# uart_tx_framer

### Placement by cell class, uart_tx_framer

Scale bar: 50 um.
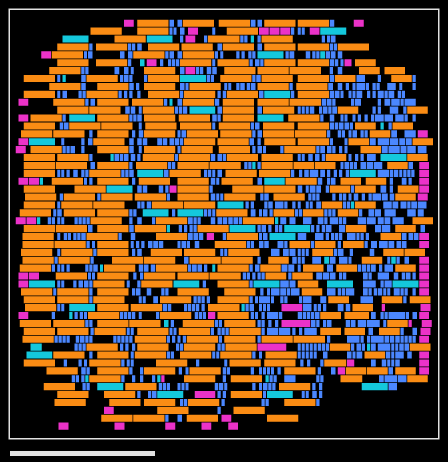

## src/rtl/uart_tx_framer.sv

```systemverilog
// rtl/uart_tx_framer.sv - buffers result words and frames them as sync/payload/xor bytes for a UART transmitter
// A small FIFO feeds a three-state framer that strobes one byte per TX_Ready_To_Send handshake.
module uart_tx_framer #(
  parameter int                   WORD_SIZE       = 8,
  parameter int                   IN_WIDTH        = 32,
  parameter int                   FIFO_DEPTH      = 8,
  parameter int                   FIFO_ADDR_WIDTH = 3,
  parameter logic [WORD_SIZE-1:0] SYNC_BYTE       = 8'hA5
) (
  input  logic                       clk,
  input  logic                       reset,
  input  logic [IN_WIDTH-1:0]        word_in,
  input  logic                       word_valid,
  output logic                       word_ready,
  output logic [FIFO_ADDR_WIDTH:0]   fifo_level,
  output logic                       overflow,
  output logic [WORD_SIZE-1:0]       TX_Data_in,
  output logic                       TX_en,
  input  logic                       TX_Ready_To_Send,
  output logic                       busy
);

  localparam int N_BYTES = IN_WIDTH / WORD_SIZE;
  localparam int IDX_W   = $clog2(N_BYTES + 2);
  localparam logic [IDX_W-1:0]         LAST_IDX = IDX_W'(N_BYTES + 1);
  localparam logic [FIFO_ADDR_WIDTH:0] FULL_CNT = (FIFO_ADDR_WIDTH + 1)'(FIFO_DEPTH);

  typedef enum logic [1:0] {
    S_IDLE,
    S_SEND,
    S_WAIT_BUSY
  } state_t;

  state_t                     state_q, state_d;
  logic [IN_WIDTH-1:0]        mem_q [FIFO_DEPTH];
  logic [FIFO_ADDR_WIDTH-1:0] wr_ptr_q, wr_ptr_d;
  logic [FIFO_ADDR_WIDTH-1:0] rd_ptr_q, rd_ptr_d;
  logic [FIFO_ADDR_WIDTH:0]   count_q, count_d;
  logic                       overflow_q, overflow_d;
  logic [IN_WIDTH-1:0]        shift_q, shift_d;
  logic [WORD_SIZE-1:0]       csum_q, csum_d;
  logic [IDX_W-1:0]           idx_q, idx_d;
  logic [WORD_SIZE-1:0]       tx_data_q, tx_data_d;
  logic                       tx_en_q, tx_en_d;
  logic                       push;
  logic                       pop;
  logic [WORD_SIZE-1:0]       payload_byte;

  assign word_ready   = (count_q != FULL_CNT);
  assign fifo_level   = count_q;
  assign overflow     = overflow_q;
  assign TX_Data_in   = tx_data_q;
  assign TX_en        = tx_en_q;
  assign busy         = (state_q != S_IDLE);

  assign push         = word_valid && word_ready;
  assign pop          = (state_q == S_IDLE) && (count_q != '0);
  assign payload_byte = shift_q[IN_WIDTH-1 -: WORD_SIZE];

  always_comb begin
    wr_ptr_d   = wr_ptr_q;
    rd_ptr_d   = rd_ptr_q;
    count_d    = count_q;
    overflow_d = overflow_q | (word_valid & ~word_ready);
    if (push) begin
      wr_ptr_d = wr_ptr_q + FIFO_ADDR_WIDTH'(1);
    end
    if (pop) begin
      rd_ptr_d = rd_ptr_q + FIFO_ADDR_WIDTH'(1);
    end
    case ({push, pop})
      2'b10:   count_d = count_q + (FIFO_ADDR_WIDTH + 1)'(1);
      2'b01:   count_d = count_q - (FIFO_ADDR_WIDTH + 1)'(1);
      default: count_d = count_q;
    endcase
  end

  always_ff @(posedge clk) begin
    if (reset) begin
      state_q <= S_IDLE;
    end else begin
      state_q <= state_d;
    end
  end

  always_comb begin
    state_d = state_q;
    case (state_q)
      S_IDLE: begin
        if (pop) begin
          state_d = S_SEND;
        end
      end
      S_SEND: begin
        if (TX_Ready_To_Send) begin
          state_d = S_WAIT_BUSY;
        end
      end
      S_WAIT_BUSY: begin
        // Falling ready is the only proof the transmitter took the byte; no timeout by design.
        if (!TX_Ready_To_Send) begin
          state_d = (idx_q == LAST_IDX) ? S_IDLE : S_SEND;
        end
      end
      default: state_d = S_IDLE;
    endcase
  end

  always_comb begin
    shift_d   = shift_q;
    csum_d    = csum_q;
    idx_d     = idx_q;
    tx_data_d = tx_data_q;
    tx_en_d   = 1'b0;
    case (state_q)
      S_IDLE: begin
        if (pop) begin
          shift_d = mem_q[rd_ptr_q];
          idx_d   = '0;
          csum_d  = '0;
        end
      end
      S_SEND: begin
        if (TX_Ready_To_Send) begin
          tx_en_d = 1'b1;
          if (idx_q == '0) begin
            tx_data_d = SYNC_BYTE;
          end else if (idx_q == LAST_IDX) begin
            tx_data_d = csum_q;
          end else begin
            tx_data_d = payload_byte;
            csum_d    = csum_q ^ payload_byte;
            shift_d   = shift_q << WORD_SIZE;
          end
        end
      end
      S_WAIT_BUSY: begin
        if (!TX_Ready_To_Send && (idx_q != LAST_IDX)) begin
          idx_d = idx_q + IDX_W'(1);
        end
      end
      default: begin
        tx_en_d = 1'b0;
      end
    endcase
  end

  always_ff @(posedge clk) begin
    if (reset) begin
      wr_ptr_q   <= '0;
      rd_ptr_q   <= '0;
      count_q    <= '0;
      overflow_q <= 1'b0;
      shift_q    <= '0;
      csum_q     <= '0;
      idx_q      <= '0;
      tx_data_q  <= '0;
      tx_en_q    <= 1'b0;
    end else begin
      wr_ptr_q   <= wr_ptr_d;
      rd_ptr_q   <= rd_ptr_d;
      count_q    <= count_d;
      overflow_q <= overflow_d;
      shift_q    <= shift_d;
      csum_q     <= csum_d;
      idx_q      <= idx_d;
      tx_data_q  <= tx_data_d;
      tx_en_q    <= tx_en_d;
    end
  end

  always_ff @(posedge clk) begin
    if (push) begin
      mem_q[wr_ptr_q] <= word_in;
    end
  end

endmodule

```

## config.mk

```make
export PLATFORM = sky130hd
export DESIGN_NAME = uart_tx_framer
export DESIGN_NICKNAME = d
export VERILOG_FILES = /design/src/rtl/uart_tx_framer.sv
export SDC_FILE = /design/constraint.sdc
export NUM_CORES = 1
export LEC_CHECK = 0
export ABC_AREA = 1
export CAP_MARGIN = 20
export CORE_MARGIN = 1.5
export CORE_UTILIZATION = 65
export CTS_CLUSTER_SIZE = 16
export DETAILED_ROUTE_END_ITERATION = 7
export GPL_TIMING_DRIVEN = 1
export PLACE_DENSITY = 0.86
export RECOVER_POWER = 50
export SETUP_SLACK_MARGIN = 0.02
export SLEW_MARGIN = 10
export SYNTH_ARGS = -nofsm -noshare
export SYNTH_HDL_FRONTEND = slang
export SYNTH_SLANG_ARGS = --single-unit
```

## constraint.sdc

```tcl
create_clock -name clk -period 8 [get_ports clk]
set_input_delay 0.8 -clock clk [delete_from_list [all_inputs] [get_ports clk]]
set_output_delay 0.8 -clock clk [all_outputs]
set_load 0.05 [all_outputs]
```

# xlr8_dm_dma

`src/rtl/xlr8_dm_dma.sv`:
```
// Block copy/fill engine on the single-port AVR data memory. It issues accesses
// only in cycles where the external arbiter grants it the DM port.
module xlr8_dm_dma #(
    parameter int dm_size = 1
) (
    input  logic        cp2,
    input  logic        rst,
    input  logic        start,
    input  logic        mode,
    input  logic [15:0] src_addr,
    input  logic [15:0] dst_addr,
    input  logic [15:0] length,
    input  logic [7:0]  fill_data,
    input  logic        abort,
    output logic        busy,
    output logic        done,
    output logic [15:0] remaining,
    input  logic        dm_gnt,
    output logic        dm_ce,
    output logic [15:0] dm_addr,
    output logic [7:0]  dm_din,
    output logic        dm_we,
    input  logic [7:0]  dm_dout
);

    // The RAM decodes only the low 10+clog2(dm_size) address bits; pointers stay 16 bits.
    if (dm_size < 1 || dm_size > 64) begin : g_bad_dm_size
        $error("xlr8_dm_dma: dm_size must be 1..64");
    end

    typedef enum logic [2:0] {
        ST_IDLE,
        ST_RD,
        ST_CAP,
        ST_WR,
        ST_DONE
    } state_t;

    state_t      state_q, state_d;
    logic        mode_q, mode_d;
    logic [15:0] src_ptr_q, src_ptr_d;
    logic [15:0] dst_ptr_q, dst_ptr_d;
    logic [15:0] remaining_q, remaining_d;
    logic [7:0]  fill_q, fill_d;
    logic [7:0]  data_q, data_d;
    logic [15:0] addr_q, addr_d;
    logic [7:0]  din_q, din_d;

    always_comb begin
        // NOTE: every signal gets a default before the case so no path infers a latch.
        state_d     = state_q;
        mode_d      = mode_q;
        src_ptr_d   = src_ptr_q;
        dst_ptr_d   = dst_ptr_q;
        remaining_d = remaining_q;
        fill_d      = fill_q;
        data_d      = data_q;
        done        = 1'b0;
        dm_ce       = 1'b0;
        dm_we       = 1'b0;
        dm_addr     = addr_q;
        dm_din      = din_q;

        case (state_q)
            ST_IDLE: begin
                if (start) begin
                    remaining_d = length;
                    if (length == 16'd0) begin
                        state_d = ST_DONE;
                    end else begin
                        mode_d    = mode;
                        src_ptr_d = src_addr;
                        dst_ptr_d = dst_addr;
                        fill_d    = fill_data;
                        state_d   = mode ? ST_WR : ST_RD;
                    end
                end
            end
            ST_RD: begin
                dm_addr = src_ptr_q;
                if (abort) begin
                    state_d = ST_DONE;
                end else begin
                    dm_ce = dm_gnt;
                    if (dm_gnt) begin
                        src_ptr_d = src_ptr_q + 16'd1;
                        state_d   = ST_CAP;
                    end
                end
            end
            ST_CAP: begin
                // The RAM already registered our read address, so the grant is irrelevant here.
                if (abort) begin
                    state_d = ST_DONE;
                end else begin
                    data_d  = dm_dout;
                    state_d = ST_WR;
                end
            end
            ST_WR: begin
                dm_addr = dst_ptr_q;
                dm_din  = mode_q ? fill_q : data_q;
                if (abort) begin
                    state_d = ST_DONE;
                end else begin
                    dm_ce = dm_gnt;
                    dm_we = dm_gnt;
                    if (dm_gnt) begin
                        dst_ptr_d   = dst_ptr_q + 16'd1;
                        remaining_d = remaining_q - 16'd1;
                        if (remaining_q == 16'd1) begin
                            state_d = ST_DONE;
                        end else begin
                            state_d = mode_q ? ST_WR : ST_RD;
                        end
                    end
                end
            end
            ST_DONE: begin
                done    = 1'b1;
                state_d = ST_IDLE;
            end
            default: state_d = ST_IDLE;
        endcase

        // Idle/capture/done cycles re-present the last address and data.
        addr_d = dm_addr;
        din_d  = dm_din;
    end

    // NOTE: state registers use non-blocking assignments so all flops update together.
    always_ff @(posedge cp2 or posedge rst) begin
        if (rst) begin
            state_q     <= ST_IDLE;
            mode_q      <= 1'b0;
            src_ptr_q   <= 16'd0;
            dst_ptr_q   <= 16'd0;
            remaining_q <= 16'd0;
            fill_q      <= 8'd0;
            data_q      <= 8'd0;
            addr_q      <= 16'd0;
            din_q       <= 8'd0;
        end else begin
            state_q     <= state_d;
            mode_q      <= mode_d;
            src_ptr_q   <= src_ptr_d;
            dst_ptr_q   <= dst_ptr_d;
            remaining_q <= remaining_d;
            fill_q      <= fill_d;
            data_q      <= data_d;
            addr_q      <= addr_d;
            din_q       <= din_d;
        end
    end

    assign busy      = (state_q != ST_IDLE);
    assign remaining = remaining_q;

endmodule

```
`config.mk`:
```
export PLATFORM = sky130hd
export DESIGN_NAME = xlr8_dm_dma
export DESIGN_NICKNAME = d
export VERILOG_FILES = /design/src/rtl/xlr8_dm_dma.sv
export SDC_FILE = /design/constraint.sdc
export NUM_CORES = 1
export LEC_CHECK = 0
export CORE_MARGIN = 2
export CORE_UTILIZATION = 57
export CTS_BUF_LIST = sky130_fd_sc_hd__clkbuf_4
export CTS_CLUSTER_DIAMETER = 200
export DETAILED_ROUTE_END_ITERATION = 10
export PLACE_DENSITY_LB_ADDON = 0.12
export REMOVE_ABC_BUFFERS = 1
export SKIP_CTS_REPAIR_TIMING = 1
export SLEW_MARGIN = 5
export SYNTH_ARGS = -nofsm -noshare
export SYNTH_HDL_FRONTEND = slang
export SYNTH_SLANG_ARGS = --single-unit
```
`constraint.sdc`:
```
create_clock -name cp2 -period 7.6 [get_ports cp2]
set_input_delay 1.9 -clock cp2 [delete_from_list [all_inputs] [get_ports cp2]]
set_output_delay 1.9 -clock cp2 [all_outputs]
set_load 0.005 [all_outputs]
```
### Routed clock nets over the placement, uart_tx_framer

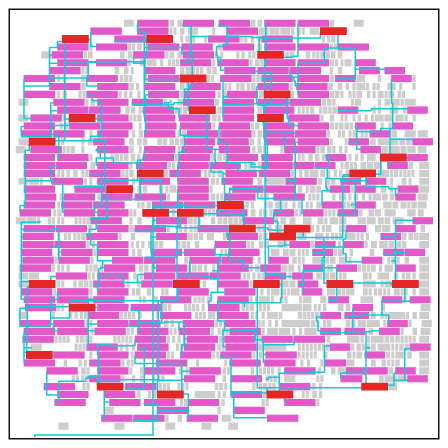
Key: flip-flops = magenta [count 324]; clock-net drivers = red [count 31]; clock wires = cyan [length 3,290 um]
There are 32 routed clock nets.

## Picture notes: 'Placement by cell class' of uart_tx_framer
Key: remaining buffers and delay cells = magenta [cells 64]; registers = orange [cells 324]; clock drivers and dummy loads = cyan [cells 57]; remaining logic cells = blue [cells 911]

==> flow_metrics.py, uart_tx_framer <==
# Metrics from the implementation run
metrics = {
    "finish": {
        "clockBufferCount": 38,
        "comb_share_pct": 26.0,
        "diodes": 0,
        "flop-count": 324,
        "post-route-util_pct": 74.4,
        "areaGrowthSynthToFinish_pct": 11.9,
        "seq_share_pct": 59.7,
        "largest_register": "mem_q",
        "largest_reg_flops": 256,
        "lay_top_count": "nand2_1",
        "layout-drive-gt1-share_pct": 9.96,
        "seq_area_um2": 9050,
    },
    "global_routing": {
        "grt_usage_pct": 26.5,
        "grt_use_met2_pct": 44.2,
        "grt.busiest_layer": "met2",
        "grt_max_degree": 83,
        "grtUsageMet1_pct": 35.0,
    },
    "run": {
        "warning_count": 29,
        "cap_violations": 2,
    },
    "power_and_ir_drop": {
        "power_density_nw_per_um2": 334,
        "power_frac_seq_pct": 41.3,
        "power_frac_comb_pct": 32.7,
        "p_leak_nw": 5.85,
        "top_power_group": "registers",
        "p_clk_w": 0.00131,
        "switchingPower_w": 0.00188,
        "p_int_w": 0.00318,
        "seq-power_w": 0.00209,
    },
    "status": {
        "violations": "max-capacitance violations, max-slew violations",
        "outcome": "finished, violations left",
    },
    "synthesis": {
        "syn_area_per_cell_um2": 10.4,
        "ys_sh_aoi_pct": 4.60,
        "ys_sh_adder_pct": 0.739,
        "netlist_area_um2": 13500,
        "ys_sh_simple_pct": 22.3,
        "syn-instance-count": 1302,
        "yosysMostFrequentCell": "nand2_1",
        "ys_ff": 324,
        "mux_share_pct": 0.332,
    },
    "detailed_routing": {
        "vias_per_cell": 5.76,
        "dr.pass1.iters": 5,
        "final_antenna_net_count": 0,
        "wire_per_inst_um": 17.8,
    },
    "critical_path": {
        "crit_path_start": "fifo_level[0]$_SDFFE_PP0P_",
        "cpMaxStageDelayCell": "clkbuf_1",
        "worstRegToRegCells": 9,
        "slowest_delay_ns": 1.43,
    },
    "floorplan": {
        "die_w_um": 147,
        "die-height_um": 147,
    },
    "placed_design": {
        "gp_congestion": 0.794,
        "placed_area_um2": 14200,
        "port_buffers": 51,
    },
    "min_path": {
        "hold_start": "TX_Data_in[3]$_SDFFE_PP0P_",
    },
    "clocking": {
        "post-cts-setup-buffer-count": 0,
        "clkLatencyLatePin_ns": 0.56,
        "clock_path_buffers": 3,
        "root_buffer": "clkbuf_16",
    },
    "final_timing": {
        "setup_violations": 0,
        "max-slew-margin-rel_pct": -26.5,
        "worst_slew_pin_slew_ns": 1.90,
        "setup_ws_ns": 4.29,
        "final_max_slew_viol_count": 54,
        "rsz0062_at_grt": "no",
    },
}
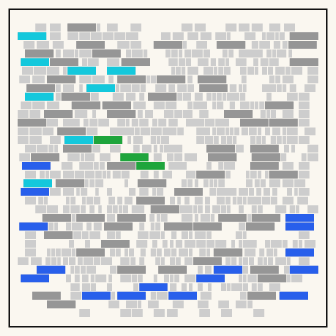
*Sequential cells coloured by netlist name, xlr8_dm_dma*
Other sequential cells in the stronger grey, the rest of the logic in the fainter grey.
Key: state_q = green [flops 3]; data_q = cyan [flops 8, where upper left]; addr_q = blue [flops 16]
Another 65 sequential cells are not coloured.

==> flow_metrics.py, xlr8_dm_dma <==
# Metrics from the implementation run
metrics = {
    "status": {
        "outcome": "complete, no violations",
    },
    "power_and_ir_drop": {
        "total_power_w": 0.00252,
        "p_leak_nw": 2.51,
        "top_power_group": "combinational cells",
        "comb_power_w": 0.00129,
        "ir_drop_v": 0.000194,
        "switchingPower_w": 0.00108,
        "power_frac_seq_pct": 39.4,
        "power_density_nw_per_um2": 394,
    },
    "final_timing": {
        "setup_ws_ns": 1.73,
        "final-hold-violation-count": 0,
        "fmax_mhz": 170,
        "rsz0062_at_grt": "no",
        "tns_ns": 0,
        "fin_worst_skew_ns": 0.0199,
    },
    "placed_design": {
        "dp_hpwl_um": 9340,
        "port_buffers": 113,
        "numPlacedInstances": 749,
    },
    "synthesis": {
        "edf_count": 0,
        "yosysTopAreaCell": "dfrtp_1",
        "syn_area_per_cell_um2": 9.24,
        "yosysMostFrequentCell": "dfrtp_1",
        "ys_sh_simple_pct": 18.5,
        "topCellsByArea": "dfrtp_1 (44%), a21oi_1 (5.4%), o21ai_0 (5.3%)",
        "synth_warnings": 0,
        "ys_ff": 92,
        "common_cells": "dfrtp_1 (92), nand2_1 (68), a21oi_1 (56)",
        "ys_async_sr_fraction_pct": 100,
        "xor_area_share_pct": 0.169,
        "ys_sh_adder_pct": 0.966,
        "syn-instance-count": 561,
    },
    "floorplan": {
        "die-height_um": 99.4,
        "num_rows": 34,
        "core_um2": 8760,
        "taps": 108,
    },
    "detailed_routing": {
        "highest_layer": "met4",
        "wl_met1_um": 5540,
        "drt_iter0_drc": 311,
        "vias_per_cell": 6.22,
        "drc_errors": 0,
        "wire_per_inst_um": 17.1,
        "dr.pass1.iters": 5,
        "routed-wl-met2_um": 6190,
    },
    "global_routing": {
        "grt_pass1_wl_um": 21800,
        "grt_use_met2_pct": 42.9,
        "grt_max_degree": 65,
    },
    "finish": {
        "nFillCells": 664,
        "postLayoutCellArea_um2": 6400,
        "comb_share_pct": 41.1,
        "diodes": 0,
        "finalNetCount": 726,
        "areaGrowthSynthToFinish_pct": 23.5,
        "largest_class": "logic gates",
        "flop-count": 92,
        "lay_top_count": "clkdlybuf4s50_1",
        "logic_area_um2": 2630,
        "layout-drive-gt1-share_pct": 9.89,
    },
    "critical_path": {
        "r2r_slack_ns": 4.86,
        "cp-end-kind": "output port",
        "crit_end": "dm_we",
        "crit_path_start": "start",
        "required_ns": 5.70,
        "timing.rr.start": "state_q[1]$_DFFE_PP0P_",
        "start_kind": "input port",
        "crit_top_cell": "clkdlybuf4s50_1",
        "path_delay_family": "buffers and inverters",
    },
    "clocking": {
        "cts_tree": "yes",
        "path_clk_slew_ns": 0.14,
        "clkLatencyLatePin_ns": 0.44,
    },
    "run": {
        "warning_count": 26,
    },
}

# l2_dc_responder

File: src/rtl/l2_dc_responder_pkg.sv
// Shared encodings and widths for the L2 D-cache responder.
// Holds FSM states, read/write codes and line geometry.
package l2_dc_responder_pkg;

  localparam int LINE_ADDR_W = 28;
  localparam int WORD_W      = 32;
  localparam int LINE_WORDS  = 4;
  localparam int LINE_W      = WORD_W * LINE_WORDS;

  localparam logic L2_RW_READ  = 1'b0;
  localparam logic L2_RW_WRITE = 1'b1;

  typedef enum logic [1:0] {
    L2R_IDLE = 2'd0,
    L2R_RD   = 2'd1,
    L2R_WB   = 2'd2,
    L2R_RESP = 2'd3
  } l2r_state_e;

endpackage

File: src/rtl/l2_dc_responder.sv
// L2-side responder: refills or writes back one 128-bit line
// over a 32-bit word-serial memory port, word 0 first.
module l2_dc_responder
  import l2_dc_responder_pkg::*;
#(
  parameter int LINE_ADDR_W = 28,
  parameter int WORD_W      = 32
) (
  input  logic                     clk,
  input  logic                     reset,
  input  logic                     drq,
  input  logic                     l2_cache_rw,
  input  logic [LINE_ADDR_W-1:0]   l2_addr,
  input  logic [WORD_W*4-1:0]      rd_to_l2,
  output logic                     l2_rdy,
  output logic                     dc_en,
  output logic [WORD_W*4-1:0]      data_wd_l2,
  output logic                     mem_wr_dc_en,
  output logic                     r_complete_dc,
  output logic                     l2_complete_w,
  output logic                     mem_req,
  output logic                     mem_we,
  output logic [LINE_ADDR_W+1:0]   mem_addr,
  output logic [WORD_W-1:0]        mem_wdata,
  input  logic [WORD_W-1:0]        mem_rdata,
  input  logic                     mem_ack
);

  localparam int LW = WORD_W * LINE_WORDS;

  l2r_state_e             state_q, state_d;
  logic [LINE_ADDR_W-1:0] addr_q, addr_d;
  logic                   rw_q, rw_d;
  logic [LW-1:0]          line_q, line_d;
  logic [LW-1:0]          data_q, data_d;
  logic [1:0]             beat_q, beat_d;

  always_ff @(posedge clk or negedge reset) begin
    if (!reset) begin
      state_q <= L2R_IDLE;
      addr_q  <= '0;
      rw_q    <= L2_RW_READ;
      line_q  <= '0;
      data_q  <= '0;
      beat_q  <= '0;
    end else begin
      state_q <= state_d;
      addr_q  <= addr_d;
      rw_q    <= rw_d;
      line_q  <= line_d;
      data_q  <= data_d;
      beat_q  <= beat_d;
    end
  end

  always_comb begin
    state_d = state_q;
    addr_d  = addr_q;
    rw_d    = rw_q;
    line_d  = line_q;
    data_d  = data_q;
    beat_d  = beat_q;
    unique case (state_q)
      L2R_IDLE: begin
        if (drq) begin
          addr_d  = l2_addr;
          rw_d    = l2_cache_rw;
          line_d  = rd_to_l2;
          beat_d  = '0;
          state_d = (l2_cache_rw == L2_RW_WRITE)
                    ? L2R_WB : L2R_RD;
        end
      end
      L2R_RD, L2R_WB: begin
        if (mem_ack) begin
          if (state_q == L2R_RD)
            line_d[WORD_W*beat_q +: WORD_W] = mem_rdata;
          beat_d = beat_q + 2'd1;
          if (beat_q == 2'd3) begin
            state_d = L2R_RESP;
            // refill output updates only as the last word lands
            if (state_q == L2R_RD)
              data_d = line_d;
          end
        end
      end
      L2R_RESP: state_d = L2R_IDLE;
      default:  state_d = L2R_IDLE;
    endcase
  end

  assign l2_rdy        = (state_q == L2R_IDLE);
  assign dc_en         = ~l2_rdy;
  assign mem_req       = (state_q == L2R_RD)
                       | (state_q == L2R_WB);
  assign mem_we        = (state_q == L2R_WB);
  assign mem_addr      = {addr_q, beat_q};
  assign mem_wdata     = line_q[WORD_W*beat_q +: WORD_W];
  assign data_wd_l2    = data_q;
  assign mem_wr_dc_en  = (state_q == L2R_RESP)
                       & (rw_q == L2_RW_READ);
  assign r_complete_dc = mem_wr_dc_en;
  assign l2_complete_w = (state_q == L2R_RESP)
                       & (rw_q == L2_RW_WRITE);

endmodule
File: config.mk
export PLATFORM = sky130hd
export DESIGN_NAME = l2_dc_responder
export DESIGN_NICKNAME = d
export VERILOG_FILES = /design/src/rtl/l2_dc_responder_pkg.sv /design/src/rtl/l2_dc_responder.sv
export SDC_FILE = /design/constraint.sdc
export NUM_CORES = 1
export LEC_CHECK = 0
export ABC_AREA = 1
export CAP_MARGIN = 5
export CORE_ASPECT_RATIO = 0.75
export CORE_MARGIN = 2
export CORE_UTILIZATION = 34
export CTS_BUF_LIST = sky130_fd_sc_hd__clkbuf_16
export CTS_CLUSTER_DIAMETER = 200
export DETAILED_ROUTE_END_ITERATION = 8
export GPL_TIMING_DRIVEN = 0
export PLACE_DENSITY_LB_ADDON = 0.3
export SLEW_MARGIN = 20
export SYNTH_ARGS = -nofsm -noshare
export SYNTH_HDL_FRONTEND = slang
export SYNTH_SLANG_ARGS = --single-unit
File: constraint.sdc
create_clock -name clk -period 3.65 [get_ports clk]
set_input_delay 0.73 -clock clk [delete_from_list [all_inputs] [get_ports clk]]
set_output_delay 0.73 -clock clk [all_outputs]
set_load 0.01 [all_outputs]
# multicycle_control

<file path="src/rtl/multicycle_control.sv">
// Multicycle LEGv8 control unit: sequences FETCH/DECODE/EXEC/MEM/WB, waits on the
// memory ready handshake with an optional timeout, and counts retired instructions.
module multicycle_control #(
  parameter int OPCODE_W    = 11,
  parameter int ALUOP_W     = 2,
  parameter int MEM_TIMEOUT = 15,
  parameter int CNT_W       = 32
) (
  input  logic                clk_i,
  input  logic                reset_i,
  input  logic [OPCODE_W-1:0] opcode_i,
  input  logic                zero_i,
  input  logic                mem_ready_i,
  output logic                ir_write_o,
  output logic                pc_write_o,
  output logic [1:0]          pc_src_o,
  output logic                reg2loc_o,
  output logic                alu_src_o,
  output logic                mem_read_o,
  output logic                mem_write_o,
  output logic                mem_to_reg_o,
  output logic                reg_write_o,
  output logic [ALUOP_W-1:0]  alu_op_o,
  output logic                instr_done_o,
  output logic [CNT_W-1:0]    retired_o,
  output logic                fault_o,
  output logic                illegal_o,
  output logic [2:0]          state_o
);

  typedef enum logic [2:0] {
    S_FETCH  = 3'd0,
    S_DECODE = 3'd1,
    S_EXEC   = 3'd2,
    S_MEM    = 3'd3,
    S_WB     = 3'd4,
    S_FAULT  = 3'd5
  } state_e;

  typedef enum logic [2:0] {
    C_NONE, C_RTYPE, C_LDUR, C_STUR, C_CBZ, C_CBNZ, C_B, C_ILLEGAL
  } class_e;

  localparam logic [1:0]         PC_SEQ = 2'b00;
  localparam logic [1:0]         PC_BR  = 2'b01;
  localparam logic [ALUOP_W-1:0] ALU_ADD = ALUOP_W'(0);
  localparam logic [ALUOP_W-1:0] ALU_CB  = ALUOP_W'(1);
  localparam logic [ALUOP_W-1:0] ALU_R   = ALUOP_W'(2);

  // The counter only needs to reach MEM_TIMEOUT-1: the expiring cycle goes straight to FAULT.
  localparam int               WAIT_W     = (MEM_TIMEOUT > 1) ? $clog2(MEM_TIMEOUT) : 1;
  localparam logic [WAIT_W-1:0] WAIT_LAST = WAIT_W'((MEM_TIMEOUT > 0) ? MEM_TIMEOUT - 1 : 0);
  localparam bit               TIMEOUT_EN = (MEM_TIMEOUT > 0);

  state_e            state_q, state_d;
  class_e            class_q, class_d, dec_class;
  logic              illegal_q, illegal_d;
  logic [WAIT_W-1:0] wait_q, wait_d;
  logic [CNT_W-1:0]  retired_q, retired_d;
  logic              expired;

  always_comb begin
    dec_class = C_ILLEGAL;
    casez (opcode_i)
      11'b10001011000, 11'b11001011000,
      11'b10001010000, 11'b10101010000: dec_class = C_RTYPE;
      11'b11111000010:                  dec_class = C_LDUR;
      11'b11111000000:                  dec_class = C_STUR;
      11'b10110100???:                  dec_class = C_CBZ;
      11'b10110101???:                  dec_class = C_CBNZ;
      11'b000101?????:                  dec_class = C_B;
      default:                          dec_class = C_ILLEGAL;
    endcase
  end

  assign expired = TIMEOUT_EN && (wait_q == WAIT_LAST) && !mem_ready_i;

  always_comb begin
    state_d      = state_q;
    class_d      = class_q;
    illegal_d    = illegal_q;
    ir_write_o   = 1'b0;
    pc_write_o   = 1'b0;
    pc_src_o     = PC_SEQ;
    reg2loc_o    = 1'b0;
    alu_src_o    = 1'b0;
    mem_read_o   = 1'b0;
    mem_write_o  = 1'b0;
    mem_to_reg_o = 1'b0;
    reg_write_o  = 1'b0;
    alu_op_o     = ALU_ADD;
    instr_done_o = 1'b0;
    fault_o      = 1'b0;
    unique case (state_q)
      S_FETCH: begin
        mem_read_o = 1'b1;
        if (mem_ready_i) begin
          ir_write_o = 1'b1;
          pc_write_o = 1'b1;
          state_d    = S_DECODE;
        end else if (expired) begin
          state_d = S_FAULT;
        end
      end
      S_DECODE: begin
        class_d = dec_class;
        if (dec_class == C_ILLEGAL) begin
          illegal_d = 1'b1;
          state_d   = S_FAULT;
        end else if (dec_class == C_B) begin
          pc_write_o   = 1'b1;
          pc_src_o     = PC_BR;
          instr_done_o = 1'b1;
          state_d      = S_FETCH;
        end else begin
          state_d = S_EXEC;
        end
      end
      S_EXEC: begin
        case (class_q)
          C_RTYPE: begin
            alu_op_o = ALU_R;
            state_d  = S_WB;
          end
          C_LDUR, C_STUR: begin
            reg2loc_o = 1'b1;
            alu_src_o = 1'b1;
            state_d   = S_MEM;
          end
          C_CBZ, C_CBNZ: begin
            reg2loc_o = 1'b1;
            alu_op_o  = ALU_CB;
            if ((class_q == C_CBZ) == zero_i) begin
              pc_write_o = 1'b1;
              pc_src_o   = PC_BR;
            end
            instr_done_o = 1'b1;
            state_d      = S_FETCH;
          end
          default: state_d = S_FAULT;
        endcase
      end
      S_MEM: begin
        reg2loc_o   = 1'b1;
        alu_src_o   = 1'b1;
        mem_read_o  = (class_q == C_LDUR);
        mem_write_o = (class_q == C_STUR);
        if (mem_ready_i) begin
          if (class_q == C_LDUR) begin
            state_d = S_WB;
          end else begin
            instr_done_o = 1'b1;
            state_d      = S_FETCH;
          end
        end else if (expired) begin
          state_d = S_FAULT;
        end
      end
      S_WB: begin
        reg_write_o  = 1'b1;
        mem_to_reg_o = (class_q == C_LDUR);
        instr_done_o = 1'b1;
        state_d      = S_FETCH;
      end
      S_FAULT: fault_o = 1'b1;
      default: state_d = S_FAULT;
    endcase

    // A reset cycle aborts the instruction, so no architectural write may land on that edge.
    if (reset_i) begin
      ir_write_o   = 1'b0;
      pc_write_o   = 1'b0;
      mem_write_o  = 1'b0;
      reg_write_o  = 1'b0;
      instr_done_o = 1'b0;
    end

    if ((state_d == state_q) && ((state_q == S_FETCH) || (state_q == S_MEM))) begin
      wait_d = wait_q + WAIT_W'(1);
    end else begin
      wait_d = '0;
    end
    retired_d = retired_q + CNT_W'(instr_done_o);
  end

  always_ff @(posedge clk_i) begin
    if (reset_i) begin
      state_q   <= S_FETCH;
      class_q   <= C_NONE;
      illegal_q <= 1'b0;
      wait_q    <= '0;
      retired_q <= '0;
    end else begin
      state_q   <= state_d;
      class_q   <= class_d;
      illegal_q <= illegal_d;
      wait_q    <= wait_d;
      retired_q <= retired_d;
    end
  end

  assign illegal_o = illegal_q;
  assign retired_o = retired_q;
  assign state_o   = state_q;

endmodule

</file>
<file path="config.mk">
export PLATFORM = sky130hd
export DESIGN_NAME = multicycle_control
export DESIGN_NICKNAME = d
export VERILOG_FILES = /design/src/rtl/multicycle_control.sv
export SDC_FILE = /design/constraint.sdc
export NUM_CORES = 1
export LEC_CHECK = 0
export ABC_AREA = 1
export CAP_MARGIN = 10
export CORE_MARGIN = 1.5
export CORE_UTILIZATION = 55
export CTS_BUF_LIST = sky130_fd_sc_hd__clkbuf_8
export CTS_CLUSTER_DIAMETER = 120
export CTS_CLUSTER_SIZE = 25
export DETAILED_ROUTE_END_ITERATION = 6
export PLACE_DENSITY = 0.85
export SETUP_SLACK_MARGIN = 0.15
export SLEW_MARGIN = 25
export SYNTH_ARGS = -nofsm -noshare
export SYNTH_HDL_FRONTEND = slang
export SYNTH_SLANG_ARGS = --single-unit
</file>
<file path="constraint.sdc">
create_clock -name clk_i -period 6.2 [get_ports clk_i]
set_clock_uncertainty 0.2 [all_clocks]
set_input_delay 1.24 -clock clk_i [delete_from_list [all_inputs] [get_ports clk_i]]
set_output_delay 1.24 -clock clk_i [all_outputs]
set_load 0.05 [all_outputs]
</file>
# mc_move_validator

### src/rtl/mc_move_validator.sv
// mc_move_validator: checks a missionaries/cannibals solver's bank states move by move and counts solved runs
// Ports: clock/reset (sync, active-high); missionary_in/cannibal_in = left-bank counts,
// finish_in = solver finish flag (001 solved); move_count/solve_count saturating counters,
// boat_side, done_pulse, sticky illegal with illegal_code (01 load, 10 unsafe, 11 sequence).
// Optional macro MC_OPTIMAL_CHECK_EN: reaching (0,0) in anything but 11 moves is an error.
module mc_move_validator (
  input  logic       clock,
  input  logic       reset,
  input  logic [1:0] missionary_in,
  input  logic [1:0] cannibal_in,
  input  logic [2:0] finish_in,
  output logic [3:0] move_count,
  output logic [7:0] solve_count,
  output logic       boat_side,
  output logic       done_pulse,
  output logic       illegal,
  output logic [1:0] illegal_code
);
`ifdef MC_OPTIMAL_CHECK_EN
  localparam bit OptEn = 1'b1;
`else
  localparam bit OptEn = 1'b0;
`endif
  typedef enum logic [1:0] {WAIT_START, TRACK, DONE, ERROR} state_e;
  state_e state_q, state_d;
  logic [1:0] pm_q, pm_d, pc_q, pc_d, code_q, code_d;
  logic [3:0] move_q, move_d, move_inc;
  logic [7:0] solve_q, solve_d, solve_inc;
  logic boat_q, boat_d, done_q, done_d, ill_q, ill_d;
  logic signed [2:0] dm, dc;
  logic [3:0] sum;
  logic start, stall, is_zero, bad_load, unsafe, seq_bad, not_opt;
  always_comb begin
    // 3-bit signed differences so a 2-bit underflow shows up as a negative value
    dm = boat_q ? $signed({1'b0, missionary_in}) - $signed({1'b0, pm_q})
                : $signed({1'b0, pm_q}) - $signed({1'b0, missionary_in});
    dc = boat_q ? $signed({1'b0, cannibal_in}) - $signed({1'b0, pc_q})
                : $signed({1'b0, pc_q}) - $signed({1'b0, cannibal_in});
    sum = {dm[2], dm} + {dc[2], dc};
    move_inc = (move_q == 4'd15) ? 4'd15 : move_q + 4'd1;
    solve_inc = (solve_q == 8'd255) ? 8'd255 : solve_q + 8'd1;
    is_zero = (missionary_in == 2'd0) && (cannibal_in == 2'd0);
    start = (missionary_in == 2'd3) && (cannibal_in == 2'd3) && (finish_in == 3'b000);
    stall = (missionary_in == pm_q) && (cannibal_in == pc_q) && (finish_in == 3'b000);
    bad_load = dm[2] || dc[2] || (sum == 4'd0) || (sum > 4'd2);
    // right bank (3-m,3-c): 3-m>0 <=> m<3, and 3-m<3-c <=> m>c
    unsafe = ((missionary_in != 2'd0) && (missionary_in < cannibal_in)) ||
             ((missionary_in != 2'd3) && (missionary_in > cannibal_in));
    seq_bad = !(is_zero ? (finish_in == 3'b001) : (finish_in == 3'b000));
    not_opt = OptEn && is_zero && (move_inc != 4'd11);
  end
  always_comb begin
    state_d = state_q;
    pm_d = pm_q;
    pc_d = pc_q;
    move_d = move_q;
    solve_d = solve_q;
    boat_d = boat_q;
    done_d = 1'b0;
    ill_d = ill_q;
    code_d = code_q;
    case (state_q)
      WAIT_START, DONE: begin
        if (start) begin
          state_d = TRACK;
          pm_d = 2'd3;
          pc_d = 2'd3;
          move_d = 4'd0;
          boat_d = 1'b0;
        end else if (state_q == DONE && seq_bad) begin
          state_d = ERROR;
          ill_d = 1'b1;
          code_d = 2'b11;
        end
      end
      TRACK: begin
        if (!stall) begin
          if (bad_load || unsafe || seq_bad || not_opt) begin
            state_d = ERROR;
            ill_d = 1'b1;
            code_d = bad_load ? 2'b01 : unsafe ? 2'b10 : 2'b11;
          end else begin
            move_d = move_inc;
            boat_d = ~boat_q;
            pm_d = missionary_in;
            pc_d = cannibal_in;
            state_d = is_zero ? DONE : TRACK;
            done_d = is_zero;
            solve_d = is_zero ? solve_inc : solve_q;
          end
        end
      end
      default: ;
    endcase
  end
  always_ff @(posedge clock) begin
    if (reset) begin
      state_q <= WAIT_START;
      pm_q <= 2'd3;
      pc_q <= 2'd3;
      move_q <= 4'd0;
      solve_q <= 8'd0;
      boat_q <= 1'b0;
      done_q <= 1'b0;
      ill_q <= 1'b0;
      code_q <= 2'b00;
    end else begin
      state_q <= state_d;
      pm_q <= pm_d;
      pc_q <= pc_d;
      move_q <= move_d;
      solve_q <= solve_d;
      boat_q <= boat_d;
      done_q <= done_d;
      ill_q <= ill_d;
      code_q <= code_d;
    end
  end
  assign move_count = move_q;
  assign solve_count = solve_q;
  assign boat_side = boat_q;
  assign done_pulse = done_q;
  assign illegal = ill_q;
  assign illegal_code = code_q;
endmodule
### config.mk
export PLATFORM = sky130hd
export DESIGN_NAME = mc_move_validator
export DESIGN_NICKNAME = d
export VERILOG_FILES = /design/src/rtl/mc_move_validator.sv
export SDC_FILE = /design/constraint.sdc
export NUM_CORES = 1
export LEC_CHECK = 0
export ABC_AREA = 1
export CAP_MARGIN = 30
export CORE_MARGIN = 5
export CORE_UTILIZATION = 25
export DETAILED_ROUTE_END_ITERATION = 12
export PLACE_DENSITY = 0.45
export SYNTH_ARGS = -nofsm -noshare
export SYNTH_HDL_FRONTEND = slang
export SYNTH_SLANG_ARGS = --single-unit
### constraint.sdc
create_clock -name clock -period 4 [get_ports clock]
set_input_delay 0.8 -clock clock [delete_from_list [all_inputs] [get_ports clock]]
set_output_delay 0.8 -clock clock [all_outputs]
set_load 0.01 [all_outputs]
# uart_boot_loader

**config.mk**
```make
export PLATFORM = sky130hd
export DESIGN_NAME = uart_boot_loader
export DESIGN_NICKNAME = d
export VERILOG_FILES = /design/src/rtl/uart_boot_loader.sv
export SDC_FILE = /design/constraint.sdc
export NUM_CORES = 1
export LEC_CHECK = 0
export CORE_AREA = 4 4 139 141
export DETAILED_ROUTE_END_ITERATION = 10
export DIE_AREA = 0 0 143 145
export DONT_BUFFER_PORTS = 1
export GPL_ROUTABILITY_DRIVEN = 0
export PLACE_DENSITY = 0.66
export SLEW_MARGIN = 20
export SYNTH_ARGS = -nofsm -noshare
export SYNTH_HDL_FRONTEND = slang
export SYNTH_SLANG_ARGS = --single-unit
```
**constraint.sdc**
```tcl
create_clock -name clk -period 6.2 [get_ports clk]
set_input_delay 0.62 -clock clk [delete_from_list [all_inputs] [get_ports clk]]
set_output_delay 0.62 -clock clk [all_outputs]
set_load 0.03 [all_outputs]
```
**src/rtl/uart_boot_loader.sv**
```systemverilog
// UART boot loader: takes command/address/count/data words from a 32-bit UART
// receiver, writes the data words to memory and holds the CPU in reset until told to run.
module uart_boot_loader #(
  parameter int unsigned TIMEOUT_CYCLES = 10_000_000,
  parameter logic [7:0]  CMD_LOAD       = 8'h4C,
  parameter logic [7:0]  CMD_RUN        = 8'h52
) (
  input  logic        clk,
  input  logic        reset,
  input  logic [31:0] rx_data,
  input  logic        rx_done,
  output logic        rx_one_byte,
  output logic        mem_we,
  output logic [31:0] mem_addr,
  output logic [31:0] mem_wdata,
  output logic        cpu_reset,
  output logic        busy,
  output logic        error,
  output logic [31:0] checksum,
  output logic [2:0]  dbg_state
);

  // Handshake: rx_done is a one-cycle valid pulse with rx_data qualified in the
  // same cycle; there is no ready, so a pulse arriving in WRITE is dropped.
  typedef enum logic [2:0] {
    IDLE      = 3'd0,
    GET_ADDR  = 3'd1,
    GET_COUNT = 3'd2,
    GET_DATA  = 3'd3,
    WRITE     = 3'd4
  } state_e;

  localparam logic [31:0] TIMEOUT_LIMIT = 32'(TIMEOUT_CYCLES);

  state_e      state_q, state_d;
  logic        rx_one_byte_q, rx_one_byte_d;
  logic        mem_we_q, mem_we_d;
  logic [31:0] mem_addr_q, mem_addr_d;
  logic [31:0] mem_wdata_q, mem_wdata_d;
  logic        cpu_reset_q, cpu_reset_d;
  logic        busy_q, busy_d;
  logic        error_q, error_d;
  logic [31:0] checksum_q, checksum_d;
  logic [31:0] timer_q, timer_d;
  logic [31:0] wr_addr_q, wr_addr_d;
  logic [15:0] remain_q, remain_d;

  logic        timer_run;
  logic [31:0] timer_inc;
  logic        timeout;
  logic        is_load;
  logic        is_run;
  logic        last_word;

  assign timer_run = (state_q == GET_ADDR) || (state_q == GET_COUNT) ||
                     (state_q == GET_DATA);
  assign timer_inc = timer_q + 32'd1;
  // An rx_done in the expiry cycle wins over the timeout.
  assign timeout   = timer_run && !rx_done && (timer_inc >= TIMEOUT_LIMIT);
  assign is_load   = rx_done && (rx_data[7:0] == CMD_LOAD);
  assign is_run    = rx_done && (rx_data[7:0] == CMD_RUN);
  assign last_word = (remain_q <= 16'd1);

  // State register and all datapath flops.
  always_ff @(posedge clk or negedge reset) begin
    if (!reset) begin
      state_q       <= IDLE;
      rx_one_byte_q <= 1'b1;
      mem_we_q      <= 1'b0;
      mem_addr_q    <= 32'd0;
      mem_wdata_q   <= 32'd0;
      cpu_reset_q   <= 1'b1;
      busy_q        <= 1'b0;
      error_q       <= 1'b0;
      checksum_q    <= 32'd0;
      timer_q       <= 32'd0;
      wr_addr_q     <= 32'd0;
      remain_q      <= 16'd0;
    end else begin
      state_q       <= state_d;
      rx_one_byte_q <= rx_one_byte_d;
      mem_we_q      <= mem_we_d;
      mem_addr_q    <= mem_addr_d;
      mem_wdata_q   <= mem_wdata_d;
      cpu_reset_q   <= cpu_reset_d;
      busy_q        <= busy_d;
      error_q       <= error_d;
      checksum_q    <= checksum_d;
      timer_q       <= timer_d;
      wr_addr_q     <= wr_addr_d;
      remain_q      <= remain_d;
    end
  end

  // Next-state logic.
  always_comb begin
    state_d = state_q;
    case (state_q)
      IDLE: begin
        if (is_load) state_d = GET_ADDR;
      end
      GET_ADDR: begin
        if (rx_done)      state_d = GET_COUNT;
        else if (timeout) state_d = IDLE;
      end
      GET_COUNT: begin
        if (rx_done)      state_d = (rx_data[15:0] == 16'd0) ? IDLE : GET_DATA;
        else if (timeout) state_d = IDLE;
      end
      GET_DATA: begin
        if (rx_done)      state_d = WRITE;
        else if (timeout) state_d = IDLE;
      end
      WRITE: begin
        state_d = last_word ? IDLE : GET_DATA;
      end
      default: state_d = IDLE;
    endcase
  end

  // Output and datapath next values; outputs are registered so they change
  // on the same edge as the state.
  always_comb begin
    mem_we_d    = 1'b0;
    mem_addr_d  = mem_addr_q;
    mem_wdata_d = mem_wdata_q;
    cpu_reset_d = cpu_reset_q;
    busy_d      = busy_q;
    error_d     = error_q;
    checksum_d  = checksum_q;
    wr_addr_d   = wr_addr_q;
    remain_d    = remain_q;
    timer_d     = (timer_run && !rx_done) ? timer_inc : 32'd0;

    case (state_q)
      IDLE: begin
        if (is_load) begin
          busy_d      = 1'b1;
          error_d     = 1'b0;
          checksum_d  = 32'd0;
          cpu_reset_d = 1'b1;
        end else if (is_run) begin
          cpu_reset_d = 1'b0;
          error_d     = 1'b0;
        end else if (rx_done) begin
          error_d = 1'b1;
        end
      end
      GET_ADDR: begin
        if (rx_done) wr_addr_d = rx_data;
      end
      GET_COUNT: begin
        if (rx_done) begin
          remain_d = rx_data[15:0];
          if (rx_data[15:0] == 16'd0) busy_d = 1'b0;
        end
      end
      GET_DATA: begin
        if (rx_done) begin
          mem_we_d    = 1'b1;
          mem_addr_d  = wr_addr_q;
          mem_wdata_d = rx_data;
        end
      end
      WRITE: begin
        checksum_d = checksum_q ^ mem_wdata_q;
        wr_addr_d  = wr_addr_q + 32'd4;
        remain_d   = remain_q - 16'd1;
        if (last_word) busy_d = 1'b0;
      end
      default: ;
    endcase

    if (timeout) begin
      error_d = 1'b1;
      busy_d  = 1'b0;
    end
  end

  assign rx_one_byte_d = (state_d == IDLE);

  assign rx_one_byte = rx_one_byte_q;
  assign mem_we      = mem_we_q;
  assign mem_addr    = mem_addr_q;
  assign mem_wdata   = mem_wdata_q;
  assign cpu_reset   = cpu_reset_q;
  assign busy        = busy_q;
  assign error       = error_q;
  assign checksum    = checksum_q;
  assign dbg_state   = state_q;

endmodule
```
# switch_debouncer

File: src/rtl/switch_debouncer.sv
// Per-bit two-flop synchronizer followed by a saturating-count debouncer.
// Produces a clean registered switch vector plus one-cycle change/rise/fall strobes.
module switch_debouncer #(
    parameter int                 WIDTH           = 4,
    parameter int                 DEBOUNCE_CYCLES = 960000,
    parameter logic [WIDTH-1:0]   RESET_VAL       = '0
) (
    input  logic             clk,
    input  logic             reset,
    input  logic [WIDTH-1:0] s_raw,
    output logic [WIDTH-1:0] s_db,
    output logic [WIDTH-1:0] changed,
    output logic [WIDTH-1:0] rose,
    output logic [WIDTH-1:0] fell
);

    localparam int               CNT_W   = $clog2(DEBOUNCE_CYCLES);
    localparam logic [CNT_W-1:0] CNT_MAX = CNT_W'(DEBOUNCE_CYCLES - 1);

    logic [WIDTH-1:0] sync1_q, sync1_d;
    logic [WIDTH-1:0] sync2_q, sync2_d;
    logic [WIDTH-1:0] stable_q, stable_d;
    logic [WIDTH-1:0] changed_q, changed_d;
    logic [WIDTH-1:0] rose_q, rose_d;
    logic [WIDTH-1:0] fell_q, fell_d;
    logic [CNT_W-1:0] cnt_q [WIDTH];
    logic [CNT_W-1:0] cnt_d [WIDTH];

    always_comb begin
        sync1_d   = s_raw;
        sync2_d   = sync1_q;
        stable_d  = stable_q;
        changed_d = '0;
        rose_d    = '0;
        fell_d    = '0;
        cnt_d     = '{default: '0};
        for (int i = 0; i < WIDTH; i++) begin
            // Any cycle where the synchronized input agrees with the output restarts the count.
            if (sync2_q[i] != stable_q[i]) begin
                if (cnt_q[i] == CNT_MAX) begin
                    stable_d[i]  = sync2_q[i];
                    changed_d[i] = 1'b1;
                    rose_d[i]    = sync2_q[i];
                    fell_d[i]    = ~sync2_q[i];
                end else begin
                    cnt_d[i] = cnt_q[i] + CNT_W'(1);
                end
            end
        end
    end

    always_ff @(posedge clk or negedge reset) begin
        if (!reset) begin
            sync1_q   <= RESET_VAL;
            sync2_q   <= RESET_VAL;
            stable_q  <= RESET_VAL;
            changed_q <= '0;
            rose_q    <= '0;
            fell_q    <= '0;
            cnt_q     <= '{default: '0};
        end else begin
            sync1_q   <= sync1_d;
            sync2_q   <= sync2_d;
            stable_q  <= stable_d;
            changed_q <= changed_d;
            rose_q    <= rose_d;
            fell_q    <= fell_d;
            cnt_q     <= cnt_d;
        end
    end

    assign s_db    = stable_q;
    assign changed = changed_q;
    assign rose    = rose_q;
    assign fell    = fell_q;

endmodule

File: config.mk
export PLATFORM = sky130hd
export DESIGN_NAME = switch_debouncer
export DESIGN_NICKNAME = d
export VERILOG_FILES = /design/src/rtl/switch_debouncer.sv
export SDC_FILE = /design/constraint.sdc
export NUM_CORES = 1
export LEC_CHECK = 0
export ABC_AREA = 1
export ABC_CLOCK_PERIOD_IN_PS = 2400
export CAP_MARGIN = 5
export CORE_MARGIN = 3
export CORE_UTILIZATION = 60
export CTS_CLUSTER_SIZE = 30
export DETAILED_ROUTE_END_ITERATION = 6
export GPL_ROUTABILITY_DRIVEN = 0
export PLACE_DENSITY_LB_ADDON = 0.15
export SLEW_MARGIN = 5
export SYNTH_ARGS = -nofsm -noshare
export SYNTH_HDL_FRONTEND = slang
export SYNTH_SLANG_ARGS = --single-unit
File: constraint.sdc
create_clock -name clk -period 2.4 [get_ports clk]
set_input_delay 0.36 -clock clk [delete_from_list [all_inputs] [get_ports clk]]
set_output_delay 0.36 -clock clk [all_outputs]
set_load 0.05 [all_outputs]
### Supply network, switch_debouncer

Pins as bars on the die edge. Tap cells in grey.
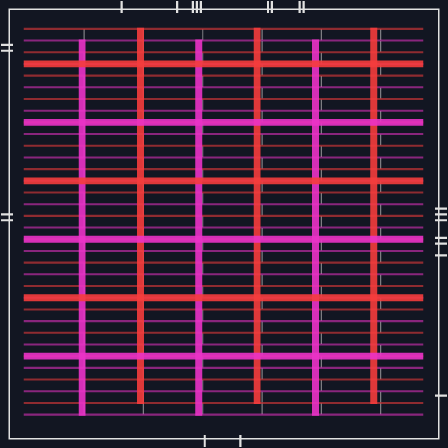
Key: VSS = magenta; VDD = red
34 met1 rails follow the rows. 6 straps on met4.

==> flow_metrics.py, switch_debouncer <==
# Metrics from the implementation run
metrics = {
    "synthesis": {
        "topCellsByArea": "dfrtp_1 (50%), nor2_1 (11%), nand2_1 (7.7%)",
        "common_cells": "nor2_1 (158), nand2_1 (108), dfrtp_1 (104)",
        "synth_cell_type_count": 27,
        "edf_count": 0,
    },
    "critical_path": {
        "worstRegToRegCells": 8,
        "crit_end": "s_db[1]",
        "slowest_delay_ns": 0.82,
        "timing.rr.start": "cnt_q[60]$_DFF_PN0_",
    },
    "finish": {
        "largest_reg_flops": 80,
        "largest_register": "cnt_q",
        "areaGrowthSynthToFinish_pct": 11.0,
        "diodes": 0,
        "comb_share_pct": 40.7,
    },
    "detailed_routing": {
        "highest_layer": "met4",
        "wl_met1_um": 4540,
    },
    "final_timing": {
        "min_period_ns": 1.94,
        "worst_slew_pin_slew_ns": 0.518,
    },
    "min_path": {
        "hold_start": "sync1_q[2]$_DFF_PN0_",
    },
    "global_routing": {
        "grt_max_degree": 51,
        "grt_pass1_wl_um": 17600,
    },
    "floorplan": {
        "io_pins": 22,
    },
    "status": {
        "outcome": "complete, no violations",
    },
}
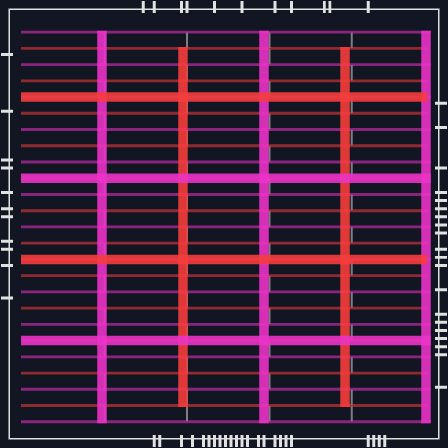
*Supply network, multicycle_control*
Pins as bars on the die edge. Tap cells in grey.
Key: VDD = red; VSS = magenta
5 straps on met4. 52 tap cells. The core has 24 rows. 65 signal pins sit on the boundary.

==> flow_metrics.py, multicycle_control <==
# Metrics from the implementation run
metrics = {
    "status": {
        "outcome": "finished, violations left",
        "violations": "design-rule violations",
    },
    "critical_path": {
        "path_buffers": 4,
        "cpMaxStageDelayCell": "clkdlybuf4s50_1",
        "crit_end": "instr_done_o",
    },
    "detailed_routing": {
        "drc_errors": 6,
    },
    "global_routing": {
        "grtUsageMet1_pct": 35.3,
        "grt_pass1_vias": 2423,
    },
    "synthesis": {
        "edf_count": 0,
    },
    "finish": {
        "nonClkBufAreaFrac_pct": 18.8,
        "post-route-util_pct": 76.4,
    },
    "placed_design": {
        "dp_hpwl_um": 4890,
        "numPlacedInstances": 489,
    },
    "power_and_ir_drop": {
        "top_power_group": "registers",
    },
    "clocking": {
        "ctsHoldBuffers": 0,
    },
}
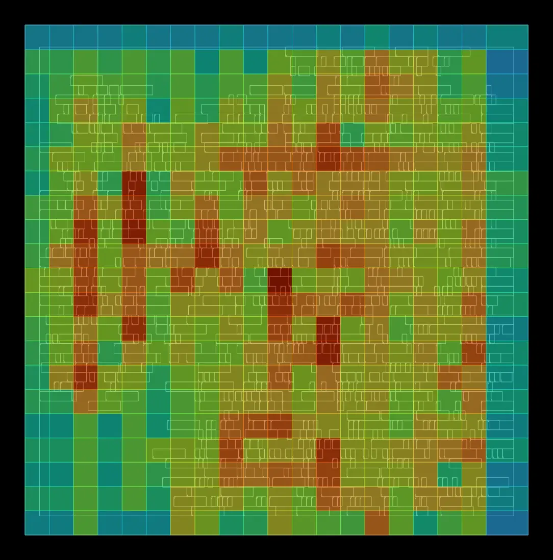
*Routing congestion map, uart_boot_loader*
GR peak layer: met2
gr usage total: 21.1%
Core Util, Final: 53.9%
GR Util met3: 6.28%

==> flow_metrics.py, uart_boot_loader <==
# Metrics from the implementation run
metrics = {
    "critical_path": {
        "cp.depth": 6,
        "slowest_delay_ns": 0.72,
        "cp-end-kind": "flop",
    },
    "clocking": {
        "clock_path_buffers": 2,
        "post-cts-setup-buffer-count": 0,
        "htreeDepth": 4,
        "cts.sinks": 184,
    },
    "floorplan": {
        "taps": 229,
        "core_um2": 18000,
        "die-height_um": 145,
    },
    "finish": {
        "clockBufferCount": 18,
        "flop-count": 184,
        "final_cell_mix": "nand2_1 (298), dfrtp_1 (182), nor2_1 (121), xor2_1 (52)",
    },
    "detailed_routing": {
        "vias_per_cell": 5.59,
        "wire_per_inst_um": 17.5,
        "final_antenna_net_count": 0,
        "drc_errors": 0,
    },
    "run": {
        "warning_count": 29,
        "cap_violations": 0,
    },
    "synthesis": {
        "ys_cells": 1009,
        "ys_seq_share_pct": 51.8,
        "edf_count": 0,
        "ys_sh_simple_pct": 27.6,
        "ys_chip_area_um2": 8900,
        "yosysMostFrequentCell": "nand2_1",
    },
    "placed_design": {
        "dp_hpwl_um": 14500,
        "numPlacedInstances": 1197,
    },
    "global_routing": {
        "grt_max_degree": 183,
        "grt_pass1_vias": 6569,
    },
    "power_and_ir_drop": {
        "p_clk_w": 0.00107,
        "power_frac_seq_pct": 58.3,
        "ir_drop_v": 0.000271,
        "p_int_w": 0.00261,
    },
    "final_timing": {
        "setup_violations": 0,
    },
    "status": {
        "outcome": "complete, no violations",
    },
}
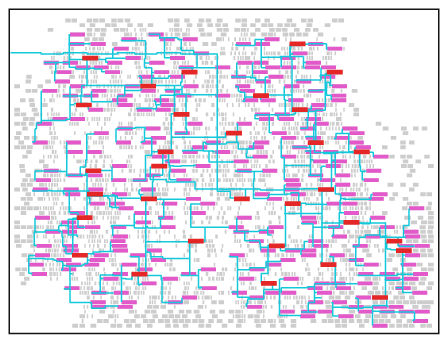
*Routed clock nets over the placement, l2_dc_responder*
Key: flip-flops = magenta [count 289]; clock-net drivers = red [count 31]; clock wires = cyan [length 4,170 um]
There are 32 routed clock nets.

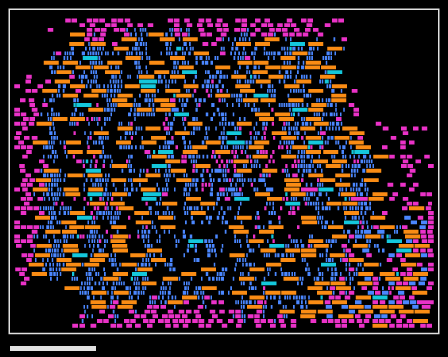
*Placement by cell class, l2_dc_responder*
Scale bar: 50 um.
Key: registers = orange [cells 289]; clock drivers and dummy loads = cyan [cells 56]; remaining buffers and delay cells = magenta [cells 537]; remaining logic cells = blue [cells 1,689]

==> flow_metrics.py, l2_dc_responder <==
# Metrics from the implementation run
metrics = {
    "status": {
        "outcome": "complete, no violations",
    },
    "power_and_ir_drop": {
        "p_int_w": 0.0107,
        "power_density_nw_per_um2": 997,
        "power_frac_comb_pct": 56.2,
    },
    "clocking": {
        "post-cts-setup-buffer-count": 0,
        "ctsHoldBuffers": 0,
        "cts.sinks": 289,
        "root_buffer": "clkbuf_16",
    },
    "critical_path": {
        "path_class": "reg2out",
        "path_buffers": 4,
    },
    "final_timing": {
        "fin_worst_skew_ns": 0.0143,
        "max-slew-margin-rel_pct": 46.2,
        "holdWs_ns": 0.148,
        "setup_ws_ns": 0.0345,
    },
    "synthesis": {
        "top_area_share_pct": 47.7,
        "ys_chip_area_um2": 15200,
        "ys_ff": 289,
    },
    "global_routing": {
        "grt_pass1_vias": 16100,
        "grt.overflow.total": 0,
    },
    "min_path": {
        "min_path_type": "in2async",
    },
    "finish": {
        "areaGrowthSynthToFinish_pct": 37.5,
        "seq_area_um2": 7230,
    },
}
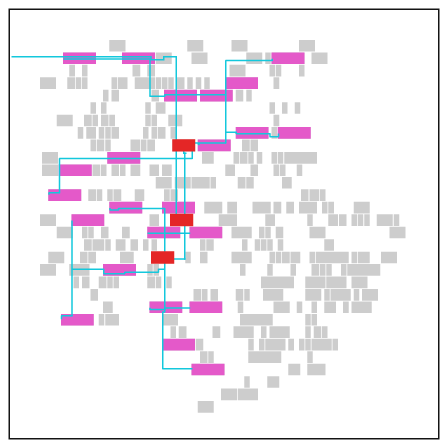
*Routed clock nets over the placement, mc_move_validator*
Key: clock-net drivers = red [count 3]; flip-flops = magenta [count 23]; clock wires = cyan [length 366 um]
There are 4 routed clock nets.

==> flow_metrics.py, mc_move_validator <==
# Metrics from the implementation run
metrics = {
    "status": {
        "outcome": "complete, no violations",
    },
    "synthesis": {
        "ys_sh_adder_pct": 15.8,
        "ys_sh_simple_pct": 34.4,
        "syn-instance-count": 249,
        "yosysTopAreaCell": "dfxtp_1",
        "mux_share_pct": 1.15,
        "ys_async_sr_fraction_pct": 0,
        "flop_cell": "dfxtp_1",
        "yosysMostFrequentCell": "nand2_1",
    },
    "finish": {
        "postLayoutCellArea_um2": 2180,
        "layout-drive-gt1-share_pct": 11.5,
        "comb_cells": 181,
        "clockBufferCount": 4,
        "finalNetCount": 308,
    },
    "final_timing": {
        "fmax_mhz": 272,
        "tns_ns": 0,
        "final_max_slew_viol_count": 0,
        "min_period_ns": 3.68,
        "max-slew-margin-rel_pct": 65.1,
    },
    "floorplan": {
        "die_w_um": 93.5,
        "fp_util_pct": 25.7,
        "taps": 96,
        "core_um2": 6790,
    },
    "clocking": {
        "numCtsBuffers": 3,
        "htreeDepth": 1,
        "post-cts-setup-buffer-count": 0,
        "ctsResizeCount": 0,
        "clkLatencyLatePin_ns": 0.26,
        "cts_tree": "yes",
    },
    "min_path": {
        "min_delay_worst_endpoint": "illegal$_SDFFE_PP0P_",
        "hold_start": "illegal$_SDFFE_PP0P_",
    },
    "placed_design": {
        "gp_congestion": 0.761,
        "dp_hpwl_um": 3240,
        "numPlacedInstances": 371,
    },
    "global_routing": {
        "grt.busiest_layer": "met2",
        "grt_use_met2_pct": 15.1,
        "grt_pass1_wl_um": 7010,
        "antenna_found_initial": 0,
    },
    "power_and_ir_drop": {
        "power_density_nw_per_um2": 423,
        "p_sw_share_pct": 41.8,
        "p_int_w": 0.000535,
        "p_clk_w": 0.000145,
    },
    "critical_path": {
        "path_delay_family": "adder cells",
        "path_class": "in2reg",
        "required_ns": 4.16,
        "cp_max_fo": 10,
        "worstPathCellList": "clkdlybuf4s50_1 > inv_1 > ha_1 > fa_1 > mux2i_1 > fa_1 > or2_2 > nand3_1 > a21oi_1 > nand2_4 > nand2_2 > nand2_4 > o21ai_0 > nor2_1",
        "crit_arrival_ns": 3.84,
        "crit_end": "move_count[3]$_SDFFE_PP0P_",
    },
    "detailed_routing": {
        "highest_layer": "met4",
        "routed_wl_um": 4080,
    },
    "run": {
        "cap_violations": 0,
    },
}

==> gallery <==
Sequential cells coloured by netlist name.
Other sequential cells in the stronger grey, the rest of the logic in the fainter grey.
(a)
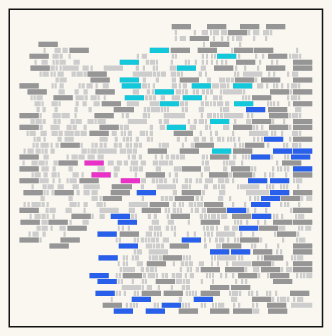
(b)
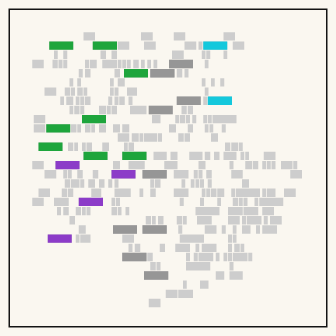
(c)
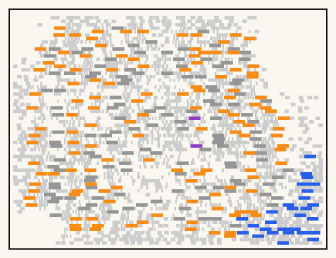
(d)
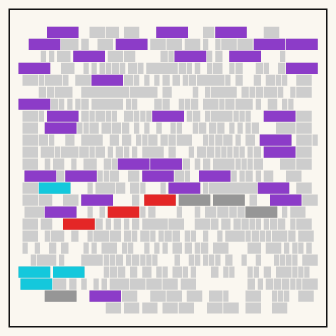
(e)
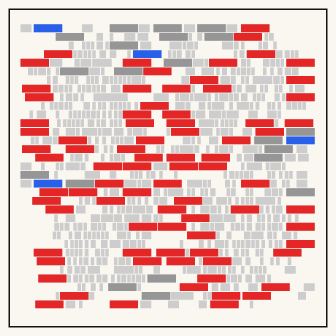
The one with the most cells is (c).
The one with the fewest cells is (b).
- multicycle_control = (d)
- mc_move_validator = (b)
- l2_dc_responder = (c)
- uart_boot_loader = (a)
- switch_debouncer = (e)

Key to (c):
Key: beat_q = purple [flops 2]; addr_q = blue [flops 28, where lower right]; data_wd_l2 = orange [flops 128, where widely spread]
Another 131 sequential cells are not coloured.


# mem_access_stage

### Supply network, mem_access_stage

Pins as bars on the die edge. Tap cells in grey.
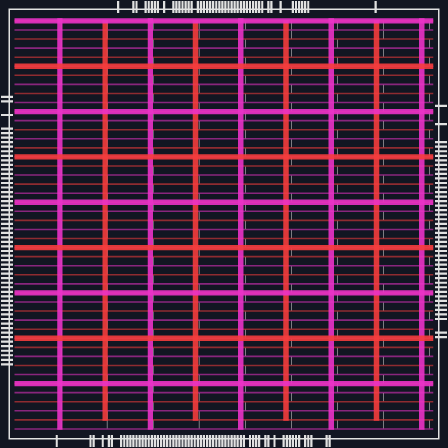

[src/rtl/mem_access_stage.sv]
// MEM pipeline stage: performs the data-memory access over a req/ack handshake,
// stalls upstream while it is outstanding, and registers results into MEM/WB.
// Optional `MEM_TIMEOUT_EN adds a WAIT-state watchdog with a sticky mem_err flag.
module mem_access_stage #(
  parameter int unsigned DATA_W         = 32,
  parameter int unsigned REG_AW         = 5,
  parameter int unsigned TIMEOUT_CYCLES = 255
) (
  input  logic              clk,
  input  logic              rst,
  input  logic              Regfile_weM,
  input  logic              DataMem_weM,
  input  logic              MemToRegM,
  input  logic [REG_AW-1:0] writeRegAddrM,
  input  logic [DATA_W-1:0] aluOutM,
  input  logic [DATA_W-1:0] writeDataM,
  output logic              dmem_req,
  output logic              dmem_we,
  output logic [DATA_W-1:0] dmem_addr,
  output logic [DATA_W-1:0] dmem_wdata,
  input  logic              dmem_ack,
  input  logic [DATA_W-1:0] dmem_rdata,
  output logic              stallM,
  output logic              Regfile_weW,
  output logic [REG_AW-1:0] writeRegAddrW,
  output logic [DATA_W-1:0] resultW,
  output logic              mem_err
);

  localparam logic [1:0] IDLE = 2'd0;
  localparam logic [1:0] WAIT = 2'd1;
  localparam logic [1:0] DONE = 2'd2;

  if (TIMEOUT_CYCLES < 1) begin : g_bad_timeout
    $error("TIMEOUT_CYCLES must be at least 1");
  end

  logic [1:0]        state;
  logic [DATA_W-1:0] rdata_hold;
  logic              memop;
  logic              is_load;
  logic              timeout;

  // A store wins when both memory flags are set.
  assign memop   = DataMem_weM | MemToRegM;
  assign is_load = MemToRegM & ~DataMem_weM;

  assign stallM = (state == WAIT) || ((state == IDLE) && memop);

`ifdef MEM_TIMEOUT_EN
  localparam int unsigned CNT_W =
      ($clog2(TIMEOUT_CYCLES + 1) > 8) ? $clog2(TIMEOUT_CYCLES + 1) : 8;

  logic [CNT_W-1:0] wait_cnt;
  logic             err;

  assign timeout = (state == WAIT) && !dmem_ack &&
                   (wait_cnt == CNT_W'(TIMEOUT_CYCLES - 1));
  assign mem_err = err;

  always_ff @(posedge clk) begin
    if (rst) begin
      wait_cnt <= '0;
      err      <= 1'b0;
    end else begin
      if ((state == IDLE) && memop) begin
        wait_cnt <= '0;
      end else if (state == WAIT) begin
        wait_cnt <= wait_cnt + 1'b1;
      end
      if (timeout) begin
        err <= 1'b1;
      end
    end
  end
`else
  assign timeout = 1'b0;
  assign mem_err = 1'b0;
`endif

  always_ff @(posedge clk) begin
    if (rst) begin
      state         <= IDLE;
      dmem_req      <= 1'b0;
      dmem_we       <= 1'b0;
      dmem_addr     <= '0;
      dmem_wdata    <= '0;
      rdata_hold    <= '0;
      Regfile_weW   <= 1'b0;
      writeRegAddrW <= '0;
      resultW       <= '0;
    end else begin
      case (state)
        IDLE: begin
          if (memop) begin
            dmem_req    <= 1'b1;
            dmem_we     <= DataMem_weM;
            dmem_addr   <= {aluOutM[DATA_W-1:2], 2'b00};
            dmem_wdata  <= writeDataM;
            Regfile_weW <= 1'b0;
            state       <= WAIT;
          end else begin
            Regfile_weW   <= Regfile_weM;
            writeRegAddrW <= writeRegAddrM;
            resultW       <= aluOutM;
          end
        end
        WAIT: begin
          Regfile_weW <= 1'b0;
          if (dmem_ack) begin
            dmem_req   <= 1'b0;
            rdata_hold <= dmem_rdata;
            state      <= DONE;
          end else if (timeout) begin
            // Abandoned access: pipeline resumes with a zero load result.
            dmem_req   <= 1'b0;
            rdata_hold <= '0;
            state      <= DONE;
          end
        end
        DONE: begin
          Regfile_weW   <= Regfile_weM;
          writeRegAddrW <= writeRegAddrM;
          resultW       <= is_load ? rdata_hold : aluOutM;
          state         <= IDLE;
        end
        default: state <= IDLE;
      endcase
    end
  end

endmodule

[config.mk]
export PLATFORM = sky130hd
export DESIGN_NAME = mem_access_stage
export DESIGN_NICKNAME = d
export VERILOG_FILES = /design/src/rtl/mem_access_stage.sv
export SDC_FILE = /design/constraint.sdc
export NUM_CORES = 1
export LEC_CHECK = 0
export ABC_AREA = 1
export CAP_MARGIN = 30
export CORE_UTILIZATION = 35
export DETAILED_ROUTE_END_ITERATION = 10
export GPL_ROUTABILITY_DRIVEN = 0
export PLACE_DENSITY = 0.69
export SLEW_MARGIN = 20
export SYNTH_ARGS = -nofsm -noshare
export SYNTH_HDL_FRONTEND = slang
export SYNTH_SLANG_ARGS = --single-unit
[constraint.sdc]
create_clock -name clk -period 1.68 [get_ports clk]
set_clock_uncertainty 0.2 [all_clocks]
set_input_delay 0.252 -clock clk [delete_from_list [all_inputs] [get_ports clk]]
set_output_delay 0.252 -clock clk [all_outputs]
set_load 0.01 [all_outputs]
# alu_bist_flat

### src/rtl/alu_bist_if.sv
// Signal bundle between the ALU BIST initiator and its environment: run control,
// ALU operand/function drive, ALU result return and status/signature readout.
interface alu_bist_if;
   logic        start;
   logic [31:0] alu_op1;
   logic [31:0] alu_op2;
   logic [3:0]  alu_funct;
   logic [31:0] alu_result;
   logic        busy;
   logic        done;
   logic        pass;
   logic [31:0] signature;

   modport master (
      input  start, alu_result,
      output alu_op1, alu_op2, alu_funct, busy, done, pass, signature
   );

   modport slave (
      output start, alu_result,
      input  alu_op1, alu_op2, alu_funct, busy, done, pass, signature
   );
endinterface

### src/rtl/alu_bist.sv
// ALU built-in self-test: drives LFSR operand pairs through all ten ALU functions,
// compacts the results into a MISR signature and compares it against a golden value.
module alu_bist #(
   parameter int unsigned NUM_PAIRS  = 16,
   parameter logic [31:0] SEED1      = 32'h0000_0001,
   parameter logic [31:0] SEED2      = 32'h0000_0002,
   parameter logic [31:0] GOLDEN_SIG = 32'h0
) (
   input  logic       clk,
   input  logic       rst,
   alu_bist_if.master bus
);

   typedef enum logic [1:0] {IDLE, RUN, DONE} state_e;
   typedef enum logic [3:0] {
      F_ADD, F_SUB, F_SLT, F_SLTU, F_AND, F_OR, F_XOR, F_SLL, F_SRL, F_SRA
   } funct_e;

   localparam logic [31:0] LFSR_POLY = 32'h8020_0003;
   localparam logic [31:0] MISR_POLY = 32'h04C1_1DB7;
   localparam logic [31:0] SEED1_EFF = (SEED1 == 32'h0) ? 32'h1 : SEED1;
   localparam logic [31:0] SEED2_EFF = (SEED2 == 32'h0) ? 32'h1 : SEED2;
   localparam logic [31:0] LAST_PAIR = 32'(NUM_PAIRS - 1);

   state_e      state_q, state_d;
   funct_e      funct_q, funct_d;
   logic [31:0] op1_q, op1_d;
   logic [31:0] op2_q, op2_d;
   logic [31:0] pair_q, pair_d;
   logic [31:0] sig_q, sig_d;
   logic        pass_q, pass_d;
   logic [31:0] misr_next;

   function automatic logic [31:0] lfsr_step(input logic [31:0] v);
      return {1'b0, v[31:1]} ^ (v[0] ? LFSR_POLY : '0);
   endfunction

   // The operand registers double as the LFSRs and are zeroed outside RUN,
   // so the ALU outputs stay registered and idle at 0/0/ADD.
   always_comb begin
      state_d   = state_q;
      funct_d   = funct_q;
      op1_d     = op1_q;
      op2_d     = op2_q;
      pair_d    = pair_q;
      sig_d     = sig_q;
      pass_d    = pass_q;
      misr_next = {sig_q[30:0], 1'b0} ^ (sig_q[31] ? MISR_POLY : '0) ^ bus.alu_result;

      unique case (state_q)
         IDLE, DONE: begin
            if (bus.start) begin
               state_d = RUN;
               funct_d = F_ADD;
               op1_d   = SEED1_EFF;
               op2_d   = SEED2_EFF;
               pair_d  = '0;
               sig_d   = '0;
               pass_d  = 1'b0;
            end
         end
         RUN: begin
            sig_d = misr_next;
            if (funct_q == F_SRA) begin
               funct_d = F_ADD;
               if (pair_q == LAST_PAIR) begin
                  state_d = DONE;
                  op1_d   = '0;
                  op2_d   = '0;
                  pass_d  = (misr_next == GOLDEN_SIG);
               end else begin
                  op1_d  = lfsr_step(op1_q);
                  op2_d  = lfsr_step(op2_q);
                  pair_d = pair_q + 32'd1;
               end
            end else begin
               funct_d = funct_e'(funct_q + 4'd1);
            end
         end
         default: state_d = IDLE;
      endcase
   end

   always_ff @(posedge clk) begin
      if (rst) begin
         state_q <= IDLE;
         funct_q <= F_ADD;
         op1_q   <= '0;
         op2_q   <= '0;
         pair_q  <= '0;
         sig_q   <= '0;
         pass_q  <= 1'b0;
      end else begin
         state_q <= state_d;
         funct_q <= funct_d;
         op1_q   <= op1_d;
         op2_q   <= op2_d;
         pair_q  <= pair_d;
         sig_q   <= sig_d;
         pass_q  <= pass_d;
      end
   end

   assign bus.alu_op1   = op1_q;
   assign bus.alu_op2   = op2_q;
   assign bus.alu_funct = funct_q;
   assign bus.busy      = (state_q == RUN);
   assign bus.done      = (state_q == DONE);
   assign bus.pass      = pass_q;
   assign bus.signature = sig_q;

endmodule
### src/flat_wrapper.sv
// flat-port wrapper written by rule: the top's interface ports become plain ports
module alu_bist_flat 
#(
   parameter int unsigned NUM_PAIRS  = 16,
   parameter logic [31:0] SEED1      = 32'h0000_0001,
   parameter logic [31:0] SEED2      = 32'h0000_0002,
   parameter logic [31:0] GOLDEN_SIG = 32'h0
)
  (clk, rst, bus_start, bus_alu_result, bus_alu_op1, bus_alu_op2, bus_alu_funct, bus_busy, bus_done, bus_pass, bus_signature);
  alu_bist_if bus_i ();
  input  logic clk;
  input  logic rst;
  input wire logic [$bits(bus_i.start)-1:0] bus_start;
  input wire logic [$bits(bus_i.alu_result)-1:0] bus_alu_result;
  output wire logic [$bits(bus_i.alu_op1)-1:0] bus_alu_op1;
  output wire logic [$bits(bus_i.alu_op2)-1:0] bus_alu_op2;
  output wire logic [$bits(bus_i.alu_funct)-1:0] bus_alu_funct;
  output wire logic [$bits(bus_i.busy)-1:0] bus_busy;
  output wire logic [$bits(bus_i.done)-1:0] bus_done;
  output wire logic [$bits(bus_i.pass)-1:0] bus_pass;
  output wire logic [$bits(bus_i.signature)-1:0] bus_signature;
  assign bus_i.start = bus_start;
  assign bus_i.alu_result = bus_alu_result;
  assign bus_alu_op1 = bus_i.alu_op1;
  assign bus_alu_op2 = bus_i.alu_op2;
  assign bus_alu_funct = bus_i.alu_funct;
  assign bus_busy = bus_i.busy;
  assign bus_done = bus_i.done;
  assign bus_pass = bus_i.pass;
  assign bus_signature = bus_i.signature;
  alu_bist #(.NUM_PAIRS(NUM_PAIRS), .SEED1(SEED1), .SEED2(SEED2), .GOLDEN_SIG(GOLDEN_SIG)) u_core (.clk(clk), .rst(rst), .bus(bus_i));
endmodule
### config.mk
export PLATFORM = sky130hd
export DESIGN_NAME = alu_bist_flat
export DESIGN_NICKNAME = d
export VERILOG_FILES = /design/src/rtl/alu_bist_if.sv /design/src/rtl/alu_bist.sv /design/src/flat_wrapper.sv
export SDC_FILE = /design/constraint.sdc
export NUM_CORES = 1
export LEC_CHECK = 0
export CAP_MARGIN = 0
export CELL_PAD_IN_SITES_DETAIL_PLACEMENT = 0
export CELL_PAD_IN_SITES_GLOBAL_PLACEMENT = 1
export CORE_MARGIN = 1.5
export CORE_UTILIZATION = 28
export DETAILED_ROUTE_END_ITERATION = 10
export MAX_ROUTING_LAYER = met4
export PLACE_DENSITY = 0.62
export SYNTH_ARGS = -nofsm -noshare
export SYNTH_HDL_FRONTEND = slang
export SYNTH_SLANG_ARGS = --single-unit
### constraint.sdc
create_clock -name clk -period 2.7 [get_ports clk]
set_input_delay 0.54 -clock clk [delete_from_list [all_inputs] [get_ports clk]]
set_output_delay 0.54 -clock clk [all_outputs]
set_load 0.005 [all_outputs]
# mem_request_sequencer

$ cat config.mk
export PLATFORM = sky130hd
export DESIGN_NAME = mem_request_sequencer
export DESIGN_NICKNAME = d
export VERILOG_FILES = /design/src/rtl/mem_seq_pkg.sv /design/src/rtl/req_fifo.sv /design/src/rtl/mem_request_sequencer.sv
export SDC_FILE = /design/constraint.sdc
export NUM_CORES = 1
export LEC_CHECK = 0
export CAP_MARGIN = 20
export CORE_UTILIZATION = 50
export CTS_CLUSTER_SIZE = 25
export DETAILED_ROUTE_END_ITERATION = 7
export PLACE_DENSITY = 0.78
export SLEW_MARGIN = 20
export SYNTH_ARGS = -nofsm -noshare
export SYNTH_HDL_FRONTEND = slang
export SYNTH_SLANG_ARGS = --single-unit
$ cat constraint.sdc
create_clock -name clk -period 4.75 [get_ports clk]
set_input_delay 0.475 -clock clk [delete_from_list [all_inputs] [get_ports clk]]
set_output_delay 0.475 -clock clk [all_outputs]
set_load 0.01 [all_outputs]
$ cat src/rtl/mem_seq_pkg.sv
// mem_seq_pkg: shared encodings and request-entry layout for mem_request_sequencer
package mem_seq_pkg;
  localparam logic [1:0] MEM_IDLE = 2'b00;
  localparam logic [1:0] MEM_READ = 2'b01;
  localparam logic [1:0] MEM_WRITE = 2'b10;
  typedef enum logic [1:0] {IDLE, ISSUE, WAIT, RESP} seq_state_t;
  localparam int ENTRY_WRITE_FROM_MSB = 0;
  localparam int ENTRY_INDIRECT_FROM_MSB = 1;
  function automatic int entry_width(input int addr_size, input int ram_width);
    return 2 + addr_size + ram_width;
  endfunction
endpackage

$ cat src/rtl/req_fifo.sv
// req_fifo: synchronous power-of-two FIFO with show-ahead head and synchronous clear
module req_fifo #(
  parameter int WIDTH = 18,
  parameter int DEPTH = 2
) (
  input  logic             clk,
  input  logic             clr,
  input  logic             push,
  input  logic             pop,
  input  logic [WIDTH-1:0] din,
  output logic [WIDTH-1:0] dout,
  output logic             full,
  output logic             empty
);
  localparam int AW = $clog2(DEPTH);
  localparam int CNTW = AW + 1;
  logic [WIDTH-1:0] mem [DEPTH];
  logic [AW-1:0] wr_ptr, rd_ptr;
  logic [CNTW-1:0] count;
  logic do_push, do_pop;
  assign full = count == CNTW'(DEPTH);
  assign empty = count == '0;
  assign dout = mem[rd_ptr];
  assign do_push = push && !full;
  assign do_pop = pop && !empty;
  always_ff @(posedge clk) begin
    if (clr) begin
      wr_ptr <= '0;
      rd_ptr <= '0;
      count <= '0;
    end else begin
      if (do_push) wr_ptr <= wr_ptr + AW'(1);
      if (do_pop) rd_ptr <= rd_ptr + AW'(1);
      count <= count + CNTW'(do_push) - CNTW'(do_pop);
    end
  end
  always_ff @(posedge clk) begin
    if (do_push) mem[wr_ptr] <= din;
  end
endmodule

$ cat src/rtl/mem_request_sequencer.sv
// mem_request_sequencer: queues load/store requests and replays them one at a time to memoryModule
module mem_request_sequencer
  import mem_seq_pkg::*;
#(
  parameter int ramWidth = 8,
  parameter int addrSize = 8,
  parameter int fifoDepth = 2,
  parameter int timeoutCycles = 64
) (
  input  logic                clk,
  input  logic                clr,
  input  logic                reqValid,
  output logic                reqReady,
  input  logic                reqWrite,
  input  logic                reqIndirect,
  input  logic [addrSize-1:0] reqAddr,
  input  logic [ramWidth-1:0] reqData,
  output logic                respValid,
  output logic [ramWidth-1:0] respData,
  output logic                respError,
  output logic [1:0]          memCntrl,
  output logic [addrSize-1:0] memAddr,
  output logic [ramWidth-1:0] memDataIn,
  output logic                memIsIndirect,
  input  logic [ramWidth-1:0] memDataOut,
  input  logic                memDataReady
);
  localparam int EW = entry_width(addrSize, ramWidth);
  localparam int CW = $clog2(timeoutCycles);
  seq_state_t state, state_nxt;
  logic [CW-1:0] wait_cnt;
  logic [EW-1:0] head;
  logic full, empty, push, pop, timed_out;
  assign push = reqValid && !full;
  assign pop = state == IDLE && !empty;
  assign reqReady = !full;
  assign respValid = state == RESP;
  assign timed_out = wait_cnt == CW'(timeoutCycles - 1);
  req_fifo #(.WIDTH(EW), .DEPTH(fifoDepth)) u_fifo (
    .clk(clk),
    .clr(clr),
    .push(push),
    .pop(pop),
    .din({reqWrite, reqIndirect, reqAddr, reqData}),
    .dout(head),
    .full(full),
    .empty(empty)
  );
  always_comb begin
    state_nxt = state;
    state_nxt = state == IDLE  ? (empty ? IDLE : ISSUE) :
                state == ISSUE ? WAIT :
                state == WAIT  ? (memDataReady || timed_out ? RESP : WAIT) :
                IDLE;
  end
  always_ff @(posedge clk) begin
    if (clr) begin
      state <= IDLE;
      wait_cnt <= '0;
      memCntrl <= MEM_IDLE;
      memAddr <= '0;
      memDataIn <= '0;
      memIsIndirect <= 1'b0;
      respData <= '0;
      respError <= 1'b0;
    end else begin
      state <= state_nxt;
      if (pop) begin
        memCntrl <= head[EW-1-ENTRY_WRITE_FROM_MSB] ? MEM_WRITE : MEM_READ;
        memIsIndirect <= head[EW-1-ENTRY_INDIRECT_FROM_MSB];
        memAddr <= head[ramWidth +: addrSize];
        memDataIn <= head[ramWidth-1:0];
      end
      if (state == ISSUE) wait_cnt <= '0;
      if (state == WAIT) begin
        wait_cnt <= wait_cnt + CW'(1);
        if (memDataReady) begin
          respData <= memCntrl == MEM_WRITE ? '0 : memDataOut;
          respError <= 1'b0;
          memCntrl <= MEM_IDLE;
        end else if (timed_out) begin
          respData <= '0;
          respError <= 1'b1;
          memCntrl <= MEM_IDLE;
        end
      end
      if (state == RESP) respError <= 1'b0;
    end
  end
endmodule

# alu_seq_param

--- config.mk ---
export PLATFORM = sky130hd
export DESIGN_NAME = alu_seq_param
export DESIGN_NICKNAME = d
export VERILOG_FILES = /design/src/rtl/alu_seq_param.sv
export SDC_FILE = /design/constraint.sdc
export NUM_CORES = 1
export LEC_CHECK = 0
export ABC_AREA = 0
export CORE_ASPECT_RATIO = 0.9
export CORE_MARGIN = 2
export CORE_UTILIZATION = 55
export CTS_CLUSTER_DIAMETER = 40
export DETAILED_ROUTE_END_ITERATION = 7
export PLACE_DENSITY_LB_ADDON = 0.1
export SYNTH_ARGS = -nofsm -noshare
export SYNTH_HDL_FRONTEND = slang
export SYNTH_SLANG_ARGS = --single-unit
export TNS_END_PERCENT = 10
--- constraint.sdc ---
create_clock -name clk -period 4 [get_ports clk]
set_input_delay 0.8 -clock clk [delete_from_list [all_inputs] [get_ports clk]]
set_output_delay 0.8 -clock clk [all_outputs]
set_load 0.01 [all_outputs]
--- src/rtl/alu_seq_param.sv ---
// Registered, parametrised adder/subtractor ALU with accumulator, modulo step ops,
// status flags and a one-cycle out_valid pulse per accepted request.
module alu_seq_param #(
    parameter int WIDTH = 8,
    parameter int MOD   = 60
) (
    input  logic             clk,
    input  logic             reset,
    input  logic             in_valid,
    input  logic [2:0]       op,
    input  logic [WIDTH-1:0] a,
    input  logic [WIDTH-1:0] b,
    input  logic             cin,
    input  logic             clr_sticky,
    output logic [WIDTH-1:0] result,
    output logic             cout,
    output logic             zero,
    output logic             ovf,
    output logic             wrap,
    output logic             out_valid,
    output logic [WIDTH-1:0] acc,
    output logic             ovf_sticky
);

    typedef enum logic [2:0] {
        OP_PASS   = 3'b000,
        OP_ADD    = 3'b001,
        OP_SUB    = 3'b010,
        OP_INC    = 3'b011,
        OP_ACC    = 3'b100,
        OP_CLRACC = 3'b101,
        OP_MODINC = 3'b110,
        OP_MODDEC = 3'b111
    } op_e;

    localparam logic [WIDTH:0] MOD_X    = (WIDTH+1)'(MOD);
    localparam logic [WIDTH:0] MOD_M1_X = MOD_X - {{WIDTH{1'b0}}, 1'b1};
    localparam logic [WIDTH:0] ONE_X    = {{WIDTH{1'b0}}, 1'b1};

    logic [WIDTH-1:0] result_q, result_d;
    logic             cout_q, cout_d;
    logic             zero_q, zero_d;
    logic             ovf_q, ovf_d;
    logic             wrap_q, wrap_d;
    logic             out_valid_q, out_valid_d;
    logic [WIDTH-1:0] acc_q, acc_d;
    logic             ovf_sticky_q, ovf_sticky_d;

    logic [WIDTH:0]   a_x, b_x, acc_x, sum_x;
    logic [WIDTH-1:0] op_res;
    logic             op_cout, op_ovf, op_wrap;
    op_e              op_sel;

    assign a_x    = {1'b0, a};
    assign b_x    = {1'b0, b};
    assign acc_x  = {1'b0, acc_q};
    assign op_sel = op_e'(op);

    // Every op is evaluated one bit wider than the operands so the top bit is the carry.
    always_comb begin
        sum_x   = '0;
        op_res  = '0;
        op_cout = 1'b0;
        op_ovf  = 1'b0;
        op_wrap = 1'b0;
        case (op_sel)
            OP_PASS: begin
                op_res = a;
            end
            OP_ADD: begin
                sum_x   = a_x + b_x + {{WIDTH{1'b0}}, cin};
                op_res  = sum_x[WIDTH-1:0];
                op_cout = sum_x[WIDTH];
                op_ovf  = (a[WIDTH-1] == b[WIDTH-1]) && (sum_x[WIDTH-1] != a[WIDTH-1]);
            end
            OP_SUB: begin
                sum_x   = a_x + {1'b0, ~b} + ONE_X;
                op_res  = sum_x[WIDTH-1:0];
                op_cout = sum_x[WIDTH];
                op_ovf  = (a[WIDTH-1] != b[WIDTH-1]) && (sum_x[WIDTH-1] != a[WIDTH-1]);
            end
            OP_INC: begin
                sum_x   = a_x + ONE_X;
                op_res  = sum_x[WIDTH-1:0];
                op_cout = sum_x[WIDTH];
            end
            OP_ACC: begin
                sum_x   = acc_x + b_x;
                op_res  = sum_x[WIDTH-1:0];
                op_cout = sum_x[WIDTH];
                op_ovf  = (acc_q[WIDTH-1] == b[WIDTH-1]) && (sum_x[WIDTH-1] != acc_q[WIDTH-1]);
            end
            OP_CLRACC: begin
                op_res = '0;
            end
            OP_MODINC: begin
                // Out-of-range digits roll to zero just like the top valid digit.
                if (a_x >= MOD_M1_X) begin
                    op_res  = '0;
                    op_wrap = 1'b1;
                end else begin
                    sum_x  = a_x + ONE_X;
                    op_res = sum_x[WIDTH-1:0];
                end
            end
            OP_MODDEC: begin
                if ((a == '0) || (a_x >= MOD_X)) begin
                    op_res  = MOD_M1_X[WIDTH-1:0];
                    op_wrap = 1'b1;
                end else begin
                    op_res = a - {{(WIDTH-1){1'b0}}, 1'b1};
                end
            end
            default: begin
                op_res = '0;
            end
        endcase
    end

    always_comb begin
        result_d     = result_q;
        cout_d       = cout_q;
        zero_d       = zero_q;
        ovf_d        = ovf_q;
        wrap_d       = wrap_q;
        acc_d        = acc_q;
        out_valid_d  = in_valid;
        ovf_sticky_d = ovf_sticky_q;

        if (in_valid) begin
            result_d = op_res;
            cout_d   = op_cout;
            zero_d   = (op_res == '0);
            ovf_d    = op_ovf;
            wrap_d   = op_wrap;
            if (op_sel == OP_ACC) begin
                acc_d = op_res;
            end else if (op_sel == OP_CLRACC) begin
                acc_d = '0;
            end
        end

        // A fresh overflow beats a same-cycle clear.
        if (in_valid && op_ovf) begin
            ovf_sticky_d = 1'b1;
        end else if (clr_sticky) begin
            ovf_sticky_d = 1'b0;
        end
    end

    always_ff @(posedge clk or posedge reset) begin
        if (reset) begin
            result_q     <= '0;
            cout_q       <= 1'b0;
            zero_q       <= 1'b0;
            ovf_q        <= 1'b0;
            wrap_q       <= 1'b0;
            out_valid_q  <= 1'b0;
            acc_q        <= '0;
            ovf_sticky_q <= 1'b0;
        end else begin
            result_q     <= result_d;
            cout_q       <= cout_d;
            zero_q       <= zero_d;
            ovf_q        <= ovf_d;
            wrap_q       <= wrap_d;
            out_valid_q  <= out_valid_d;
            acc_q        <= acc_d;
            ovf_sticky_q <= ovf_sticky_d;
        end
    end

    assign result     = result_q;
    assign cout       = cout_q;
    assign zero       = zero_q;
    assign ovf        = ovf_q;
    assign wrap       = wrap_q;
    assign out_valid  = out_valid_q;
    assign acc        = acc_q;
    assign ovf_sticky = ovf_sticky_q;

endmodule


==> gallery <==
Sequential cells coloured by netlist name.
Other sequential cells in the stronger grey, the rest of the logic in the fainter grey.
panel A
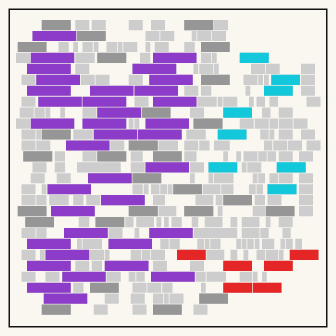
panel B
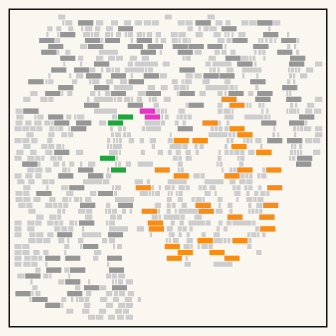
panel C
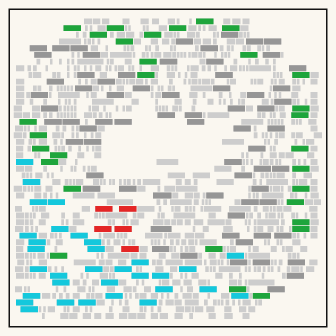
The one with the fewest cells is panel A.
For mem_access_stage, see panel C.
For mem_request_sequencer, see panel A.
For alu_bist_flat, see panel B.

Key to panel B:
Key: u_core.state_q = magenta [flops 2]; u_core.bus.alu_funct = green [flops 4]; u_core.pair_q = orange [flops 32]
Another 97 sequential cells are not coloured.

### Routed clock nets over the placement, mem_access_stage

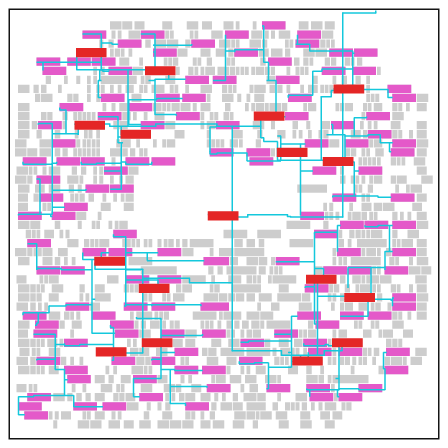
Key: flip-flops = magenta [count 136]; clock wires = cyan [length 1,810 um]; clock-net drivers = red [count 17]
Position of the flops: widely spread.

Notes on 'Supply network' of mem_access_stage above:
Key: VDD = red; VSS = magenta
211 tap cells. 213 signal pins sit on the boundary.

==> flow_metrics.py, mem_access_stage <==
# Metrics from the implementation run
metrics = {
    "status": {
        "outcome": "finished, violations left",
        "violations": "negative setup slack",
    },
    "synthesis": {
        "common_cells": "nor2_1 (234), dfxtp_1 (136), nand2_1 (107)",
        "xor_area_share_pct": 0,
        "ys_ff": 136,
        "synth_warnings": 0,
        "synth_cell_type_count": 22,
        "ys_sh_aoi_pct": 12.6,
        "ys_sh_adder_pct": 1.34,
        "yosysMostFrequentCell": "nor2_1",
        "top_area_share_pct": 48.7,
    },
    "clocking": {
        "post-cts-setup-buffer-count": 0,
        "ctsHoldBuffers": 0,
        "ctsResizeCount": 115,
    },
    "final_timing": {
        "fmax_mhz": 578,
        "final-hold-violation-count": 0,
        "final_max_slew_viol_count": 0,
        "setup_ws_ns": -0.0496,
        "setup_violations": 1,
    },
    "critical_path": {
        "path_class": "reg2out",
        "start_kind": "flop",
        "timing.rr.start": "state[0]$_SDFFE_PP0P_",
        "cp.depth": 5,
        "path_buffers": 3,
        "required_ns": 1.23,
        "path_delay_family": "buffers and inverters",
    },
    "placed_design": {
        "numPlacedInstances": 1161,
    },
    "global_routing": {
        "grtUsageMet1_pct": 23.8,
        "grt_usage_pct": 19.6,
        "grt.busiest_layer": "met2",
        "grt_use_met2_pct": 31.9,
        "grt_max_degree": 54,
    },
    "finish": {
        "largest_class": "sequential cells",
        "comb_cells": 529,
        "final_cell_mix": "nor2_1 (234), dfxtp_1 (134), clkdlybuf4s50_1 (106), nand2_1 (105), dlygate4sd2_1 (102)",
        "top_regs": "dmem_wdata (32), rdata_hold (32), resultW (32)",
        "seq_share_pct": 31.6,
        "nonClkBufAreaFrac_pct": 28.0,
        "post-route-util_pct": 56.2,
        "final_cells": 1197,
        "lay_top_count": "nor2_1",
    },
    "floorplan": {
        "dieArea_um2": 16500,
    },
    "power_and_ir_drop": {
        "p_leak_nw": 4.05,
        "switchingPower_w": 0.00272,
        "ir_drop_v": 0.000652,
        "top_power_group": "the clock network",
        "power_frac_comb_pct": 22.6,
        "total_power_w": 0.00982,
    },
    "detailed_routing": {
        "vias_per_cell": 4.50,
        "drt_iter0_drc": 321,
        "vias": 5386,
        "wire_per_inst_um": 13.5,
    },
    "min_path": {
        "min_path_cells": 3,
        "min_path_type": "in2reg",
    },
    "run": {
        "cap_violations": 0,
    },
}
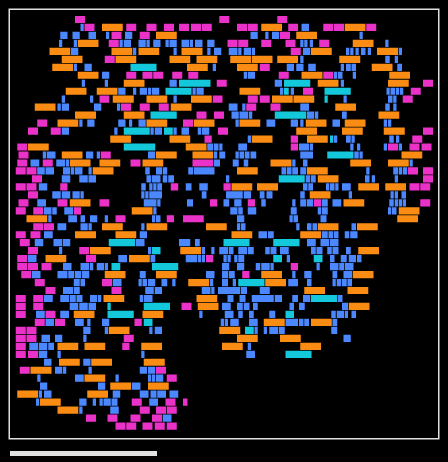
*Placement by cell class, alu_bist_flat*
Scale bar: 50 um.
Key: clock drivers and dummy loads = cyan [cells 32]; registers = orange [cells 135]; remaining logic cells = blue [cells 476]; remaining buffers and delay cells = magenta [cells 155]

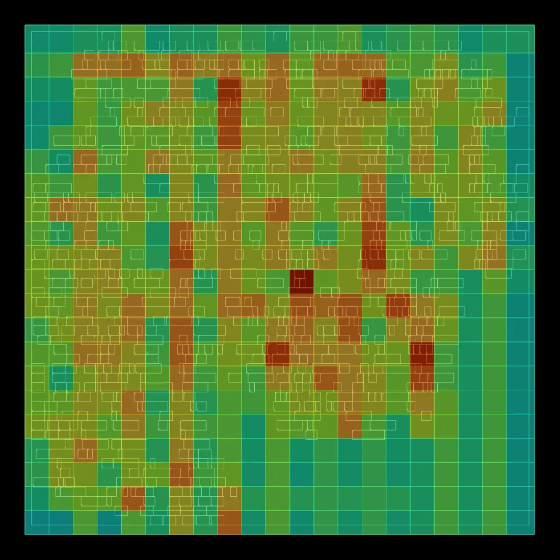
*Routing congestion map, alu_bist_flat*
gr usage total: 15.8%
GR Util met3: 4.38%
grt met2 use: 24.4%
Core Util, Final: 39.9%
routed wire length per instance: 15.1 um

==> flow_metrics.py, alu_bist_flat <==
# Metrics from the implementation run
metrics = {
    "placed_design": {
        "dp_hpwl_um": 11300,
        "gp_congestion": 0.809,
    },
    "critical_path": {
        "cp.depth": 4,
        "required_ns": 2.16,
    },
    "final_timing": {
        "setup_violations": 0,
        "max-slew-margin-rel_pct": 58.4,
        "setup_ws_ns": 0.355,
        "min_period_ns": 2.35,
        "rsz0062_at_grt": "no",
        "tns_ns": 0,
    },
    "clocking": {
        "root_buffer": "clkbuf_16",
        "numCtsBuffers": 17,
        "path_clk_slew_ns": 0.06,
        "ctsHoldBuffers": 0,
        "cts.sinks": 135,
        "htreeDepth": 4,
    },
    "finish": {
        "comb_cells": 468,
        "final_cells": 1068,
        "finalNetCount": 823,
        "seq_area_um2": 2700,
        "areaGrowthSynthToFinish_pct": 40.5,
        "buffers": 155,
        "final_cell_mix": "clkdlybuf4s50_1 (136), dfxtp_1 (135), nor2_1 (103), a22oi_1 (72), nand2_1 (51)",
        "clkCellAreaFrac_pct": 7.48,
    },
    "detailed_routing": {
        "vias_per_cell": 4.87,
        "vias": 5202,
    },
    "global_routing": {
        "grt_pass1_wl_um": 26300,
        "grt.busiest_layer": "met2",
        "grt.overflow.total": 0,
    },
    "min_path": {
        "min_path_type": "in2reg",
    },
    "power_and_ir_drop": {
        "power_frac_seq_pct": 41.9,
        "comb_power_w": 0.000497,
        "p_clk_w": 0.00239,
        "p_int_w": 0.00374,
        "p_leak_nw": 2.77,
        "seq-power_w": 0.00208,
    },
    "floorplan": {
        "die-height_um": 146,
    },
    "synthesis": {
        "yosysMostFrequentCell": "dfxtp_1",
        "top_area_share_pct": 47.2,
        "common_cells": "dfxtp_1 (135), nor2_1 (103), a22oi_1 (72)",
        "ys_sh_adder_pct": 0.655,
        "ys_ff": 135,
        "syn-instance-count": 652,
    },
    "status": {
        "outcome": "complete, no violations",
    },
}
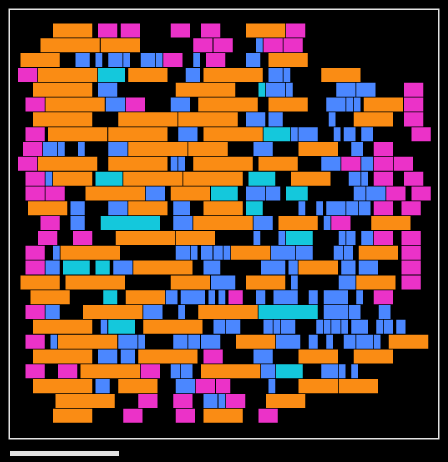
*Placement by cell class, mem_request_sequencer*
Scale bar: 20 um.
Key: remaining logic cells = blue [cells 141]; registers = orange [cells 77]; clock drivers and dummy loads = cyan [cells 16]; remaining buffers and delay cells = magenta [cells 61]

==> flow_metrics.py, mem_request_sequencer <==
# Metrics from the implementation run
metrics = {
    "final_timing": {
        "fmax_mhz": 500,
        "setup_ws_ns": 2.75,
        "tns_ns": 0,
        "fin_crit_sh_pct": 42.1,
        "setup_violations": 0,
        "min_period_ns": 2.00,
    },
    "global_routing": {
        "grt_pass1_vias": 1921,
        "antenna_found_initial": 0,
    },
    "synthesis": {
        "ys_async_sr_fraction_pct": 0,
        "common_cells": "dfxtp_1 (41), edfxtp_1 (36), mux2i_1 (27)",
        "netlist_area_um2": 2930,
        "synth_warnings": 0,
        "yosysTopAreaCell": "edfxtp_1",
        "ys_seq_share_pct": 64.9,
        "syn-instance-count": 231,
        "edf_count": 36,
    },
    "finish": {
        "n_all_inverters": 7,
        "seq_area_um2": 1900,
        "clkCellAreaFrac_pct": 5.91,
        "lay_top_count": "clkdlybuf4s50_1",
        "final_cell_mix": "clkdlybuf4s50_1 (59), dfxtp_1 (41), edfxtp_1 (36), mux2i_1 (27), nor2_1 (25)",
        "comb_cells": 134,
        "post-route-util_pct": 67.7,
        "seq_share_pct": 50.4,
    },
    "detailed_routing": {
        "final_antenna_net_count": 0,
        "drt_iter0_drc": 56,
    },
    "critical_path": {
        "cp-end-kind": "flop",
        "cp_max_fo": 9,
        "required_ns": 5.01,
        "path_delay_family": "AND-OR/OR-AND gates",
        "start_kind": "flop",
        "r2r-end": "respData[7]$_SDFFE_PP0P_",
    },
    "power_and_ir_drop": {
        "total_power_w": 0.00205,
        "power_frac_comb_pct": 28.5,
        "power_frac_seq_pct": 45.0,
        "p_clk_share_pct": 26.5,
        "seq-power_w": 0.000921,
    },
    "min_path": {
        "min_path_cells": 2,
    },
    "status": {
        "outcome": "complete, no violations",
    },
    "floorplan": {
        "fp_util_pct": 52.6,
        "io_pins": 60,
        "dieArea_um2": 6170,
    },
    "placed_design": {
        "port_buffers": 59,
    },
    "run": {
        "warning_count": 29,
    },
    "clocking": {
        "clock_path_buffers": 2,
    },
}
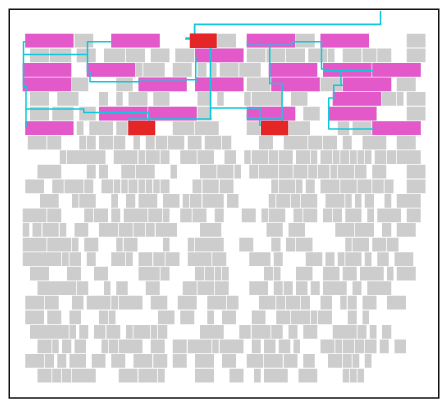
*Routed clock nets over the placement, alu_seq_param*
Key: clock-net drivers = red [count 3]; clock wires = cyan [length 256 um]; flip-flops = magenta [count 22]
There are 4 routed clock nets.

==> flow_metrics.py, alu_seq_param <==
# Metrics from the implementation run
metrics = {
    "status": {
        "outcome": "complete, no violations",
    },
    "critical_path": {
        "crit_top_cell": "fa_1",
    },
    "min_path": {
        "hold_start": "ovf$_DFFE_PP0P_",
    },
    "final_timing": {
        "min_period_ns": 3.75,
        "setup_ws_ns": 0.250,
        "fmax_mhz": 267,
        "final_max_slew_viol_count": 0,
    },
    "detailed_routing": {
        "vias": 2974,
        "routed_wl_um": 8260,
        "highest_layer": "met4",
    },
    "synthesis": {
        "ys_sh_simple_pct": 22.2,
        "netlist_area_um2": 2860,
        "mux_share_pct": 4.20,
        "top_logic_kind": "AND-OR/OR-AND gates",
        "top_area_share_pct": 19.3,
    },
    "placed_design": {
        "numPlacedInstances": 478,
    },
    "clocking": {
        "ctsHoldBuffers": 0,
        "root_buffer": "clkbuf_8",
    },
    "floorplan": {
        "num_rows": 24,
        "io_pins": 46,
        "die-height_um": 72.4,
    },
    "finish": {
        "final_cells": 481,
        "comb_cells": 288,
    },
}

# fetch_unit_flat

### Routing congestion map, fetch_unit_flat

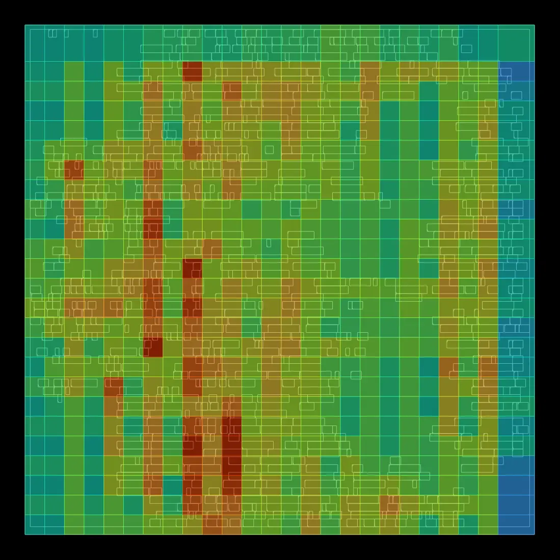

$ cat config.mk
export PLATFORM = sky130hd
export DESIGN_NAME = fetch_unit_flat
export DESIGN_NICKNAME = d
export VERILOG_FILES = /design/src/rtl/core_pkg.sv /design/src/rtl/fetch_unit_if.sv /design/src/rtl/fetch_fifo.sv /design/src/rtl/fetch_unit.sv /design/src/flat_wrapper.sv
export SDC_FILE = /design/constraint.sdc
export NUM_CORES = 1
export LEC_CHECK = 0
export CAP_MARGIN = 20
export CORE_MARGIN = 1.5
export CORE_UTILIZATION = 30
export CTS_CLUSTER_SIZE = 20
export DETAILED_ROUTE_END_ITERATION = 16
export PLACE_DENSITY = 0.57
export SLEW_MARGIN = 10
export SYNTH_ARGS = -nofsm -noshare
export SYNTH_HDL_FRONTEND = slang
export SYNTH_SLANG_ARGS = --single-unit
$ cat constraint.sdc
create_clock -name clk -period 8.65 [get_ports clk]
set_input_delay 1.2975 -clock clk [delete_from_list [all_inputs] [get_ports clk]]
set_output_delay 1.2975 -clock clk [all_outputs]
set_load 0.02 [all_outputs]
$ cat src/rtl/core_pkg.sv
// Shared core definitions: datapath widths, reset PC and the fetch buffer entry.
package core_pkg;

    localparam int unsigned Data_width = 32;
    localparam int unsigned INSTR_W    = 32;

    localparam logic [Data_width-1:0] RESET_PC = 32'h0000_0000;

    typedef struct packed {
        logic [INSTR_W-1:0]    instr;
        logic [Data_width-1:0] pc;
    } fetch_entry_t;

endpackage

$ cat src/rtl/fetch_unit_if.sv
// Fetch unit bus bundle: imem request/response, branch resolve and decode handoff.
interface fetch_unit_if #(
    parameter int unsigned Data_width = core_pkg::Data_width
) ();

    logic                        imem_req_valid;
    logic [Data_width-1:0]       imem_req_addr;
    logic                        imem_req_ready;
    logic                        imem_resp_valid;
    logic [core_pkg::INSTR_W-1:0] imem_resp_data;
    logic                        branch_en;
    logic                        eq;
    logic [Data_width-1:0]       branch_target;
    logic                        instr_valid;
    logic [core_pkg::INSTR_W-1:0] instr;
    logic [Data_width-1:0]       instr_pc;
    logic                        instr_ready;

    // Fetch unit side
    modport master (
        output imem_req_valid, imem_req_addr,
        input  imem_req_ready, imem_resp_valid, imem_resp_data,
        input  branch_en, eq, branch_target,
        output instr_valid, instr, instr_pc,
        input  instr_ready
    );

    // Memory / execute / decode side
    modport slave (
        input  imem_req_valid, imem_req_addr,
        output imem_req_ready, imem_resp_valid, imem_resp_data,
        output branch_en, eq, branch_target,
        input  instr_valid, instr, instr_pc,
        output instr_ready
    );

endinterface

$ cat src/rtl/fetch_fifo.sv
// Synchronous circular FIFO with flush; flush discards contents and any same-cycle push.
module fetch_fifo #(
    parameter int unsigned Width = 32,
    parameter int unsigned Depth = 2,
    localparam int unsigned CntW = $clog2(Depth + 1)
) (
    input  logic             clk,
    input  logic             rst,
    input  logic             flush,
    input  logic             push,
    input  logic             pop,
    input  logic [Width-1:0] wdata,
    output logic [Width-1:0] rdata,
    output logic [CntW-1:0]  count
);

    localparam int unsigned PtrW = (Depth > 1) ? $clog2(Depth) : 1;

    logic [Width-1:0] mem_q [Depth];
    logic [PtrW-1:0]  rd_q, wr_q;
    logic [CntW-1:0]  cnt_q;

    function automatic logic [PtrW-1:0] ptr_inc(input logic [PtrW-1:0] p);
        return (p == PtrW'(Depth - 1)) ? '0 : p + PtrW'(1);
    endfunction

    // Pointer and occupancy bookkeeping
    always_ff @(posedge clk or posedge rst) begin
        if (rst) begin
            rd_q  <= '0;
            wr_q  <= '0;
            cnt_q <= '0;
        end else if (flush) begin
            rd_q  <= '0;
            wr_q  <= '0;
            cnt_q <= '0;
        end else begin
            if (push) wr_q <= ptr_inc(wr_q);
            if (pop)  rd_q <= ptr_inc(rd_q);
            cnt_q <= cnt_q + CntW'(push) - CntW'(pop);
        end
    end

    // Storage write; contents need no reset since the count gates validity
    always_ff @(posedge clk) begin
        if (push && !flush) mem_q[wr_q] <= wdata;
    end

    assign rdata = mem_q[rd_q];
    assign count = cnt_q;

endmodule

$ cat src/rtl/fetch_unit.sv
// Instruction fetch front end: PC, credit-limited imem requests, in-flight PC queue,
// instruction buffer, and taken-branch redirect with wrong-path discard.
module fetch_unit #(
    parameter int unsigned            Data_width = core_pkg::Data_width,
    parameter logic [Data_width-1:0]  RESET_PC   = core_pkg::RESET_PC,
    parameter int unsigned            DEPTH      = 2
) (
    input logic          clk,
    input logic          rst,
    fetch_unit_if.master bus
);

    localparam int unsigned CntW = $clog2(DEPTH + 1);

    typedef struct packed {
        logic [core_pkg::INSTR_W-1:0] instr;
        logic [Data_width-1:0]        pc;
    } entry_t;

    logic [Data_width-1:0] fetch_pc_q, fetch_pc_d;
    logic [CntW-1:0]       drop_q, drop_d;
    logic [CntW-1:0]       outstanding, count;
    logic                  credit_ok, req_fire, resp, taken, consume, dropping, buf_push;
    logic                  head_valid;
    logic [Data_width-1:0] resp_pc;
    entry_t                buf_wdata, buf_head;

    // Credit counts both buffered and in-flight entries so the buffer can never overflow
    assign credit_ok  = ({1'b0, count} + {1'b0, outstanding}) < (CntW + 1)'(DEPTH);
    assign req_fire   = bus.imem_req_valid && bus.imem_req_ready;
    assign resp       = bus.imem_resp_valid;
    assign taken      = bus.branch_en && bus.eq;
    assign head_valid = (count != '0);
    assign consume    = head_valid && bus.instr_ready;
    assign dropping   = (drop_q != '0);
    assign buf_push   = resp && !dropping && !taken;
    assign buf_wdata  = '{instr: bus.imem_resp_data, pc: resp_pc};

    // Next PC and drop count; a redirect owns every response not yet returned
    always_comb begin
        fetch_pc_d = fetch_pc_q;
        drop_d     = drop_q;
        if (taken) begin
            fetch_pc_d = {bus.branch_target[Data_width-1:2], 2'b00};
            drop_d     = outstanding + CntW'(req_fire) - CntW'(resp);
        end else begin
            if (req_fire)         fetch_pc_d = fetch_pc_q + Data_width'(4);
            if (resp && dropping) drop_d     = drop_q - CntW'(1);
        end
    end

    // PC and drop-count registers
    always_ff @(posedge clk or posedge rst) begin
        if (rst) begin
            fetch_pc_q <= RESET_PC;
            drop_q     <= '0;
        end else begin
            fetch_pc_q <= fetch_pc_d;
            drop_q     <= drop_d;
        end
    end

    // PC of each accepted request; its occupancy is the outstanding count
    fetch_fifo #(
        .Width (Data_width),
        .Depth (DEPTH)
    ) u_pc_queue (
        .clk   (clk),
        .rst   (rst),
        .flush (1'b0),
        .push  (req_fire),
        .pop   (resp),
        .wdata (fetch_pc_q),
        .rdata (resp_pc),
        .count (outstanding)
    );

    // Decoded-ready buffer; pop and flush can coincide, both empty the head
    fetch_fifo #(
        .Width ($bits(entry_t)),
        .Depth (DEPTH)
    ) u_instr_buf (
        .clk   (clk),
        .rst   (rst),
        .flush (taken),
        .push  (buf_push),
        .pop   (consume),
        .wdata (buf_wdata),
        .rdata (buf_head),
        .count (count)
    );

    assign bus.imem_req_valid = !rst && credit_ok;
    assign bus.imem_req_addr  = fetch_pc_q;
    assign bus.instr_valid    = head_valid;
    assign bus.instr          = head_valid ? buf_head.instr : '0;
    assign bus.instr_pc       = head_valid ? buf_head.pc : '0;

endmodule

$ cat src/flat_wrapper.sv
// flat-port wrapper written by rule: the top's interface ports become plain ports
module fetch_unit_flat 
#(
    parameter int unsigned            Data_width = core_pkg::Data_width,
    parameter logic [Data_width-1:0]  RESET_PC   = core_pkg::RESET_PC,
    parameter int unsigned            DEPTH      = 2
)
  (clk, rst, bus_imem_req_valid, bus_imem_req_addr, bus_imem_req_ready, bus_imem_resp_valid, bus_imem_resp_data, bus_branch_en, bus_eq, bus_branch_target, bus_instr_valid, bus_instr, bus_instr_pc, bus_instr_ready);
  fetch_unit_if #(.Data_width(Data_width)) bus_i ();
  input logic clk;
  input logic rst;
  output wire logic [$bits(bus_i.imem_req_valid)-1:0] bus_imem_req_valid;
  output wire logic [$bits(bus_i.imem_req_addr)-1:0] bus_imem_req_addr;
  input wire logic [$bits(bus_i.imem_req_ready)-1:0] bus_imem_req_ready;
  input wire logic [$bits(bus_i.imem_resp_valid)-1:0] bus_imem_resp_valid;
  input wire logic [$bits(bus_i.imem_resp_data)-1:0] bus_imem_resp_data;
  input wire logic [$bits(bus_i.branch_en)-1:0] bus_branch_en;
  input wire logic [$bits(bus_i.eq)-1:0] bus_eq;
  input wire logic [$bits(bus_i.branch_target)-1:0] bus_branch_target;
  output wire logic [$bits(bus_i.instr_valid)-1:0] bus_instr_valid;
  output wire logic [$bits(bus_i.instr)-1:0] bus_instr;
  output wire logic [$bits(bus_i.instr_pc)-1:0] bus_instr_pc;
  input wire logic [$bits(bus_i.instr_ready)-1:0] bus_instr_ready;
  assign bus_imem_req_valid = bus_i.imem_req_valid;
  assign bus_imem_req_addr = bus_i.imem_req_addr;
  assign bus_i.imem_req_ready = bus_imem_req_ready;
  assign bus_i.imem_resp_valid = bus_imem_resp_valid;
  assign bus_i.imem_resp_data = bus_imem_resp_data;
  assign bus_i.branch_en = bus_branch_en;
  assign bus_i.eq = bus_eq;
  assign bus_i.branch_target = bus_branch_target;
  assign bus_instr_valid = bus_i.instr_valid;
  assign bus_instr = bus_i.instr;
  assign bus_instr_pc = bus_i.instr_pc;
  assign bus_i.instr_ready = bus_instr_ready;
  fetch_unit #(.Data_width(Data_width), .RESET_PC(RESET_PC), .DEPTH(DEPTH)) u_core (.clk(clk), .rst(rst), .bus(bus_i));
endmodule
# intdiv_sched

File: src/rtl/intdiv_sched.sv
// Round-robin scheduler sharing one fixed-latency pipelined signed divider among NREQ requesters,
// with credit-protected in-order response FIFO. Optional divide-by-zero bypass: INTDIV_DIV0_CHECK_EN.
module intdiv_sched #(
  parameter int N         = 9,
  parameter int NREQ      = 4,
  parameter int IDW       = 2,
  parameter int LAT       = 5,
  parameter int RSP_DEPTH = 4
) (
  input  logic                clock,
  input  logic                reset,
  input  logic [NREQ-1:0]     req_valid,
  output logic [NREQ-1:0]     req_ready,
  input  logic [NREQ*N-1:0]   req_x,
  input  logic [NREQ*N-1:0]   req_y,
  output logic [N-1:0]        div_x,
  output logic [N-1:0]        div_y,
  input  logic [N-1:0]        div_z,
  input  logic [N-1:0]        div_r,
  output logic                rsp_valid,
  input  logic                rsp_ready,
  output logic [IDW-1:0]      rsp_id,
  output logic [N-1:0]        rsp_z,
  output logic [N-1:0]        rsp_r
`ifdef INTDIV_DIV0_CHECK_EN
  ,
  output logic                rsp_div0
`endif
);

  localparam int PW = $clog2(RSP_DEPTH);
  localparam int CW = PW + 1;

  typedef struct packed {
    logic [IDW-1:0] id;
`ifdef INTDIV_DIV0_CHECK_EN
    logic           div0;
    logic [N-1:0]   x;
`endif
  } tag_t;

  typedef struct packed {
    logic [IDW-1:0] id;
    logic [N-1:0]   z;
    logic [N-1:0]   r;
`ifdef INTDIV_DIV0_CHECK_EN
    logic           div0;
`endif
  } rsp_t;

  logic [IDW-1:0] rr_ptr;
  logic           gnt_any;
  logic [IDW-1:0] gnt_id;
  logic [IDW-1:0] idx;
  logic [N-1:0]   sel_x, sel_y;
  logic [CW-1:0]  fifo_cnt, inflight;
  logic [CW:0]    used;
  logic           credit_ok;
  logic [LAT:0]   vld_pipe;
  tag_t           tag_pipe [LAT:0];
  tag_t           new_tag;
  logic           retire, pop;
  rsp_t           wdata;
  rsp_t           mem [RSP_DEPTH];
  logic [PW-1:0]  wr_ptr, rd_ptr;

  // Credit covers both buffered and in-flight results, so retire never meets a full FIFO.
  assign used      = {1'b0, fifo_cnt} + {1'b0, inflight};
  assign credit_ok = used < (CW+1)'(RSP_DEPTH);

  always_comb begin
    gnt_any = 1'b0;
    gnt_id  = '0;
    idx     = '0;
    if (!reset && credit_ok) begin
      for (int i = 0; i < NREQ; i++) begin
        idx = IDW'((int'(rr_ptr) + i) % NREQ);
        if (!gnt_any && req_valid[idx]) begin
          gnt_any = 1'b1;
          gnt_id  = idx;
        end
      end
    end
  end

  for (genvar i = 0; i < NREQ; i++) begin : g_rdy
    assign req_ready[i] = gnt_any && (gnt_id == IDW'(i));
  end

  assign sel_x = req_x[int'(gnt_id)*N +: N];
  assign sel_y = req_y[int'(gnt_id)*N +: N];

  always_comb begin
    new_tag    = '0;
    new_tag.id = gnt_id;
    div_x      = '0;
    div_y      = '0;
`ifdef INTDIV_DIV0_CHECK_EN
    new_tag.div0 = gnt_any && (sel_y == '0);
    new_tag.x    = sel_x;
    if (gnt_any && !new_tag.div0) begin
      div_x = sel_x;
      div_y = sel_y;
    end
`else
    if (gnt_any) begin
      div_x = sel_x;
      div_y = sel_y;
    end
`endif
  end

  always_ff @(posedge clock) begin
    if (reset) rr_ptr <= '0;
    else if (gnt_any) rr_ptr <= IDW'((int'(gnt_id) + 1) % NREQ);
  end

  // Stage LAT lines up with the cycle the divider presents the matching result.
  always_ff @(posedge clock) begin
    if (reset) begin
      vld_pipe <= '0;
      for (int s = 0; s <= LAT; s++) tag_pipe[s] <= '0;
    end else begin
      vld_pipe    <= {vld_pipe[LAT-1:0], gnt_any};
      tag_pipe[0] <= new_tag;
      for (int s = 1; s <= LAT; s++) tag_pipe[s] <= tag_pipe[s-1];
    end
  end

  assign retire    = vld_pipe[LAT];
  assign rsp_valid = (fifo_cnt != '0);
  assign pop       = rsp_valid && rsp_ready;

  always_comb begin
    wdata    = '0;
    wdata.id = tag_pipe[LAT].id;
    wdata.z  = div_z;
    wdata.r  = div_r;
`ifdef INTDIV_DIV0_CHECK_EN
    if (tag_pipe[LAT].div0) begin
      wdata.z    = '1;
      wdata.r    = tag_pipe[LAT].x;
      wdata.div0 = 1'b1;
    end
`endif
  end

  always_ff @(posedge clock) begin
    if (reset) begin
      inflight <= '0;
    end else begin
      case ({gnt_any, retire})
        2'b10:   inflight <= inflight + 1'b1;
        2'b01:   inflight <= inflight - 1'b1;
        default: inflight <= inflight;
      endcase
    end
  end

  always_ff @(posedge clock) begin
    if (reset) begin
      wr_ptr   <= '0;
      rd_ptr   <= '0;
      fifo_cnt <= '0;
      for (int i = 0; i < RSP_DEPTH; i++) mem[i] <= '0;
    end else begin
      if (retire) begin
        mem[wr_ptr] <= wdata;
        wr_ptr      <= wr_ptr + 1'b1;
      end
      if (pop) rd_ptr <= rd_ptr + 1'b1;
      case ({retire, pop})
        2'b10:   fifo_cnt <= fifo_cnt + 1'b1;
        2'b01:   fifo_cnt <= fifo_cnt - 1'b1;
        default: fifo_cnt <= fifo_cnt;
      endcase
    end
  end

  assign rsp_id = mem[rd_ptr].id;
  assign rsp_z  = mem[rd_ptr].z;
  assign rsp_r  = mem[rd_ptr].r;
`ifdef INTDIV_DIV0_CHECK_EN
  assign rsp_div0 = mem[rd_ptr].div0;
`endif

endmodule
File: config.mk
export PLATFORM = sky130hd
export DESIGN_NAME = intdiv_sched
export DESIGN_NICKNAME = d
export VERILOG_FILES = /design/src/rtl/intdiv_sched.sv
export SDC_FILE = /design/constraint.sdc
export NUM_CORES = 1
export LEC_CHECK = 0
export CAP_MARGIN = 5
export CORE_ASPECT_RATIO = 1.25
export CORE_MARGIN = 4
export CORE_UTILIZATION = 53
export DETAILED_ROUTE_END_ITERATION = 8
export HOLD_SLACK_MARGIN = 0.03
export PLACE_DENSITY_LB_ADDON = 0.15
export RECOVER_POWER = 100
export SETUP_SLACK_MARGIN = 0.02
export SLEW_MARGIN = 25
export SYNTH_ARGS = -nofsm -noshare
export SYNTH_HDL_FRONTEND = slang
export SYNTH_SLANG_ARGS = --single-unit
File: constraint.sdc
create_clock -name clock -period 10.6 [get_ports clock]
set_clock_uncertainty 0.05 [all_clocks]
set_input_delay 3.18 -clock clock [delete_from_list [all_inputs] [get_ports clock]]
set_output_delay 3.18 -clock clock [all_outputs]
set_load 0.01 [all_outputs]
### Routed clock nets over the placement, intdiv_sched

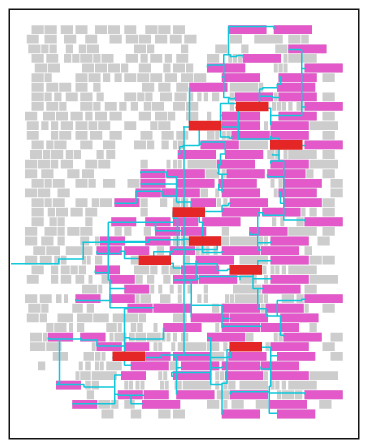
Key: clock-net drivers = red [count 9]; flip-flops = magenta [count 112]; clock wires = cyan [length 1,120 um]
There are 10 routed clock nets.

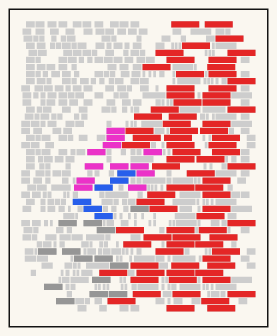
*Sequential cells coloured by netlist name, intdiv_sched*
Other sequential cells in the stronger grey, the rest of the logic in the fainter grey.
Key: vld_pipe = blue [flops 6]; mem = red [flops 80]; tag_pipe = magenta [flops 12, where centre]

==> flow_metrics.py, intdiv_sched <==
# Metrics from the implementation run
metrics = {
    "synthesis": {
        "syn_area_per_cell_um2": 12.2,
        "ys_sh_simple_pct": 16.0,
        "ys_cells": 444,
        "ys_seq_share_pct": 56.1,
        "ys_sh_adder_pct": 2.58,
        "flop_cell": "edfxtp_1",
        "ys_async_sr_fraction_pct": 0,
    },
    "finish": {
        "largest_reg_flops": 80,
        "postLayoutCellArea_um2": 7170,
        "nFillCells": 727,
        "largest_class": "sequential cells",
        "seq_area_um2": 3040,
        "logic_area_um2": 2150,
        "seq_share_pct": 42.4,
        "post-route-util_pct": 71.3,
        "final_cell_mix": "clkdlybuf4s50_1 (97), edfxtp_1 (80), nor2b_1 (54), nor2_1 (52), dlygate4sd3_1 (42)",
        "layout-drive-gt1-share_pct": 7.57,
        "comb_share_pct": 29.9,
    },
    "floorplan": {
        "num_rows": 41,
        "fp_util_pct": 54.0,
        "die-height_um": 121,
        "dieArea_um2": 11900,
    },
    "power_and_ir_drop": {
        "p_int_w": 0.000737,
        "top_power_group": "registers",
        "power_density_nw_per_um2": 133,
        "p_leak_nw": 2.78,
        "p_clk_share_pct": 33.0,
        "seq-power_w": 0.000489,
    },
    "status": {
        "violations": "max-capacitance violations, max-slew violations",
        "outcome": "finished, violations left",
    },
    "final_timing": {
        "worst_slew_pin_slew_ns": 1.71,
        "final-hold-violation-count": 0,
        "final_max_slew_viol_count": 21,
        "fin_crit_sh_pct": 88.1,
        "setup_ws_ns": 1.26,
        "min_period_ns": 9.34,
    },
    "global_routing": {
        "grt_pass1_wl_um": 19500,
        "grt.busiest_layer": "met2",
        "grt_pass1_vias": 4136,
        "grtUsageMet1_pct": 22.3,
        "grt_use_met2_pct": 40.1,
    },
    "critical_path": {
        "start_kind": "input port",
        "path_buffers": 3,
        "cp.depth": 8,
        "path_delay_family": "buffers and inverters",
        "crit_arrival_ns": 6.11,
        "cpMaxStageDelayCell": "or4_2",
    },
    "detailed_routing": {
        "routed-wl-met2_um": 6850,
        "drc_errors": 0,
        "routed_wl_um": 12300,
        "vias_per_cell": 5.35,
        "met3_length_um": 755,
        "dr.pass1.iters": 4,
        "vias": 3802,
    },
    "run": {
        "cap_violations": 1,
    },
    "min_path": {
        "min_path_cells": 1,
    },
    "clocking": {
        "post-cts-setup-buffer-count": 0,
        "clock_path_buffers": 2,
        "path_clk_slew_ns": 0.07,
    },
    "placed_design": {
        "pre_cts_ws_ns": 1.54,
        "numPlacedInstances": 694,
        "gp_congestion": 0.804,
    },
}
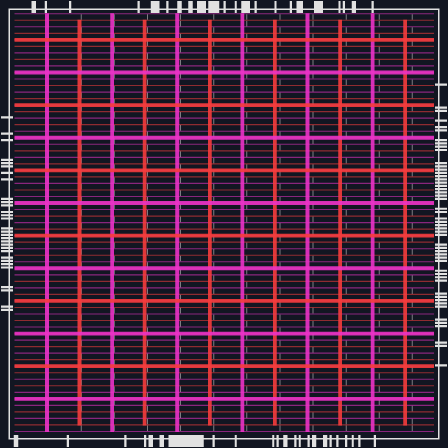
*Supply network, fetch_unit_flat*
Pins as bars on the die edge. Tap cells in grey.
Key: VSS = magenta; VDD = red
12 straps on met4. 65 met1 rails follow the rows.

About 'Routing congestion map' of fetch_unit_flat:
GR Util met3: 2.79%
Core Util, Final: 39.9%

==> flow_metrics.py, fetch_unit_flat <==
# Metrics from the implementation run
metrics = {
    "min_path": {
        "min_path_type": "reg2reg",
        "min_delay_worst_endpoint": "u_core.u_pc_queue.rd_q$_DFFE_PP0P_",
    },
    "detailed_routing": {
        "met3_length_um": 1300,
        "final_antenna_net_count": 0,
        "vias": 5677,
        "wire_per_inst_um": 17.5,
        "wl_met1_um": 9160,
        "drc_errors": 0,
    },
    "critical_path": {
        "path_delay_family": "buffers and inverters",
        "worstPathCellList": "buf_4 > mux2i_1 > nor2_1 > clkdlybuf4s50_1",
        "start_kind": "flop",
        "r2r_slack_ns": 5.32,
        "timing.rr.start": "u_core.u_instr_buf.count[0]$_DFF_PP0_",
        "path_buffers": 2,
        "cp_max_fo": 35,
        "cp.depth": 4,
        "cpMaxStageDelayCell": "dfrtp_4",
        "cp-end-kind": "output port",
        "r2r-end": "u_core.u_pc_queue.mem_q[0][19]$_DFFE_PP_",
    },
    "synthesis": {
        "ys_ff": 224,
        "top_area_share_pct": 59.9,
        "mux_share_pct": 10.4,
        "ys_async_sr_fraction_pct": 17.9,
    },
    "final_timing": {
        "final_max_slew_viol_count": 0,
        "final-hold-violation-count": 0,
        "setup_violations": 0,
        "fmax_mhz": 238,
        "rsz0062_at_grt": "no",
        "min_period_ns": 4.21,
        "tns_ns": 0,
        "holdWs_ns": 0.465,
        "setup_ws_ns": 4.44,
    },
    "power_and_ir_drop": {
        "top_power_group": "registers",
        "switchingPower_w": 0.00125,
        "comb_power_w": 0.00128,
        "p_clk_share_pct": 28.0,
        "p_sw_share_pct": 32.3,
        "p_clk_w": 0.00108,
    },
    "clocking": {
        "numCtsBuffers": 25,
        "cts.sinks": 224,
        "htreeDepth": 1,
        "ctsResizeCount": 0,
        "root_buffer": "clkbuf_16",
    },
    "global_routing": {
        "grt_pass1_vias": 5536,
        "grt_usage_pct": 13.3,
        "grt_use_met2_pct": 22.4,
        "grt_max_degree": 64,
        "antenna_found_initial": 0,
    },
    "finish": {
        "nonClkBufAreaFrac_pct": 14.0,
        "seq_share_pct": 53.7,
        "largest_class": "sequential cells",
        "largest_reg_flops": 124,
        "largest_register": "u_core.u_instr_buf.mem_q",
        "n_all_inverters": 10,
        "comb_cells": 364,
        "comb_share_pct": 20.9,
        "clockBufferCount": 32,
        "postLayoutCellArea_um2": 12100,
    },
    "placed_design": {
        "dp_hpwl_um": 12900,
        "placed_area_um2": 11300,
        "gp_congestion": 0.762,
    },
    "status": {
        "outcome": "complete, no violations",
    },
    "floorplan": {
        "core_um2": 30400,
    },
}


==> layout pictures side by side <==
Supply network.
Pins as bars on the die edge. Tap cells in grey.
picture 1
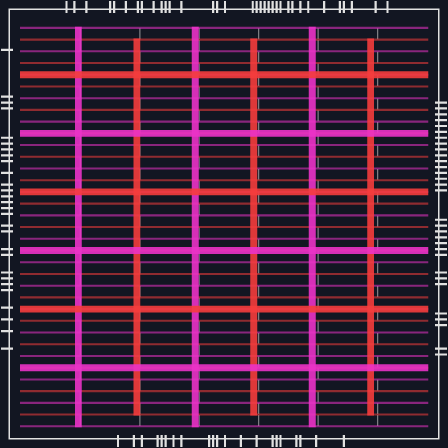
picture 2
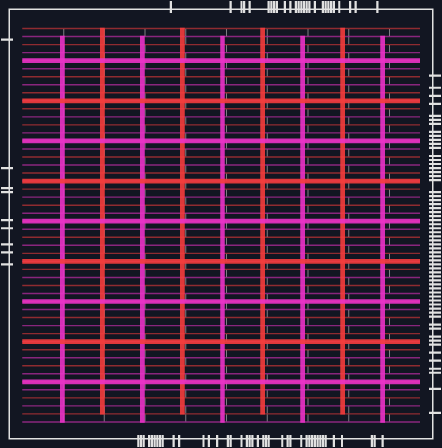
picture 3
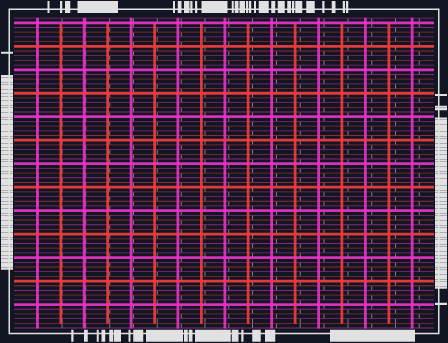
picture 4
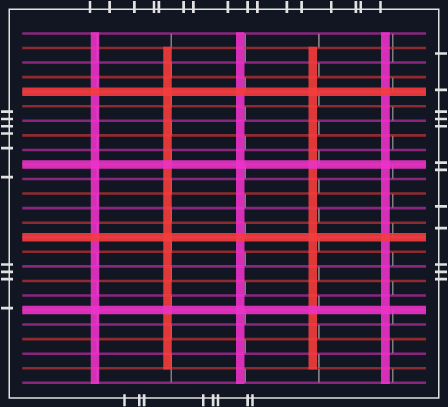
picture 5
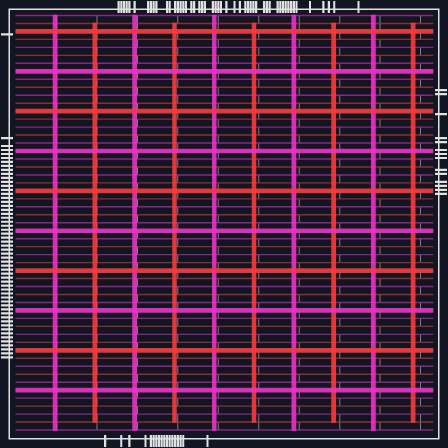
picture 6
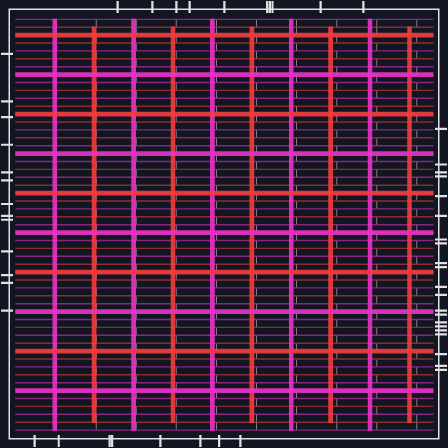
uart_tx_framer -> picture 6
alu_bist_flat -> picture 5
alu_seq_param -> picture 4
l2_dc_responder -> picture 3
uart_boot_loader -> picture 2
xlr8_dm_dma -> picture 1
- smallest die: picture 4
- most pins: picture 3

Key to picture 6:
Key: VSS = magenta; VDD = red
52 signal pins sit on the boundary. 53 met1 rails follow the rows. 10 straps on met4. 270 tap cells. 10 straps on met5.


==> notes/layouts.md <==
Pictures saved along the way, in no particular order.

Placement by cell class.
image #1
Scale bar: 50 um.
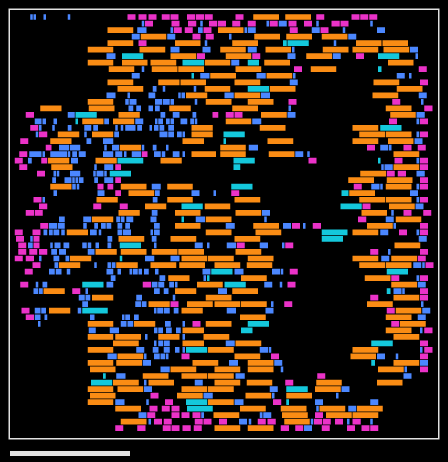
image #2
Scale bar: 20 um.
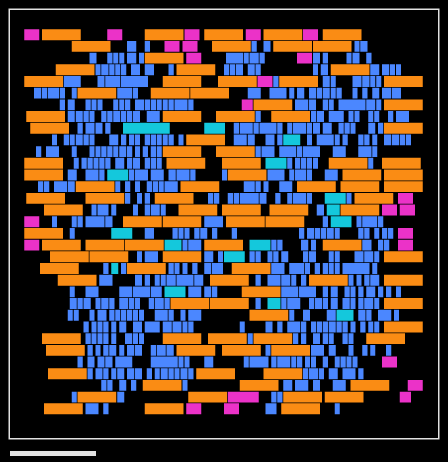
image #3
Scale bar: 20 um.
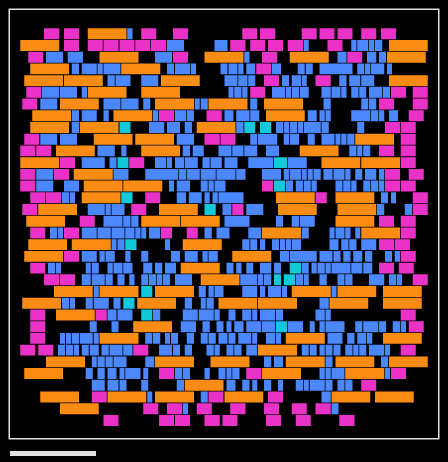
image #4
Scale bar: 50 um.
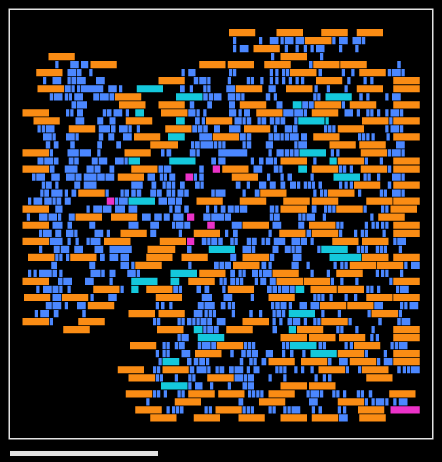
image #5
Scale bar: 20 um.
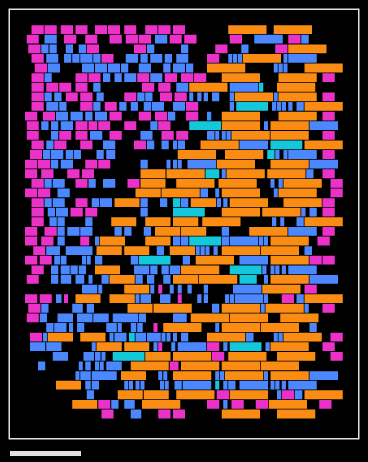
image #6
Scale bar: 50 um.
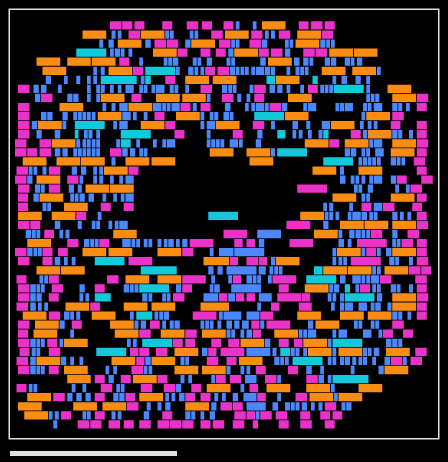
The one with the lowest utilization is image #1.
The one with the most sequential cells is image #1.
For fetch_unit_flat, see image #1.
For intdiv_sched, see image #5.
For switch_debouncer, see image #2.
For xlr8_dm_dma, see image #3.
For mem_access_stage, see image #6.
For uart_boot_loader, see image #4.

